# menu_selector_flat

### Cell area per tile, menu_selector_flat

Scale bar: 20 um. 7 x 7 tiles, from black (low) to pale yellow (high), 0 to 100% covered.
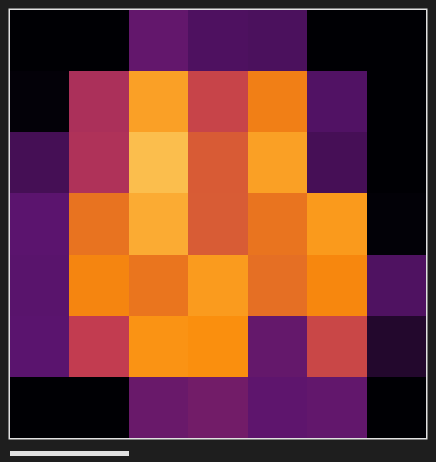

<file path="src/rtl/menu_selector_if.sv">
// Signal bundle between the menu selector and the game side: sample strobe,
// raw buttons and game_done in, registered mode/select status out.
interface menu_selector_if #(
    parameter int MODE_W = 2
);
    logic              tick_i;
    logic              btn_up_i;
    logic              btn_down_i;
    logic              btn_sel_i;
    logic              btn_back_i;
    logic              game_done_i;
    logic [MODE_W-1:0] mode_o;
    logic              selected_o;
    logic              mode_changed_o;
    logic              sel_pulse_o;

    modport master (
        output tick_i, btn_up_i, btn_down_i, btn_sel_i, btn_back_i, game_done_i,
        input  mode_o, selected_o, mode_changed_o, sel_pulse_o
    );

    modport slave (
        input  tick_i, btn_up_i, btn_down_i, btn_sel_i, btn_back_i, game_done_i,
        output mode_o, selected_o, mode_changed_o, sel_pulse_o
    );
endinterface

</file>
<file path="src/rtl/menu_selector.sv">
// N-way mode menu for the reaction game: synchronised, tick-debounced buttons
// with hold-to-repeat on up/down, and a BROWSE/LOCKED selection FSM.
module menu_selector #(
    parameter int NUM_MODES      = 3,
    parameter int MODE_W         = 2,
    parameter int DEFAULT_MODE   = 1,
    parameter int WRAP           = 0,
    parameter int DEBOUNCE_TICKS = 2,
    parameter int REPEAT_TICKS   = 5
) (
    input logic         clk,
    input logic         rst,
    menu_selector_if.slave bus
);
    localparam int B_UP   = 0;
    localparam int B_DOWN = 1;
    localparam int B_SEL  = 2;
    localparam int B_BACK = 3;
    localparam int DB_W   = (DEBOUNCE_TICKS > 1) ? $clog2(DEBOUNCE_TICKS) : 1;
    localparam int RP_W   = (REPEAT_TICKS > 1) ? $clog2(REPEAT_TICKS) : 1;
    localparam logic [MODE_W-1:0] TOP_MODE = MODE_W'(NUM_MODES - 1);

    typedef enum logic {BROWSE, LOCKED} state_t;

    state_t                  state_q, state_d;
    logic [3:0]              raw;
    logic [3:0]              meta_q, sync_q;
    logic [1:0]              rdy_q;
    logic [3:0]              arm_q;
    logic [3:0]              deb_q, deb_d;
    logic [3:0][DB_W-1:0]    db_cnt_q, db_cnt_d;
    logic [3:0]              press_q, press_d;
    logic [1:0]              rep_q, rep_d;
    logic [1:0][RP_W-1:0]    rep_cnt_q, rep_cnt_d;
    logic [MODE_W-1:0]       mode_q, mode_d;
    logic                    mode_changed_q, mode_changed_d;
    logic                    sel_pulse_q, sel_pulse_d;
    logic                    up_ev, dn_ev, sel_ev, back_ev;

    assign raw = {bus.btn_back_i, bus.btn_sel_i, bus.btn_down_i, bus.btn_up_i};

    // A button only arms once it is seen released after reset, so a press held
    // through reset never produces an event.
    // NOTE: non-blocking assignments make every flop sample pre-edge values.
    always_ff @(posedge clk or posedge rst) begin
        if (rst) begin
            meta_q    <= '0;
            sync_q    <= '0;
            rdy_q     <= '0;
            arm_q     <= '0;
            deb_q     <= '0;
            db_cnt_q  <= '0;
            press_q   <= '0;
            rep_q     <= '0;
            rep_cnt_q <= '0;
        end else begin
            meta_q    <= raw;
            sync_q    <= meta_q;
            rdy_q     <= {rdy_q[0], 1'b1};
            arm_q     <= arm_q | ({4{rdy_q[1]}} & ~sync_q);
            deb_q     <= deb_d;
            db_cnt_q  <= db_cnt_d;
            press_q   <= press_d;
            rep_q     <= rep_d;
            rep_cnt_q <= rep_cnt_d;
        end
    end

    // NOTE: defaults first so every path assigns and no latch is inferred.
    always_comb begin
        deb_d    = deb_q;
        db_cnt_d = db_cnt_q;
        press_d  = '0;
        for (int b = 0; b < 4; b++) begin
            if (bus.tick_i) begin
                if (sync_q[b] != deb_q[b]) begin
                    if (db_cnt_q[b] == DB_W'(DEBOUNCE_TICKS - 1)) begin
                        deb_d[b]    = sync_q[b];
                        db_cnt_d[b] = '0;
                        press_d[b]  = sync_q[b] & arm_q[b];
                    end else begin
                        db_cnt_d[b] = db_cnt_q[b] + 1'b1;
                    end
                end else begin
                    db_cnt_d[b] = '0;
                end
            end
        end
    end

    // Repeat timer runs only while a held up/down stays debounced high in BROWSE.
    always_comb begin
        rep_d     = '0;
        rep_cnt_d = '0;
        for (int r = 0; r < 2; r++) begin
            if (REPEAT_TICKS > 0 && state_q == BROWSE && arm_q[r] && deb_q[r] && deb_d[r]) begin
                rep_cnt_d[r] = rep_cnt_q[r];
                if (bus.tick_i) begin
                    if (rep_cnt_q[r] == RP_W'(REPEAT_TICKS - 1)) begin
                        rep_d[r]     = 1'b1;
                        rep_cnt_d[r] = '0;
                    end else begin
                        rep_cnt_d[r] = rep_cnt_q[r] + 1'b1;
                    end
                end
            end
        end
    end

    assign up_ev   = press_q[B_UP] | rep_q[B_UP];
    assign dn_ev   = press_q[B_DOWN] | rep_q[B_DOWN];
    assign sel_ev  = press_q[B_SEL];
    assign back_ev = press_q[B_BACK];

    always_ff @(posedge clk or posedge rst) begin
        if (rst) state_q <= BROWSE;
        else     state_q <= state_d;
    end

    always_comb begin
        state_d = state_q;
        case (state_q)
            BROWSE:  if (sel_ev) state_d = LOCKED;
            LOCKED:  if (back_ev || bus.game_done_i) state_d = BROWSE;
            default: state_d = BROWSE;
        endcase
    end

    // Select beats any step in the same cycle; opposing steps cancel.
    always_comb begin
        mode_d      = mode_q;
        sel_pulse_d = 1'b0;
        if (state_q == BROWSE) begin
            if (sel_ev) begin
                sel_pulse_d = 1'b1;
            end else if (up_ev && !dn_ev) begin
                if (mode_q == TOP_MODE) mode_d = (WRAP != 0) ? '0 : mode_q;
                else                    mode_d = mode_q + 1'b1;
            end else if (dn_ev && !up_ev) begin
                if (mode_q == '0) mode_d = (WRAP != 0) ? TOP_MODE : mode_q;
                else              mode_d = mode_q - 1'b1;
            end
        end
        mode_changed_d = (mode_d != mode_q);
    end

    always_ff @(posedge clk or posedge rst) begin
        if (rst) begin
            mode_q         <= MODE_W'(DEFAULT_MODE);
            mode_changed_q <= 1'b0;
            sel_pulse_q    <= 1'b0;
        end else begin
            mode_q         <= mode_d;
            mode_changed_q <= mode_changed_d;
            sel_pulse_q    <= sel_pulse_d;
        end
    end

    assign bus.mode_o         = mode_q;
    assign bus.selected_o     = (state_q == LOCKED);
    assign bus.mode_changed_o = mode_changed_q;
    assign bus.sel_pulse_o    = sel_pulse_q;
endmodule
</file>
<file path="src/flat_wrapper.sv">
// flat-port wrapper written by rule: the top's interface ports become plain ports
module menu_selector_flat 
#(
    parameter int NUM_MODES      = 3,
    parameter int MODE_W         = 2,
    parameter int DEFAULT_MODE   = 1,
    parameter int WRAP           = 0,
    parameter int DEBOUNCE_TICKS = 2,
    parameter int REPEAT_TICKS   = 5
)
  (clk, rst, bus_tick_i, bus_btn_up_i, bus_btn_down_i, bus_btn_sel_i, bus_btn_back_i, bus_game_done_i, bus_mode_o, bus_selected_o, bus_mode_changed_o, bus_sel_pulse_o);
  menu_selector_if #(.MODE_W(MODE_W)) bus_i ();
  input logic clk;
  input logic rst;
  input wire logic [$bits(bus_i.tick_i)-1:0] bus_tick_i;
  input wire logic [$bits(bus_i.btn_up_i)-1:0] bus_btn_up_i;
  input wire logic [$bits(bus_i.btn_down_i)-1:0] bus_btn_down_i;
  input wire logic [$bits(bus_i.btn_sel_i)-1:0] bus_btn_sel_i;
  input wire logic [$bits(bus_i.btn_back_i)-1:0] bus_btn_back_i;
  input wire logic [$bits(bus_i.game_done_i)-1:0] bus_game_done_i;
  output wire logic [$bits(bus_i.mode_o)-1:0] bus_mode_o;
  output wire logic [$bits(bus_i.selected_o)-1:0] bus_selected_o;
  output wire logic [$bits(bus_i.mode_changed_o)-1:0] bus_mode_changed_o;
  output wire logic [$bits(bus_i.sel_pulse_o)-1:0] bus_sel_pulse_o;
  assign bus_i.tick_i = bus_tick_i;
  assign bus_i.btn_up_i = bus_btn_up_i;
  assign bus_i.btn_down_i = bus_btn_down_i;
  assign bus_i.btn_sel_i = bus_btn_sel_i;
  assign bus_i.btn_back_i = bus_btn_back_i;
  assign bus_i.game_done_i = bus_game_done_i;
  assign bus_mode_o = bus_i.mode_o;
  assign bus_selected_o = bus_i.selected_o;
  assign bus_mode_changed_o = bus_i.mode_changed_o;
  assign bus_sel_pulse_o = bus_i.sel_pulse_o;
  menu_selector #(.NUM_MODES(NUM_MODES), .MODE_W(MODE_W), .DEFAULT_MODE(DEFAULT_MODE), .WRAP(WRAP), .DEBOUNCE_TICKS(DEBOUNCE_TICKS), .REPEAT_TICKS(REPEAT_TICKS)) u_core (.clk(clk), .rst(rst), .bus(bus_i));
endmodule
</file>
<file path="config.mk">
export PLATFORM = sky130hd
export DESIGN_NAME = menu_selector_flat
export DESIGN_NICKNAME = d
export VERILOG_FILES = /design/src/rtl/menu_selector_if.sv /design/src/rtl/menu_selector.sv /design/src/flat_wrapper.sv
export SDC_FILE = /design/constraint.sdc
export NUM_CORES = 1
export LEC_CHECK = 0
export ABC_AREA = 1
export ABC_CLOCK_PERIOD_IN_PS = 2100
export CORE_AREA = 5 5 65 67
export DETAILED_ROUTE_END_ITERATION = 6
export DIE_AREA = 0 0 70 72
export PLACE_DENSITY = 0.7
export SLEW_MARGIN = 40
export SYNTH_ARGS = -nofsm -noshare
export SYNTH_HDL_FRONTEND = slang
export SYNTH_SLANG_ARGS = --single-unit
</file>
<file path="constraint.sdc">
create_clock -name clk -period 2.1 [get_ports clk]
set_clock_uncertainty 0.1 [all_clocks]
set_input_delay 0.42 -clock clk [delete_from_list [all_inputs] [get_ports clk]]
set_output_delay 0.42 -clock clk [all_outputs]
set_load 0.02 [all_outputs]
</file>
# rotated_pixel_reader_flat

`src/rtl/rotated_pixel_reader_pkg.sv`:
```
// Shared types and constants for the rotated frame-buffer read sequencer.
package rotated_pixel_reader_pkg;

    localparam int PIXEL_W = 24;

    typedef enum logic [1:0] {
        ROT_0   = 2'd0,
        ROT_90  = 2'd1,
        ROT_180 = 2'd2,
        ROT_270 = 2'd3
    } rot_mode_e;

    typedef enum logic [1:0] {
        ST_IDLE,
        ST_ROW,
        ST_GAP,
        ST_DRAIN
    } state_e;

endpackage

```
`src/rtl/rotated_pixel_reader_if.sv`:
```
// Control, frame-buffer read port and pixel stream of the rotated reader.
// master = the reader, slave = frame buffer / downstream formatter side.
interface rotated_pixel_reader_if #(
    parameter int AW = 12
);
    import rotated_pixel_reader_pkg::*;

    logic                 frame_ready;
    logic [1:0]           rot_mode;
    logic                 rd_en;
    logic [AW-1:0]        rd_addr;
    logic [PIXEL_W-1:0]   rd_data;
    logic                 busy;
    logic                 frame_done;
    logic                 out_pixel_ready;
    logic                 out_pixel_valid;
    logic                 out_line_end;
    logic [PIXEL_W-1:0]   out_pixel_data;

    modport master (
        input  frame_ready, rot_mode, rd_data,
        output rd_en, rd_addr, busy, frame_done,
               out_pixel_ready, out_pixel_valid, out_line_end, out_pixel_data
    );

    modport slave (
        output frame_ready, rot_mode, rd_data,
        input  rd_en, rd_addr, busy, frame_done,
               out_pixel_ready, out_pixel_valid, out_line_end, out_pixel_data
    );

endinterface

```
`src/rtl/rotated_pixel_reader_rot_addr_gen.sv`:
```
// Output-raster counters and rotation mapping to a row-major source address.
// The counters always name the pixel whose address is currently on addr_o,
// so last_col_o/last_row_o describe the read being issued this cycle.
module rot_addr_gen
    import rotated_pixel_reader_pkg::*;
#(
    parameter int IMG_W = 64,
    parameter int IMG_H = 48,
    parameter int AW    = 12
) (
    input  logic          clk_i,
    input  logic          rst_i,
    input  logic          start_i,
    input  logic [1:0]    mode_i,
    input  logic          step_i,
    output logic [AW-1:0] addr_o,
    output logic          last_col_o,
    output logic          last_row_o
);

    localparam int MAXD = (IMG_W > IMG_H) ? IMG_W : IMG_H;
    localparam int CW   = $clog2(MAXD + 1);

    rot_mode_e       mode_q, mode_d;
    logic [CW-1:0]   r_q, r_d, c_q, c_d;
    logic [AW-1:0]   addr_q, addr_d;
    logic [CW-1:0]   w_m1, h_m1;
    logic [AW-1:0]   rr, cc, sr, sc;

    // Odd modes swap the output raster dimensions.
    assign w_m1       = mode_q[0] ? CW'(IMG_H - 1) : CW'(IMG_W - 1);
    assign h_m1       = mode_q[0] ? CW'(IMG_W - 1) : CW'(IMG_H - 1);
    assign last_col_o = (c_q == w_m1);
    assign last_row_o = (r_q == h_m1);
    assign addr_o     = addr_q;

    // Next counter position and its mapped source address.
    always_comb begin
        mode_d = start_i ? rot_mode_e'(mode_i) : mode_q;
        r_d    = r_q;
        c_d    = c_q;
        if (start_i) begin
            r_d = '0;
            c_d = '0;
        end else if (step_i) begin
            if (last_col_o) begin
                c_d = '0;
                r_d = last_row_o ? '0 : r_q + CW'(1);
            end else begin
                c_d = c_q + CW'(1);
            end
        end
        rr = AW'(r_d);
        cc = AW'(c_d);
        sr = rr;
        sc = cc;
        case (mode_d)
            ROT_0:   begin sr = rr;                    sc = cc;                    end
            ROT_90:  begin sr = AW'(IMG_H - 1) - cc;   sc = rr;                    end
            ROT_180: begin sr = AW'(IMG_H - 1) - rr;   sc = AW'(IMG_W - 1) - cc;   end
            ROT_270: begin sr = cc;                    sc = AW'(IMG_W - 1) - rr;   end
            default: begin sr = rr;                    sc = cc;                    end
        endcase
        addr_d = sr * AW'(IMG_W) + sc;
    end

    // Counter, mode and registered address state.
    always_ff @(posedge clk_i) begin
        if (rst_i) begin
            mode_q <= ROT_0;
            r_q    <= '0;
            c_q    <= '0;
            addr_q <= '0;
        end else begin
            mode_q <= mode_d;
            r_q    <= r_d;
            c_q    <= c_d;
            addr_q <= addr_d;
        end
    end

endmodule

```
`src/rtl/rotated_pixel_reader.sv`:
```
// Frame-buffer read sequencer: walks the rotated output raster, issues one
// read per cycle, and re-times the returned data into a pixel stream.
module rotated_pixel_reader
    import rotated_pixel_reader_pkg::*;
#(
    parameter int IMG_W    = 64,
    parameter int IMG_H    = 48,
    parameter int AW       = 12,
    parameter int LINE_GAP = 4
) (
    input  logic                   Clk_in,
    input  logic                   Rst_in,
    rotated_pixel_reader_if.master bus
);

    localparam int GW = $clog2(LINE_GAP + 2);

    state_e                state_q;
    logic                  rd_en_q, busy_q, done_q, first_q;
    logic [GW-1:0]         gap_q;
    logic                  start;
    logic [AW-1:0]         addr;
    logic                  last_col, last_row;

    // Read-side flags one cycle behind the issue, then the output stage.
    logic                  p1_vld_q, p1_le_q, p1_fs_q, p1_last_q;
    logic                  out_vld_q, out_le_q, out_fs_q, out_last_q;
    logic [PIXEL_W-1:0]    out_data_q;

    assign start = (state_q == ST_IDLE) && bus.frame_ready;

    rot_addr_gen #(
        .IMG_W (IMG_W),
        .IMG_H (IMG_H),
        .AW    (AW)
    ) u_addr (
        .clk_i      (Clk_in),
        .rst_i      (Rst_in),
        .start_i    (start),
        .mode_i     (bus.rot_mode),
        .step_i     (rd_en_q),
        .addr_o     (addr),
        .last_col_o (last_col),
        .last_row_o (last_row)
    );

    // Sequencer FSM with registered read strobe, busy and done.
    always_ff @(posedge Clk_in) begin
        if (Rst_in) begin
            state_q <= ST_IDLE;
            rd_en_q <= 1'b0;
            busy_q  <= 1'b0;
            done_q  <= 1'b0;
            first_q <= 1'b0;
            gap_q   <= '0;
        end else begin
            done_q <= 1'b0;
            case (state_q)
                ST_IDLE: begin
                    if (bus.frame_ready) begin
                        state_q <= ST_ROW;
                        rd_en_q <= 1'b1;
                        busy_q  <= 1'b1;
                        first_q <= 1'b1;
                    end
                end
                ST_ROW: begin
                    first_q <= 1'b0;
                    if (last_col) begin
                        if (last_row) begin
                            state_q <= ST_DRAIN;
                            rd_en_q <= 1'b0;
                        end else if (LINE_GAP > 0) begin
                            state_q <= ST_GAP;
                            rd_en_q <= 1'b0;
                            gap_q   <= '0;
                        end
                    end
                end
                ST_GAP: begin
                    if (gap_q == GW'(LINE_GAP - 1)) begin
                        state_q <= ST_ROW;
                        rd_en_q <= 1'b1;
                    end else begin
                        gap_q <= gap_q + GW'(1);
                    end
                end
                ST_DRAIN: begin
                    // done follows the last output pixel; leave the cycle after
                    if (done_q) begin
                        state_q <= ST_IDLE;
                        busy_q  <= 1'b0;
                    end else if (out_last_q) begin
                        done_q <= 1'b1;
                    end
                end
                default: state_q <= ST_IDLE;
            endcase
        end
    end

    // Two-stage read-to-output pipeline; data is zeroed on invalid cycles.
    always_ff @(posedge Clk_in) begin
        if (Rst_in) begin
            p1_vld_q   <= 1'b0;
            p1_le_q    <= 1'b0;
            p1_fs_q    <= 1'b0;
            p1_last_q  <= 1'b0;
            out_vld_q  <= 1'b0;
            out_le_q   <= 1'b0;
            out_fs_q   <= 1'b0;
            out_last_q <= 1'b0;
            out_data_q <= '0;
        end else begin
            p1_vld_q   <= rd_en_q;
            p1_le_q    <= rd_en_q & last_col;
            p1_fs_q    <= rd_en_q & first_q;
            p1_last_q  <= rd_en_q & last_col & last_row;
            out_vld_q  <= p1_vld_q;
            out_le_q   <= p1_le_q;
            out_fs_q   <= p1_fs_q;
            out_last_q <= p1_last_q;
            out_data_q <= p1_vld_q ? bus.rd_data : '0;
        end
    end

    assign bus.rd_en           = rd_en_q;
    assign bus.rd_addr         = addr;
    assign bus.busy            = busy_q;
    assign bus.frame_done      = done_q;
    assign bus.out_pixel_ready = out_fs_q;
    assign bus.out_pixel_valid = out_vld_q;
    assign bus.out_line_end    = out_le_q;
    assign bus.out_pixel_data  = out_data_q;

endmodule

```
`src/flat_wrapper.sv`:
```
// flat-port wrapper written by rule: the top's interface ports become plain ports
module rotated_pixel_reader_flat import rotated_pixel_reader_pkg::*;
#(
    parameter int IMG_W    = 64,
    parameter int IMG_H    = 48,
    parameter int AW       = 12,
    parameter int LINE_GAP = 4
)
  (Clk_in, Rst_in, bus_frame_ready, bus_rot_mode, bus_rd_data, bus_rd_en, bus_rd_addr, bus_busy, bus_frame_done, bus_out_pixel_ready, bus_out_pixel_valid, bus_out_line_end, bus_out_pixel_data);
  rotated_pixel_reader_if #(.AW(AW)) bus_i ();
  input  logic Clk_in;
  input  logic Rst_in;
  input wire logic [$bits(bus_i.frame_ready)-1:0] bus_frame_ready;
  input wire logic [$bits(bus_i.rot_mode)-1:0] bus_rot_mode;
  input wire logic [$bits(bus_i.rd_data)-1:0] bus_rd_data;
  output wire logic [$bits(bus_i.rd_en)-1:0] bus_rd_en;
  output wire logic [$bits(bus_i.rd_addr)-1:0] bus_rd_addr;
  output wire logic [$bits(bus_i.busy)-1:0] bus_busy;
  output wire logic [$bits(bus_i.frame_done)-1:0] bus_frame_done;
  output wire logic [$bits(bus_i.out_pixel_ready)-1:0] bus_out_pixel_ready;
  output wire logic [$bits(bus_i.out_pixel_valid)-1:0] bus_out_pixel_valid;
  output wire logic [$bits(bus_i.out_line_end)-1:0] bus_out_line_end;
  output wire logic [$bits(bus_i.out_pixel_data)-1:0] bus_out_pixel_data;
  assign bus_i.frame_ready = bus_frame_ready;
  assign bus_i.rot_mode = bus_rot_mode;
  assign bus_i.rd_data = bus_rd_data;
  assign bus_rd_en = bus_i.rd_en;
  assign bus_rd_addr = bus_i.rd_addr;
  assign bus_busy = bus_i.busy;
  assign bus_frame_done = bus_i.frame_done;
  assign bus_out_pixel_ready = bus_i.out_pixel_ready;
  assign bus_out_pixel_valid = bus_i.out_pixel_valid;
  assign bus_out_line_end = bus_i.out_line_end;
  assign bus_out_pixel_data = bus_i.out_pixel_data;
  rotated_pixel_reader #(.IMG_W(IMG_W), .IMG_H(IMG_H), .AW(AW), .LINE_GAP(LINE_GAP)) u_core (.Clk_in(Clk_in), .Rst_in(Rst_in), .bus(bus_i));
endmodule
```
`config.mk`:
```
export PLATFORM = sky130hd
export DESIGN_NAME = rotated_pixel_reader_flat
export DESIGN_NICKNAME = d
export VERILOG_FILES = /design/src/rtl/rotated_pixel_reader_pkg.sv /design/src/rtl/rotated_pixel_reader_if.sv /design/src/rtl/rotated_pixel_reader_rot_addr_gen.sv /design/src/rtl/rotated_pixel_reader.sv /design/src/flat_wrapper.sv
export SDC_FILE = /design/constraint.sdc
export NUM_CORES = 1
export LEC_CHECK = 0
export CAP_MARGIN = 10
export CORE_MARGIN = 2
export CORE_UTILIZATION = 40
export DETAILED_ROUTE_END_ITERATION = 10
export GPL_ROUTABILITY_DRIVEN = 0
export GPL_TIMING_DRIVEN = 0
export PLACE_DENSITY = 0.67
export SLEW_MARGIN = 30
export SYNTH_ARGS = -nofsm -noshare
export SYNTH_HDL_FRONTEND = slang
export SYNTH_SLANG_ARGS = --single-unit
```
`constraint.sdc`:
```
create_clock -name Clk_in -period 9.3 [get_ports Clk_in]
set_input_delay 1.86 -clock Clk_in [delete_from_list [all_inputs] [get_ports Clk_in]]
set_output_delay 1.86 -clock Clk_in [all_outputs]
set_load 0.02 [all_outputs]
```

==> notes/layouts.md <==
Pictures saved along the way, in no particular order.

Metal 1.
Scale bar: 20 um.
image #1
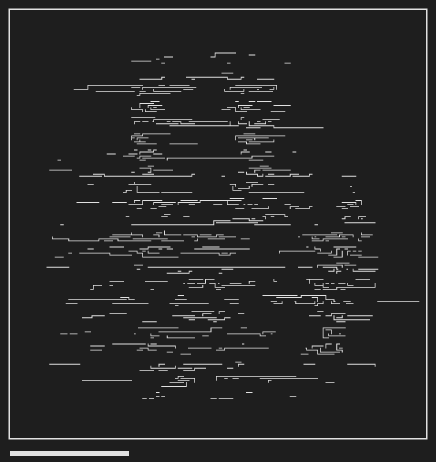
image #2
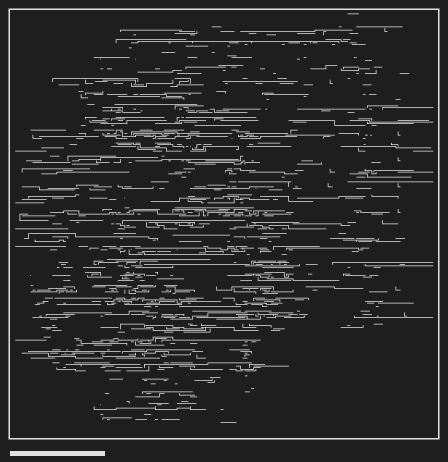
Image #1 comes from menu_selector_flat.
Image #2 comes from rotated_pixel_reader_flat.

### Track usage over the die, rotated_pixel_reader_flat

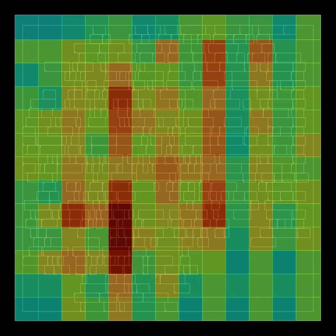
Post-Route Utilization: 55.7%
met1 Usage GRT: 23.3%
global route hottest layer: met2
Total GRT Usage: 17.0%
wire per inst: 13.3 um

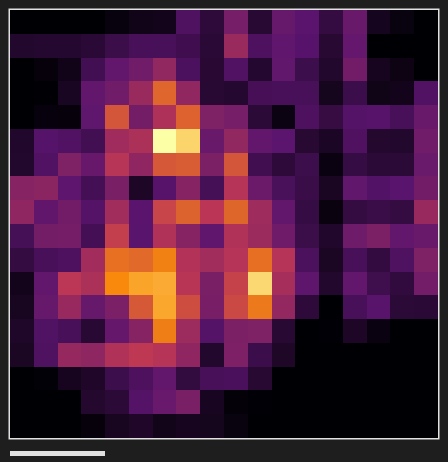
*Wiring heat map, rotated_pixel_reader_flat*
Scale bar: 20 um. 18 x 18 tiles, from black (low) to pale yellow (high), scaled to the fullest tile. Values are wire area over tile area, all layers added.
- tiles over half the peak: 8.6%
- densest ninth of the die: middle
- emptiest ninth of the die: bottom right
- nearly empty tiles: 19%
- fullest tile: 0.58
- mean over tiles: 0.13
via count: 2370
DRT Wirelength: 6600 um

==> impl_metrics.json, rotated_pixel_reader_flat <==
{
  "peakVddDrop_uv": 125,
  "final-seq-area_um2": 1380,
  "r2r-start": "u_core.u_addr.c_q[0]$_SDFF_PP0_",
  "n_multi_input_combinational_cell": 219,
  "dieHeight_um": 90.1,
  "detail_route.first_pass.iterations": 4,
  "power_density_nw_per_um2": 168,
  "power_frac_comb_pct": 13.0,
  "setup_viol": 0,
  "fillers": 683,
  "seq_share_pct": 34.4,
  "synth_area_um2": 2960,
  "clockBufferDepth": 2,
  "syn_to_final_growth_pct": 35.6,
  "finalPower_mw": 0.676,
  "xor_share_pct": 7.94,
  "final-comb-area_um2": 1450,
  "cp-end-kind": "flop",
  "reg2reg_depth": 16,
  "clk_pin_slew_worst_paths_ns": 0.08,
  "postCtsSetupRepairBufs": 0,
  "cts-buffers-inserted": 9,
  "status": "completed",
  "hold_start": "u_core.p1_fs_q$_SDFF_PP0_",
  "drv_cap": 0,
  "hold_slack_ns": 0.436,
  "clk_share_pct": 5.70,
  "nets": 432,
  "detail_route.vias_per_cell": 4.77,
  "wl_met2_um": 2920,
  "postCtsHoldBufs": 0,
  "comb-cell-share_pct": 36.0,
  "ys.flops": 69,
  "min_delay_path_depth": 1,
  "num-nonclk-buffers": 84,
  "p_switching_mw": 0.172,
  "swShare_pct": 25.5,
  "buf_share_pct": 19.8,
  "synth_stat.cells": 312
}
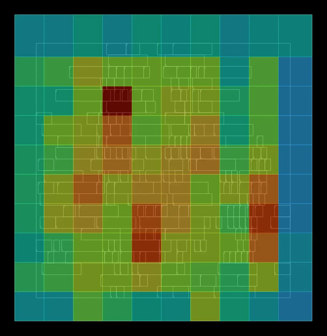
*Track usage over the die, menu_selector_flat*
global route hottest layer: met2
met1 Usage GRT: 13.0%

About 'Cell area per tile' of menu_selector_flat:
- densest ninth of the die: middle
- emptiest ninth of the die: top right
- tiles over 75% full: 16%
- mean over tiles: 38%
Core ar.: 3580 um2
Post-Route Utilization: 55.6%
FP Core Util: 47.3%

==> impl_metrics.json, menu_selector_flat <==
{
  "largest_reg_flops": 6,
  "syn_to_final_growth_pct": 17.4,
  "postCtsHoldBufs": 0,
  "largest_class": "flip-flops and latches",
  "finalPower_mw": 2.21,
  "hold_class": "reg2reg",
  "crit_family": "buffers and inverters",
  "htreeDepth": 2,
  "ys_warn_count": 0,
  "critPathCapture": "bus_mode_o[1]",
  "top_cells_by_area": "dfrtp_1 56%, inv_1 6.9%, nand2_1 6.9%, ha_1 5.2%, nand3_1 3.0%",
  "port_buffers": 12,
  "synth_area_um2": 1690,
  "pre_cts_slack_ns": 0.142,
  "setup_viol": 0,
  "grt_max_degree": 40,
  "cp.depth": 1,
  "post-synth-top-area-fraction_pct": 56.2,
  "mux_share_pct": 1.18,
  "hold_viol_final": 0,
  "dieHeight_um": 72,
  "crit_chain": "clkdlybuf4s50_1",
  "hpwl_um": 2090,
  "seq_power_share_pct": 44.8,
  "pg_comb_mw": 0.618,
  "postSynthCellCount": 176,
  "use_met2_pct": 21.9,
  "period_minus_slack_ns": 1.95,
  "clk_share_pct": 5.10,
  "max_stage_delay_ns": 0.64,
  "path_buffers": 1,
  "vias": 1185,
  "power_frac_comb_pct": 27.9,
  "grt_overflow": 0,
  "layout_top_cell": "dfrtp_1",
  "ys.flops": 39,
  "aoi_share_pct": 7.32,
  "status": "completed",
  "reg2reg_depth": 9,
  "swShare_pct": 32.0,
  "r2r_end": "u_core.bus.mode_changed_o$_DFF_PP0_",
  "clk_pin_slew_worst_paths_ns": 0.11,
  "drt-initial-drc-count": 28,
  "fp_nets": 191,
  "io_pins": 13,
  "grt_pass1_wl_um": 4870,
  "grtUsageMet3_pct": 3.88
}

# rifl_sync_bank

### Cell area per tile, rifl_sync_bank

Scale bar: 20 um. 8 x 8 tiles, from black (low) to pale yellow (high), 0 to 100% covered.
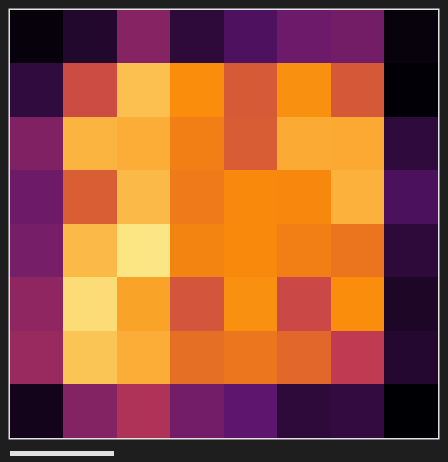

`src/rtl/rifl_sync_pkg.sv`:
```
// Shared constants and helpers for the rifl_sync_bank CDC receiver.
// Optional feature macro used by this block: RIFL_SYNC_EVENT_CNT_EN.
package rifl_sync_pkg;

  // Shortest chain that still gives a metastable first stage a full cycle to resolve.
  localparam int MIN_SYNC_STAGES = 2;

  // Ceiling log2, usable in parameter and localparam expressions.
  function automatic int clog2(input int value);
    int v;
    int r;
    v = value - 1;
    r = 0;
    while (v > 0) begin
      r++;
      v = v >> 1;
    end
    return r;
  endfunction

  // Legal parameter combination for a bank.
  function automatic bit params_ok(input int num_ch, input int sync_stages,
                                   input int filter_len, input int cnt_w);
    return (num_ch >= 1) && (sync_stages >= MIN_SYNC_STAGES) &&
           (filter_len >= 1) && (cnt_w >= 1);
  endfunction

endpackage

```
`src/rtl/rifl_sync_chan.sv`:
```
// One receiver channel: metastability chain, optional glitch filter, stable
// register, edge strobes and (with RIFL_SYNC_EVENT_CNT_EN) a saturating
// event counter.
module rifl_sync_chan
  import rifl_sync_pkg::*;
#(
  parameter int SYNC_STAGES = 2,
  parameter int FILTER_LEN  = 4,
  parameter bit FILTER_EN   = 1'b0,
  parameter bit TOGGLE      = 1'b0,
  parameter bit RST_BIT     = 1'b0
`ifdef RIFL_SYNC_EVENT_CNT_EN
  , parameter int CNT_W     = 16
`endif
) (
  input  logic             clk_in,
  input  logic             rst_n_in,
  input  logic             async_in,
  output logic             sync_out,
  output logic             evt_pulse,
  output logic             fall_pulse
`ifdef RIFL_SYNC_EVENT_CNT_EN
  , input  logic             evt_cnt_clr
  , output logic [CNT_W-1:0] evt_cnt
`endif
);

  // An unfiltered channel is a filtered one that accepts after a single
  // mismatching cycle, so one datapath serves both and the counter folds away.
  localparam int EFF_LEN = FILTER_EN ? FILTER_LEN : 1;
  localparam int CW      = clog2(FILTER_LEN + 1);
  localparam logic [CW-1:0] CNT_LAST = CW'(EFF_LEN - 1);

  logic [SYNC_STAGES-1:0] r_chain;
  logic [CW-1:0]          r_cnt;
  logic                   r_stable;
  logic                   r_evt;
  logic                   r_fall;
  logic                   w_sq;
  logic                   w_mismatch;
  logic                   w_accept;

  assign w_sq       = r_chain[SYNC_STAGES-1];
  assign w_mismatch = (w_sq != r_stable);
  assign w_accept   = w_mismatch && (r_cnt == CNT_LAST);

  // Metastability chain: pure shift register, nothing between stages.
  always_ff @(posedge clk_in or negedge rst_n_in) begin
    // NOTE: every chain stage is reset to the channel's reset value, not left
    // as an unreset shift memory; otherwise stale stages would fake an edge
    // right after reset release.
    if (!rst_n_in) begin
      r_chain <= {SYNC_STAGES{RST_BIT}};
    end else begin
      r_chain <= {r_chain[SYNC_STAGES-2:0], async_in};
    end
  end

  // Filter, stable value and strobes, all updated together so a strobe marks
  // exactly the cycle the new stable value first appears.
  always_ff @(posedge clk_in or negedge rst_n_in) begin
    // NOTE: non-blocking assignments throughout, so every right-hand side reads
    // the pre-edge value and the statement order does not matter.
    if (!rst_n_in) begin
      r_cnt    <= '0;
      r_stable <= RST_BIT;
      r_evt    <= 1'b0;
      r_fall   <= 1'b0;
    end else begin
      r_evt  <= 1'b0;
      r_fall <= 1'b0;
      if (!w_mismatch) begin
        r_cnt <= '0;
      end else if (w_accept) begin
        r_cnt    <= '0;
        r_stable <= w_sq;
        r_evt    <= TOGGLE ? 1'b1 : w_sq;
        r_fall   <= TOGGLE ? 1'b0 : ~w_sq;
      end else begin
        r_cnt <= r_cnt + 1'b1;
      end
    end
  end

  assign sync_out   = r_stable;
  assign evt_pulse  = r_evt;
  assign fall_pulse = r_fall;

`ifdef RIFL_SYNC_EVENT_CNT_EN
  logic [CNT_W-1:0] r_evt_cnt;

  // Saturating event counter; a clear wins over a same-cycle event.
  always_ff @(posedge clk_in or negedge rst_n_in) begin
    if (!rst_n_in) begin
      r_evt_cnt <= '0;
    end else if (evt_cnt_clr) begin
      r_evt_cnt <= '0;
    end else if (r_evt && !(&r_evt_cnt)) begin
      r_evt_cnt <= r_evt_cnt + 1'b1;
    end
  end

  assign evt_cnt = r_evt_cnt;
`endif

endmodule

```
`src/rtl/rifl_sync_bank.sv`:
```
// Multi-channel CDC receiver bank for one destination clock domain.
// Optional per-channel event counters are built when RIFL_SYNC_EVENT_CNT_EN
// is defined; otherwise evt_cnt_clr/evt_cnt and the counters do not exist.
module rifl_sync_bank
  import rifl_sync_pkg::*;
#(
  parameter int                NUM_CH      = 8,
  parameter int                SYNC_STAGES = 2,
  parameter int                FILTER_LEN  = 4,
  parameter logic [NUM_CH-1:0] FILTER_MASK = '0,
  parameter logic [NUM_CH-1:0] TOGGLE_MASK = '0,
  parameter logic [NUM_CH-1:0] RST_VAL     = '0,
  parameter int                CNT_W       = 16
) (
  input  logic                    clk_in,
  input  logic                    rst_n_in,
  input  logic [NUM_CH-1:0]       async_in,
  output logic [NUM_CH-1:0]       sync_out,
  output logic [NUM_CH-1:0]       evt_pulse,
  output logic [NUM_CH-1:0]       fall_pulse,
  output logic                    any_evt
`ifdef RIFL_SYNC_EVENT_CNT_EN
  , input  logic                    evt_cnt_clr
  , output logic [NUM_CH*CNT_W-1:0] evt_cnt
`endif
);

  if (!params_ok(NUM_CH, SYNC_STAGES, FILTER_LEN, CNT_W)) begin : g_bad_params
    $error("rifl_sync_bank: illegal NUM_CH/SYNC_STAGES/FILTER_LEN/CNT_W");
  end

  logic [NUM_CH-1:0] w_evt;
  logic [NUM_CH-1:0] w_fall;
  logic              r_any_evt;

  for (genvar i = 0; i < NUM_CH; i++) begin : g_ch
    rifl_sync_chan #(
      .SYNC_STAGES (SYNC_STAGES),
      .FILTER_LEN  (FILTER_LEN),
      .FILTER_EN   (FILTER_MASK[i]),
      .TOGGLE      (TOGGLE_MASK[i]),
      .RST_BIT     (RST_VAL[i])
`ifdef RIFL_SYNC_EVENT_CNT_EN
      , .CNT_W     (CNT_W)
`endif
    ) u_chan (
      .clk_in      (clk_in),
      .rst_n_in    (rst_n_in),
      .async_in    (async_in[i]),
      .sync_out    (sync_out[i]),
      .evt_pulse   (w_evt[i]),
      .fall_pulse  (w_fall[i])
`ifdef RIFL_SYNC_EVENT_CNT_EN
      , .evt_cnt_clr (evt_cnt_clr)
      , .evt_cnt     (evt_cnt[i*CNT_W +: CNT_W])
`endif
    );
  end

  // Summary strobe, one cycle behind the per-channel strobes.
  always_ff @(posedge clk_in or negedge rst_n_in) begin
    if (!rst_n_in) begin
      r_any_evt <= 1'b0;
    end else begin
      r_any_evt <= |(w_evt | w_fall);
    end
  end

  assign evt_pulse  = w_evt;
  assign fall_pulse = w_fall;
  assign any_evt    = r_any_evt;

endmodule

```
`config.mk`:
```
export PLATFORM = sky130hd
export DESIGN_NAME = rifl_sync_bank
export DESIGN_NICKNAME = d
export VERILOG_FILES = /design/src/rtl/rifl_sync_pkg.sv /design/src/rtl/rifl_sync_chan.sv /design/src/rtl/rifl_sync_bank.sv
export SDC_FILE = /design/constraint.sdc
export NUM_CORES = 1
export LEC_CHECK = 0
export CORE_MARGIN = 4
export CORE_UTILIZATION = 49
export CTS_CLUSTER_DIAMETER = 50
export DETAILED_ROUTE_END_ITERATION = 10
export PLACE_DENSITY = 0.75
export SLEW_MARGIN = 20
export SYNTH_ARGS = -nofsm -noshare
export SYNTH_HDL_FRONTEND = slang
export SYNTH_SLANG_ARGS = --single-unit
```
`constraint.sdc`:
```
create_clock -name clk_in -period 1.35 [get_ports clk_in]
set_clock_uncertainty 0.15 [all_clocks]
set_input_delay 0.27 -clock clk_in [delete_from_list [all_inputs] [get_ports clk_in]]
set_output_delay 0.27 -clock clk_in [all_outputs]
set_load 0.02 [all_outputs]
```
# mic_capture_writer_flat

**config.mk**
```make
export PLATFORM = sky130hd
export DESIGN_NAME = mic_capture_writer_flat
export DESIGN_NICKNAME = d
export VERILOG_FILES = /design/src/rtl/mic_capture_writer_if.sv /design/src/rtl/mic_capture_writer.sv /design/src/flat_wrapper.sv
export SDC_FILE = /design/constraint.sdc
export NUM_CORES = 1
export LEC_CHECK = 0
export CORE_ASPECT_RATIO = 1.4
export CORE_UTILIZATION = 34
export DETAILED_ROUTE_END_ITERATION = 16
export PLACE_DENSITY = 0.68
export SETUP_SLACK_MARGIN = 0.15
export SLEW_MARGIN = 30
export SYNTH_ARGS = -nofsm -noshare
export SYNTH_HDL_FRONTEND = slang
export SYNTH_SLANG_ARGS = --single-unit
```
**constraint.sdc**
```tcl
create_clock -name clk -period 1.7 [get_ports clk]
set_clock_uncertainty 0.05 [all_clocks]
set_input_delay 0.255 -clock clk [delete_from_list [all_inputs] [get_ports clk]]
set_output_delay 0.255 -clock clk [all_outputs]
set_load 0.01 [all_outputs]
```
**src/rtl/mic_capture_writer_if.sv**
```systemverilog
// Sample-pair stream between the microphone front end and the capture writer.
interface mic_capture_writer_if #(
  parameter int unsigned DATA_W = 16
);
  logic              s_valid;
  logic              s_ready;
  logic [DATA_W-1:0] s_ch0;
  logic [DATA_W-1:0] s_ch1;

  modport master (output s_valid, output s_ch0, output s_ch1, input s_ready);
  modport slave  (input s_valid, input s_ch0, input s_ch1, output s_ready);
endinterface

```
**src/rtl/mic_capture_writer.sv**
```systemverilog
// Fills both mic sample RAMs (port A) with one 1024-pair frame, then freezes them until frame_ack.
// Optional CAPTURE_OVERRUN_EN: accept-and-drop pairs while holding, counted in overrun_cnt.
module mic_capture_writer #(
  parameter int unsigned DATA_W     = 16,
  parameter int unsigned ADDR_W     = 10,
  parameter bit          AUTO_REARM = 1'b1
) (
  input  logic                 clk,
  input  logic                 rst_n,
  input  logic                 start,
  mic_capture_writer_if.slave  s_if,
  output logic                 mem_we,
  output logic [ADDR_W-1:0]    mem_addr,
  output logic [DATA_W-1:0]    mem_din0,
  output logic [DATA_W-1:0]    mem_din1,
  output logic                 frame_valid,
  input  logic                 frame_ack,
  output logic [7:0]           frame_cnt,
  output logic [15:0]          overrun_cnt
);

  typedef enum logic [1:0] {ST_IDLE, ST_FILL, ST_HOLD} state_t;

  state_t              r_state;
  state_t              w_next;
  logic [ADDR_W-1:0]   r_wr_ptr;
  logic                r_we;
  logic [ADDR_W-1:0]   r_addr;
  logic [DATA_W-1:0]   r_din0;
  logic [DATA_W-1:0]   r_din1;
  logic                r_fv;
  logic [7:0]          r_fcnt;
  logic                w_ready;
  logic                w_hs;
  logic                w_fill_hs;
  logic                w_last;
  logic                w_ack;

  always_ff @(posedge clk or negedge rst_n) begin
    if (!rst_n) r_state <= ST_IDLE;
    else        r_state <= w_next;
  end

  always_comb begin
    w_next = r_state;
    case (r_state)
      ST_IDLE: if (start) w_next = ST_FILL;
      ST_FILL: if (w_last) w_next = ST_HOLD;
      ST_HOLD: if (w_ack) w_next = AUTO_REARM ? ST_FILL : ST_IDLE;
      default: w_next = ST_IDLE;
    endcase
  end

  // s_ready depends only on the state register, never on s_valid.
  always_comb begin
    w_ready = (r_state == ST_FILL);
`ifdef CAPTURE_OVERRUN_EN
    if (r_state == ST_HOLD) w_ready = 1'b1;
`endif
    w_hs      = s_if.s_valid && w_ready;
    w_fill_hs = w_hs && (r_state == ST_FILL);
    w_last    = w_fill_hs && (r_wr_ptr == '1);
    w_ack     = (r_state == ST_HOLD) && r_fv && frame_ack;
  end

  assign s_if.s_ready = w_ready;

  always_ff @(posedge clk or negedge rst_n) begin
    if (!rst_n) begin
      r_wr_ptr <= '0;
      r_we     <= 1'b0;
      r_addr   <= '0;
      r_din0   <= '0;
      r_din1   <= '0;
    end else begin
      r_we <= w_fill_hs;
      if (r_state == ST_IDLE && start) begin
        r_wr_ptr <= '0;
      end else if (w_fill_hs) begin
        r_addr   <= r_wr_ptr;
        r_din0   <= s_if.s_ch0;
        r_din1   <= s_if.s_ch1;
        r_wr_ptr <= r_wr_ptr + 1'b1;
      end
    end
  end

  // frame_valid lags HOLD entry by one cycle so the last write has landed first.
  always_ff @(posedge clk or negedge rst_n) begin
    if (!rst_n) begin
      r_fv   <= 1'b0;
      r_fcnt <= '0;
    end else if (w_ack) begin
      r_fv   <= 1'b0;
      r_fcnt <= r_fcnt + 8'd1;
    end else if (r_state == ST_HOLD) begin
      r_fv   <= 1'b1;
    end
  end

`ifdef CAPTURE_OVERRUN_EN
  logic [15:0] r_ovr;

  always_ff @(posedge clk or negedge rst_n) begin
    if (!rst_n) r_ovr <= '0;
    else if (w_hs && (r_state == ST_HOLD) && (r_ovr != '1)) r_ovr <= r_ovr + 16'd1;
  end

  assign overrun_cnt = r_ovr;
`else
  assign overrun_cnt = '0;
`endif

  assign mem_we      = r_we;
  assign mem_addr    = r_addr;
  assign mem_din0    = r_din0;
  assign mem_din1    = r_din1;
  assign frame_valid = r_fv;
  assign frame_cnt   = r_fcnt;

endmodule

```
**src/flat_wrapper.sv**
```systemverilog
// flat-port wrapper written by rule: the top's interface ports become plain ports
module mic_capture_writer_flat 
#(
  parameter int unsigned DATA_W     = 16,
  parameter int unsigned ADDR_W     = 10,
  parameter bit          AUTO_REARM = 1'b1
)
  (clk, rst_n, start, mem_we, mem_addr, mem_din0, mem_din1, frame_valid, frame_ack, frame_cnt, overrun_cnt, s_if_s_valid, s_if_s_ch0, s_if_s_ch1, s_if_s_ready);
  mic_capture_writer_if #(.DATA_W(DATA_W)) s_if_i ();
  input  logic clk;
  input  logic rst_n;
  input  logic start;
  output logic mem_we;
  output logic [ADDR_W-1:0] mem_addr;
  output logic [DATA_W-1:0] mem_din0;
  output logic [DATA_W-1:0] mem_din1;
  output logic frame_valid;
  input  logic frame_ack;
  output logic [7:0] frame_cnt;
  output logic [15:0] overrun_cnt;
  input wire logic [$bits(s_if_i.s_valid)-1:0] s_if_s_valid;
  input wire logic [$bits(s_if_i.s_ch0)-1:0] s_if_s_ch0;
  input wire logic [$bits(s_if_i.s_ch1)-1:0] s_if_s_ch1;
  output wire logic [$bits(s_if_i.s_ready)-1:0] s_if_s_ready;
  assign s_if_i.s_valid = s_if_s_valid;
  assign s_if_i.s_ch0 = s_if_s_ch0;
  assign s_if_i.s_ch1 = s_if_s_ch1;
  assign s_if_s_ready = s_if_i.s_ready;
  mic_capture_writer #(.DATA_W(DATA_W), .ADDR_W(ADDR_W), .AUTO_REARM(AUTO_REARM)) u_core (.clk(clk), .rst_n(rst_n), .start(start), .s_if(s_if_i), .mem_we(mem_we), .mem_addr(mem_addr), .mem_din0(mem_din0), .mem_din1(mem_din1), .frame_valid(frame_valid), .frame_ack(frame_ack), .frame_cnt(frame_cnt), .overrun_cnt(overrun_cnt));
endmodule
```
# instr_fetch_unit

==> config.mk <==
export PLATFORM = sky130hd
export DESIGN_NAME = instr_fetch_unit
export DESIGN_NICKNAME = d
export VERILOG_FILES = /design/src/rtl/isa_pkg.sv /design/src/rtl/instr_fetch_unit.sv
export SDC_FILE = /design/constraint.sdc
export NUM_CORES = 1
export LEC_CHECK = 0
export CAP_MARGIN = 20
export CORE_ASPECT_RATIO = 2
export CORE_MARGIN = 8
export CORE_UTILIZATION = 33
export CTS_CLUSTER_SIZE = 10
export DETAILED_ROUTE_END_ITERATION = 12
export GPL_ROUTABILITY_DRIVEN = 0
export GPL_TIMING_DRIVEN = 1
export PLACE_DENSITY = 0.7
export SLEW_MARGIN = 15
export SYNTH_ARGS = -nofsm -noshare
export SYNTH_HDL_FRONTEND = slang
export SYNTH_SLANG_ARGS = --single-unit
==> constraint.sdc <==
create_clock -name clk -period 2.2 [get_ports clk]
set_input_delay 0.33 -clock clk [delete_from_list [all_inputs] [get_ports clk]]
set_output_delay 0.33 -clock clk [all_outputs]
set_load 0.02 [all_outputs]
==> src/rtl/isa_pkg.sv <==
// Shared ISA constants and fetch-state encoding used by the fetch unit and decoder.
package isa_pkg;

  localparam int OPC_HI = 15;
  localparam int OPC_LO = 11;

  localparam logic [4:0]  OPC_HALT = 5'b00000;
  localparam logic [4:0]  OPC_NOP  = 5'b00001;
  localparam logic [15:0] NOP_WORD = {OPC_NOP, 11'b0};

  typedef enum logic [1:0] {REQ, WAIT, HOLD, HALTED} fetch_state_t;

  function automatic logic [4:0] opcode_of(input logic [15:0] word);
    return word[OPC_HI:OPC_LO];
  endfunction

endpackage

==> src/rtl/instr_fetch_unit.sv <==
// Instruction fetch: owns the PC, issues imem word fetches, hands one instruction at a time to decode.
// Optional performance counters (fetch_count, squash_count) are built when FETCH_PERF_CNT_EN is defined.
//
// state  | meaning
// REQ    | presenting fetch request at pc_q
// WAIT   | request accepted, awaiting imem response (squash marks it dead)
// HOLD   | instruction offered to decode
// HALTED | HALT consumed, no fetching until a redirect
module instr_fetch_unit
  import isa_pkg::*;
#(
  parameter int              PC_W     = 16,
  parameter int              INSTR_W  = 16,
  parameter logic [PC_W-1:0] RESET_PC = '0
) (
  input  logic               clk,
  input  logic               rst_n,
  output logic               imem_req_valid,
  input  logic               imem_req_ready,
  output logic [PC_W-1:0]    imem_req_addr,
  input  logic               imem_rsp_valid,
  input  logic [INSTR_W-1:0] imem_rsp_data,
  input  logic               redirect_valid,
  input  logic [PC_W-1:0]    redirect_pc,
  output logic               instr_valid,
  input  logic               instr_ready,
  output logic [INSTR_W-1:0] instr,
  output logic [PC_W-1:0]    instr_pc,
  output logic [PC_W-1:0]    instr_pc_inc,
  output logic               halted
`ifdef FETCH_PERF_CNT_EN
  ,
  output logic [31:0]        fetch_count,
  output logic [15:0]        squash_count
`endif
);

  fetch_state_t    state;
  logic [PC_W-1:0] pc_q;
  logic [PC_W-1:0] pc_next;
  logic [PC_W-1:0] redir_pc;
  logic            squash;

  assign redir_pc       = redirect_pc & ~PC_W'(1);
  assign pc_next        = pc_q + PC_W'(2);
  assign imem_req_valid = rst_n && (state == REQ) && !redirect_valid;
  assign imem_req_addr  = pc_q;

  always_ff @(posedge clk or negedge rst_n) begin
    if (!rst_n) begin
      state        <= REQ;
      pc_q         <= RESET_PC;
      squash       <= 1'b0;
      instr_valid  <= 1'b0;
      instr        <= INSTR_W'(NOP_WORD);
      instr_pc     <= '0;
      instr_pc_inc <= PC_W'(2);
      halted       <= 1'b0;
    end else begin
      case (state)
        REQ: begin
          if (redirect_valid) pc_q <= redir_pc;
          else if (imem_req_ready) state <= WAIT;
        end
        WAIT: begin
          // A response belonging to a redirected-away fetch is discarded here.
          if (imem_rsp_valid && (redirect_valid || squash)) begin
            squash <= 1'b0;
            state  <= REQ;
            if (redirect_valid) pc_q <= redir_pc;
          end else if (redirect_valid) begin
            pc_q   <= redir_pc;
            squash <= 1'b1;
          end else if (imem_rsp_valid) begin
            instr        <= imem_rsp_data;
            instr_pc     <= pc_q;
            instr_pc_inc <= pc_next;
            pc_q         <= pc_next;
            instr_valid  <= 1'b1;
            state        <= HOLD;
          end
        end
        HOLD: begin
          if (redirect_valid) begin
            instr_valid <= 1'b0;
            pc_q        <= redir_pc;
            state       <= REQ;
          end else if (instr_valid && instr_ready) begin
            instr_valid <= 1'b0;
            if (opcode_of(16'(instr)) == OPC_HALT) begin
              halted <= 1'b1;
              state  <= HALTED;
            end else begin
              state <= REQ;
            end
          end
        end
        HALTED: begin
          if (redirect_valid) begin
            pc_q   <= redir_pc;
            halted <= 1'b0;
            state  <= REQ;
          end
        end
        default: state <= REQ;
      endcase
    end
  end

`ifdef FETCH_PERF_CNT_EN
  logic accept_evt;
  logic drop_evt;

  assign accept_evt = (state == HOLD) && instr_valid && instr_ready && !redirect_valid;
  assign drop_evt   = ((state == WAIT) && imem_rsp_valid && (redirect_valid || squash)) ||
                      ((state == HOLD) && redirect_valid);

  always_ff @(posedge clk or negedge rst_n) begin
    if (!rst_n) begin
      fetch_count  <= '0;
      squash_count <= '0;
    end else begin
      if (accept_evt) fetch_count <= fetch_count + 32'd1;
      if (drop_evt && (squash_count != 16'hFFFF)) squash_count <= squash_count + 16'd1;
    end
  end
`endif

endmodule

# alu_op_sequencer

<file path="src/rtl/alu_pkg.sv">
// Shared types and constants for the sequenced 4-function ALU.
package alu_pkg;

    typedef enum logic [1:0] {
        OP_SUB = 2'b00,
        OP_ADD = 2'b01,
        OP_OR  = 2'b10,
        OP_AND = 2'b11
    } opcode_e;

    typedef enum logic [2:0] {
        S_LOAD_A,
        S_LOAD_B,
        S_LOAD_OP,
        S_EXEC,
        S_HOLD
    } state_e;

    localparam int FLAGS_W = 5;
    localparam int FLAG_N  = 4;
    localparam int FLAG_Z  = 3;
    localparam int FLAG_C  = 2;
    localparam int FLAG_V  = 1;
    localparam int FLAG_P  = 0;

endpackage

</file>
<file path="src/rtl/alu_core.sv">
// Combinational ALU: sub/add/or/and on M-bit operands with {N,Z,C,V,P} flags.
module alu_core
    import alu_pkg::*;
#(
    parameter int M = 4
) (
    input  logic [M-1:0]       a,
    input  logic [M-1:0]       b,
    input  opcode_e            opcode,
    output logic [M-1:0]       result,
    output logic [FLAGS_W-1:0] flags
);

    logic        [M:0] sum_u;
    logic        [M:0] diff_u;
    logic signed [M:0] a_s;
    logic signed [M:0] b_s;
    logic signed [M:0] sum_s;
    logic signed [M:0] diff_s;
    logic              carry;
    logic              ovf;

    // Unsigned M+1 results give carry/borrow; sign-extended ones expose overflow
    // as a mismatch between their top two bits.
    assign sum_u  = {1'b0, a} + {1'b0, b};
    assign diff_u = {1'b0, a} - {1'b0, b};
    assign a_s    = signed'({a[M-1], a});
    assign b_s    = signed'({b[M-1], b});
    assign sum_s  = a_s + b_s;
    assign diff_s = a_s - b_s;

    always_comb begin
        result = '0;
        carry  = 1'b0;
        ovf    = 1'b0;
        unique case (opcode)
            OP_SUB: begin
                result = diff_u[M-1:0];
                carry  = diff_u[M];
                ovf    = diff_s[M] ^ diff_s[M-1];
            end
            OP_ADD: begin
                result = sum_u[M-1:0];
                carry  = sum_u[M];
                ovf    = sum_s[M] ^ sum_s[M-1];
            end
            OP_OR:   result = a | b;
            OP_AND:  result = a & b;
            default: result = '0;
        endcase
    end

    always_comb begin
        flags         = '0;
        flags[FLAG_N] = result[M-1];
        flags[FLAG_Z] = (result == '0);
        flags[FLAG_C] = carry;
        flags[FLAG_V] = ovf;
        flags[FLAG_P] = ^result;
    end

endmodule

</file>
<file path="src/rtl/alu_op_sequencer.sv">
// Loads A, B and an opcode word over valid/ready, runs the ALU once and holds
// the registered result until the consumer takes it; optional result chaining.
module alu_op_sequencer
    import alu_pkg::*;
#(
    parameter int M = 4
) (
    input  logic               clk,
    input  logic               reset_n,
    input  logic [M-1:0]       in_data,
    input  logic               in_valid,
    output logic               in_ready,
    output logic [M-1:0]       result,
    output logic [FLAGS_W-1:0] flags,
    output logic               out_valid,
    input  logic               out_ready,
    output logic [7:0]         op_count
);

    state_e               state;
    state_e               state_nx;
    logic                 rst_hold;
    logic [M-1:0]         a_q;
    logic [M-1:0]         b_q;
    opcode_e              op_q;
    logic                 chain_q;
    logic [M-1:0]         alu_result;
    logic [FLAGS_W-1:0]   alu_flags;
    logic                 in_hs;
    logic                 out_hs;

    alu_core #(.M(M)) u_core (
        .a      (a_q),
        .b      (b_q),
        .opcode (op_q),
        .result (alu_result),
        .flags  (alu_flags)
    );

    // rst_hold keeps in_ready low for as long as reset is held, while the
    // state register already sits in LOAD_A.
    assign in_ready  = !rst_hold &&
                       (state == S_LOAD_A || state == S_LOAD_B || state == S_LOAD_OP);
    assign out_valid = (state == S_HOLD);
    assign in_hs     = in_valid && in_ready;
    assign out_hs    = out_valid && out_ready;

    always_comb begin
        state_nx = state;
        unique case (state)
            S_LOAD_A:  if (in_hs) state_nx = S_LOAD_B;
            S_LOAD_B:  if (in_hs) state_nx = S_LOAD_OP;
            S_LOAD_OP: if (in_hs) state_nx = S_EXEC;
            S_EXEC:    state_nx = S_HOLD;
            S_HOLD:    if (out_hs) state_nx = chain_q ? S_LOAD_B : S_LOAD_A;
            default:   state_nx = S_LOAD_A;
        endcase
    end

    always_ff @(posedge clk) begin
        if (!reset_n) begin
            state    <= S_LOAD_A;
            rst_hold <= 1'b1;
            a_q      <= '0;
            b_q      <= '0;
            op_q     <= OP_SUB;
            chain_q  <= 1'b0;
            result   <= '0;
            flags    <= '0;
            op_count <= '0;
        end else begin
            state    <= state_nx;
            rst_hold <= 1'b0;
            if (in_hs && state == S_LOAD_A) a_q <= in_data;
            if (in_hs && state == S_LOAD_B) b_q <= in_data;
            if (in_hs && state == S_LOAD_OP) begin
                op_q    <= opcode_e'(in_data[1:0]);
                chain_q <= in_data[2];
            end
            if (state == S_EXEC) begin
                result <= alu_result;
                flags  <= alu_flags;
            end
            if (out_hs) begin
                op_count <= op_count + 8'd1;
                if (chain_q) a_q <= result;
            end
        end
    end

endmodule
</file>
<file path="config.mk">
export PLATFORM = sky130hd
export DESIGN_NAME = alu_op_sequencer
export DESIGN_NICKNAME = d
export VERILOG_FILES = /design/src/rtl/alu_pkg.sv /design/src/rtl/alu_core.sv /design/src/rtl/alu_op_sequencer.sv
export SDC_FILE = /design/constraint.sdc
export NUM_CORES = 1
export LEC_CHECK = 0
export CAP_MARGIN = 25
export CORE_ASPECT_RATIO = 0.6
export CORE_MARGIN = 1
export CORE_UTILIZATION = 45
export DETAILED_ROUTE_END_ITERATION = 10
export HOLD_SLACK_MARGIN = 0.12
export PLACE_DENSITY_LB_ADDON = 0.25
export SLEW_MARGIN = 20
export SYNTH_ARGS = -nofsm -noshare
export SYNTH_HDL_FRONTEND = slang
export SYNTH_SLANG_ARGS = --single-unit
</file>
<file path="constraint.sdc">
create_clock -name clk -period 2.85 [get_ports clk]
set_input_delay 0.57 -clock clk [delete_from_list [all_inputs] [get_ports clk]]
set_output_delay 0.57 -clock clk [all_outputs]
set_load 0.1 [all_outputs]
</file>
### Track usage over the die, mic_capture_writer_flat

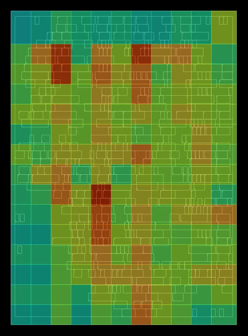
wire per inst: 12.1 um
Post-Route Utilization: 53.9%

==> impl_metrics.json, mic_capture_writer_flat <==
{
  "power_frac_clock_pct": 32.6,
  "nets": 441,
  "cts_resized": 33,
  "power_frac_comb_pct": 21.5,
  "antenna_found_initial": 0,
  "synth_area_um2": 2730,
  "htreeDepth": 3,
  "r2r-start": "u_core.r_state[1]$_DFFE_PN0P_",
  "status": "completed",
  "fmax_ghz": 0.616,
  "postSynthCellCount": 288,
  "r2r_slack_ns": 0.08,
  "power_top_consumer": "sequential cells",
  "ys.flops": 64,
  "path_buffers": 1,
  "drt-initial-drc-count": 110,
  "setup_viol": 0,
  "cts.sinks": 64,
  "place_congestion": 0.797,
  "setup_ws_ns": 0.0774,
  "postSynthSeqShare_pct": 58.7,
  "flop_cell": "dfrtp_1",
  "slew_violations": 0,
  "finalPower_mw": 4.04,
  "ys_area_um2": 2730,
  "fp_util_pct": 35.2,
  "r2r_end": "u_core.r_wr_ptr[3]$_DFFE_PN0P_"
}
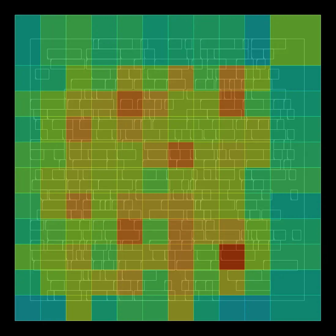
*Track usage over the die, rifl_sync_bank*
met1 Usage GRT: 18.9%
Post-Route Utilization: 67.1%
Total GRT Usage: 14.9%

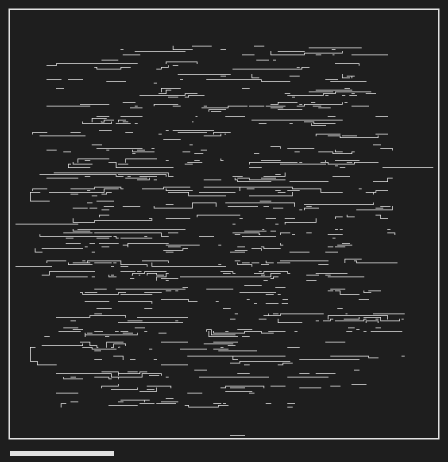
*Metal 1, rifl_sync_bank*
Scale bar: 20 um.
- wire length on this layer: 1940 um
- nets with wire on the layer: 255
- main direction: horizontal
- share of all routed wire: 44%
via count: 1624
DRT Wirelength: 4380 um

About 'Cell area per tile' of rifl_sync_bank:
- nearly empty tiles: 4.7%
- emptiest ninth of the die: bottom right
- fullest tile: 95%
- densest ninth of the die: middle
- tiles over 75% full: 27%
Core ar.: 5240 um2
FP Core Util: 52.1%

==> impl_metrics.json, rifl_sync_bank <==
{
  "drc_errors": 0,
  "drt-initial-drc-count": 62,
  "max_stage_delay_ns": 0.38,
  "nWellTaps": 70,
  "cp.depth": 4,
  "reg2reg_depth": 4,
  "cts_resized": 113,
  "io_pins": 35,
  "simple_gate_area_share_pct": 16.9,
  "n_multi_input_combinational_cell": 102,
  "use_met2_pct": 23.5,
  "cp.arrival_ns": 1.40,
  "status": "completed",
  "grt_pass1_wl_um": 7390,
  "place_congestion": 0.712,
  "worstPathMaxFanout": 3,
  "syn_to_final_growth_pct": 28.8,
  "seq_share_pct": 46.3,
  "placed_cells": 320,
  "pg_comb_mw": 0.302,
  "setup_ws_ns": 0.00681,
  "top_cell": "dfrtp_1",
  "cts.sinks": 65,
  "fin_setup_tns_ns": 0,
  "wl_met1_um": 1940,
  "num_antenna_cells": 0,
  "clockBufferDepth": 2,
  "postSynthSeqShare_pct": 59.6,
  "flop_cell": "dfrtp_1",
  "largest_class": "flip-flops and latches",
  "cts-buffers-inserted": 9,
  "clk_share_pct": 4.63,
  "crit_chain": "inv_1 > ha_2 > nor2b_4 > mux2_4",
  "clockRootBuffer": "clkbuf_8",
  "dieHeight_um": 82.6,
  "grt_max_degree": 66,
  "postSynthAreaPerCell_um2": 13.2,
  "post-synth-top-area-fraction_pct": 59.6,
  "row_count": 26,
  "period_minus_slack_ns": 1.34,
  "htreeDepth": 3,
  "detail_route.first_pass.iterations": 4
}
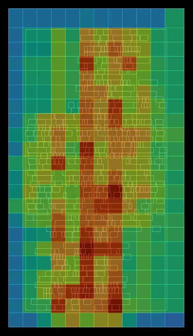
*Track usage over the die, instr_fetch_unit*
wire per inst: 16.7 um
met3 Use GR: 3.29%
met1 Usage GRT: 14.4%

==> impl_metrics.json, instr_fetch_unit <==
{
  "status": "completed",
  "drc_errors": 0,
  "nWellTaps": 104,
  "final-comb-area_um2": 1310,
  "post-synth-top-area-fraction_pct": 52.4,
  "leakagePower_nw": 1.98,
  "vias": 2672,
  "simple_gate_area_share_pct": 23.5,
  "largest_class": "flip-flops and latches",
  "dr_wl_met3_um": 386,
  "flop_cell": "dfrtp_1",
  "mux_share_pct": 3.17,
  "row_count": 50,
  "final_cell_mix": "114 x nand2_1, 101 x clkdlybuf4s50_1, 66 x dfrtp_1",
  "routed_wl_um": 9180,
  "synth_area_um2": 3150,
  "r2r-start": "imem_req_addr[4]$_DFFE_PN0P_",
  "post-route-util_pct": 49.1,
  "clockBufferDepth": 2,
  "cp.required_ns": 1.87,
  "cts_resized": 0,
  "reg2reg_depth": 4,
  "cts_tree": "yes",
  "rsz0062_at_grt": "no",
  "p_clk_mw": 1.28,
  "track_usage_pct": 14.4,
  "postSynthCellCount": 335,
  "power_frac_clock_pct": 22.4,
  "detail_route.vias_per_cell": 4.88,
  "power_sequential_mw": 2.05,
  "wl_met2_um": 5180,
  "comb-cell-share_pct": 28.6,
  "gr-max-usage-layer": "met2",
  "postCtsSetupRepairBufs": 0,
  "criticalPathCategory": "reg2out",
  "fmax_ghz": 0.526,
  "flop-count": 68,
  "port_buffers": 103,
  "cp.depth": 1,
  "num-nonclk-buffers": 118,
  "top_cell": "nand2_1",
  "setup_ws_ns": 0.300,
  "grt_overflow": 0,
  "detail_route.first_pass.iterations": 5,
  "clk_share_pct": 5.85,
  "grt_max_degree": 69,
  "inverters": 5,
  "cts-buffers-inserted": 9,
  "seq_share_pct": 37.2,
  "period_minus_slack_ns": 1.90,
  "io_pins": 105,
  "coreArea_um2": 9320,
  "buf_share_pct": 25.1,
  "nets": 479,
  "final-seq-area_um2": 1700,
  "tightest_slew_ns": 0.875,
  "slew_headroom_pct": 41.7,
  "fin_setup_tns_ns": 0,
  "use_met2_pct": 26.3,
  "logic_family": "simple AND/OR/NAND/NOR gates",
  "synthArstFlopShare_pct": 100
}
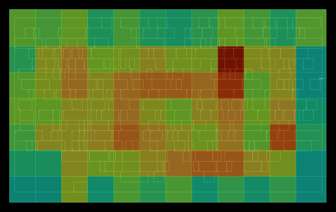
*Track usage over the die, alu_op_sequencer*
Post-Route Utilization: 56.9%
met3 Use GR: 5.49%
met1 Usage GRT: 32.0%
wire per inst: 14.5 um

==> impl_metrics.json, alu_op_sequencer <==
{
  "cts-buffers-inserted": 5,
  "hpwl_um": 3040,
  "pg_comb_mw": 0.120,
  "track_usage_pct": 20.6,
  "grt_overflow": 0,
  "drive_gt1_share_pct": 16.2,
  "flop-count": 31,
  "period_minus_slack_ns": 2.41,
  "nWellTaps": 47,
  "ys_warn_count": 0,
  "slew_headroom_pct": 37.8,
  "violations": "DRC",
  "intPower_mw": 0.714,
  "synthArstFlopShare_pct": 0,
  "io_pins": 27,
  "fin_area_um2": 2140,
  "top_layer_used": "met4",
  "comb-cell-share_pct": 50.3,
  "detail_route.first_pass.iterations": 7,
  "power_sequential_mw": 0.454,
  "fillers": 340,
  "detail_route.vias_per_cell": 5.29,
  "antenna_found_initial": 0,
  "final_cell_mix": "31 x dfxtp_1, 27 x nor2_1, 21 x buf_4",
  "wl_met1_um": 2250,
  "swShare_pct": 25.5,
  "crit_top_cell": "ha_1",
  "simple_gate_area_share_pct": 18.6,
  "p_switching_mw": 0.244,
  "critPathLaunchType": "flop",
  "worstPathMaxFanout": 5,
  "drc_errors": 2,
  "status": "complete, but fails checks",
  "placed_cells": 268,
  "dieHeight_um": 51.2,
  "layout_top_cell": "dfxtp_1",
  "max_stage_delay_ns": 0.42,
  "min_to": "flags[3]$_SDFFE_PN0P_",
  "vias": 1460,
  "htreeDepth": 2,
  "leakagePower_nw": 0.881,
  "setup_viol": 0,
  "slowest_stage": "dfxtp_1",
  "coreArea_um2": 3760,
  "post-route-period-util_pct": 84.6,
  "top_register": "op_count",
  "synthDistinctLibCells": 39,
  "hold_viol_final": 0,
  "use_met2_pct": 26.2,
  "cp-end-kind": "flop",
  "top_area_cell": "dfxtp_1",
  "min_delay_path_depth": 2,
  "stdcell_count": 276,
  "ys_sh_adder_pct": 13.3,
  "crit_path_start": "a_q[2]$_SDFF_PN0_"
}


## Gallery

Metal 1.
Scale bar: 20 um.
panel A
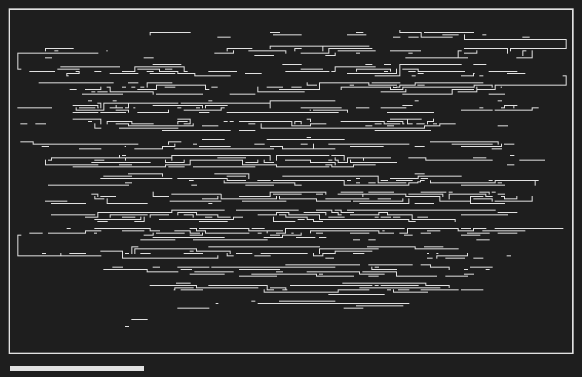
panel B
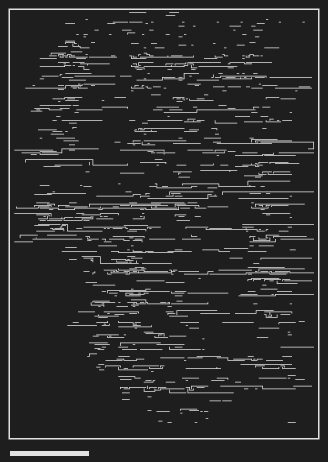
panel C
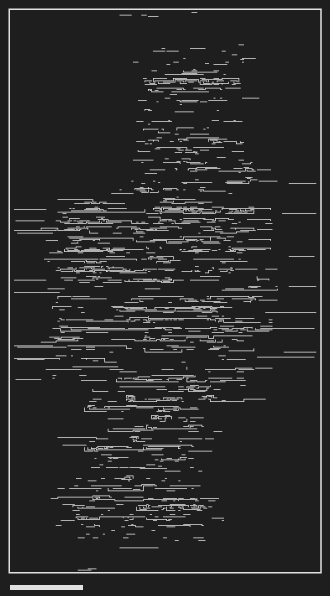
The one with the smallest die is panel A.
Panel A comes from alu_op_sequencer.
Panel B comes from mic_capture_writer_flat.
Panel C comes from instr_fetch_unit.

Key to panel A:
- wire length on this layer: 2250 um
- share of all routed wire: 56%
- nets with wire on the layer: 221
- main direction: horizontal
- longest straight run: 24.4 um


==> layout pictures side by side <==
Wiring heat map.
(a)
Scale bar: 20 um. 17 x 10 tiles, from black (low) to pale yellow (high), scaled to the fullest tile. Values are wire area over tile area, all layers added.
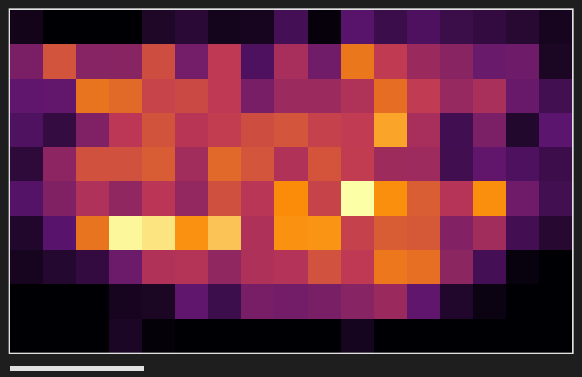
(b)
Scale bar: 20 um. 14 x 14 tiles, from black (low) to pale yellow (high), scaled to the fullest tile. Values are wire area over tile area, all layers added.
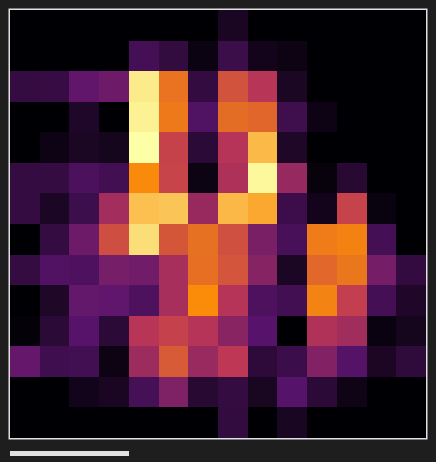
(c)
Scale bar: 20 um. 16 x 22 tiles, from black (low) to pale yellow (high), scaled to the fullest tile. Values are wire area over tile area, all layers added.
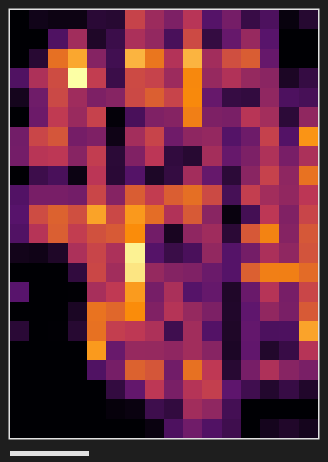
(d)
Scale bar: 20 um. 17 x 17 tiles, from black (low) to pale yellow (high), scaled to the fullest tile. Values are wire area over tile area, all layers added.
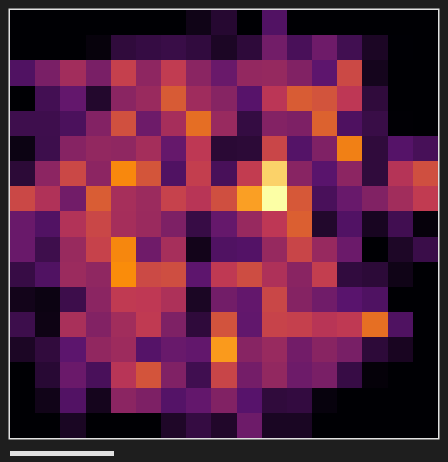
(e)
Scale bar: 20 um. 17 x 31 tiles, from black (low) to pale yellow (high), scaled to the fullest tile. Values are wire area over tile area, all layers added.
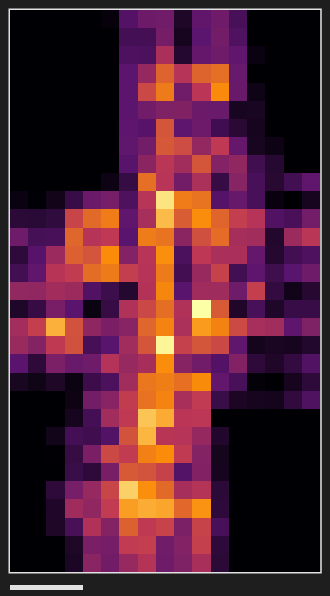
rifl_sync_bank is (d).
mic_capture_writer_flat is (c).
instr_fetch_unit is (e).
alu_op_sequencer is (a).
menu_selector_flat is (b).
The one with the largest die is (e).
The one with the smallest die is (a).

Key to (e):
- mean over tiles: 0.11
- fullest tile: 0.44
- emptiest ninth of the die: top left

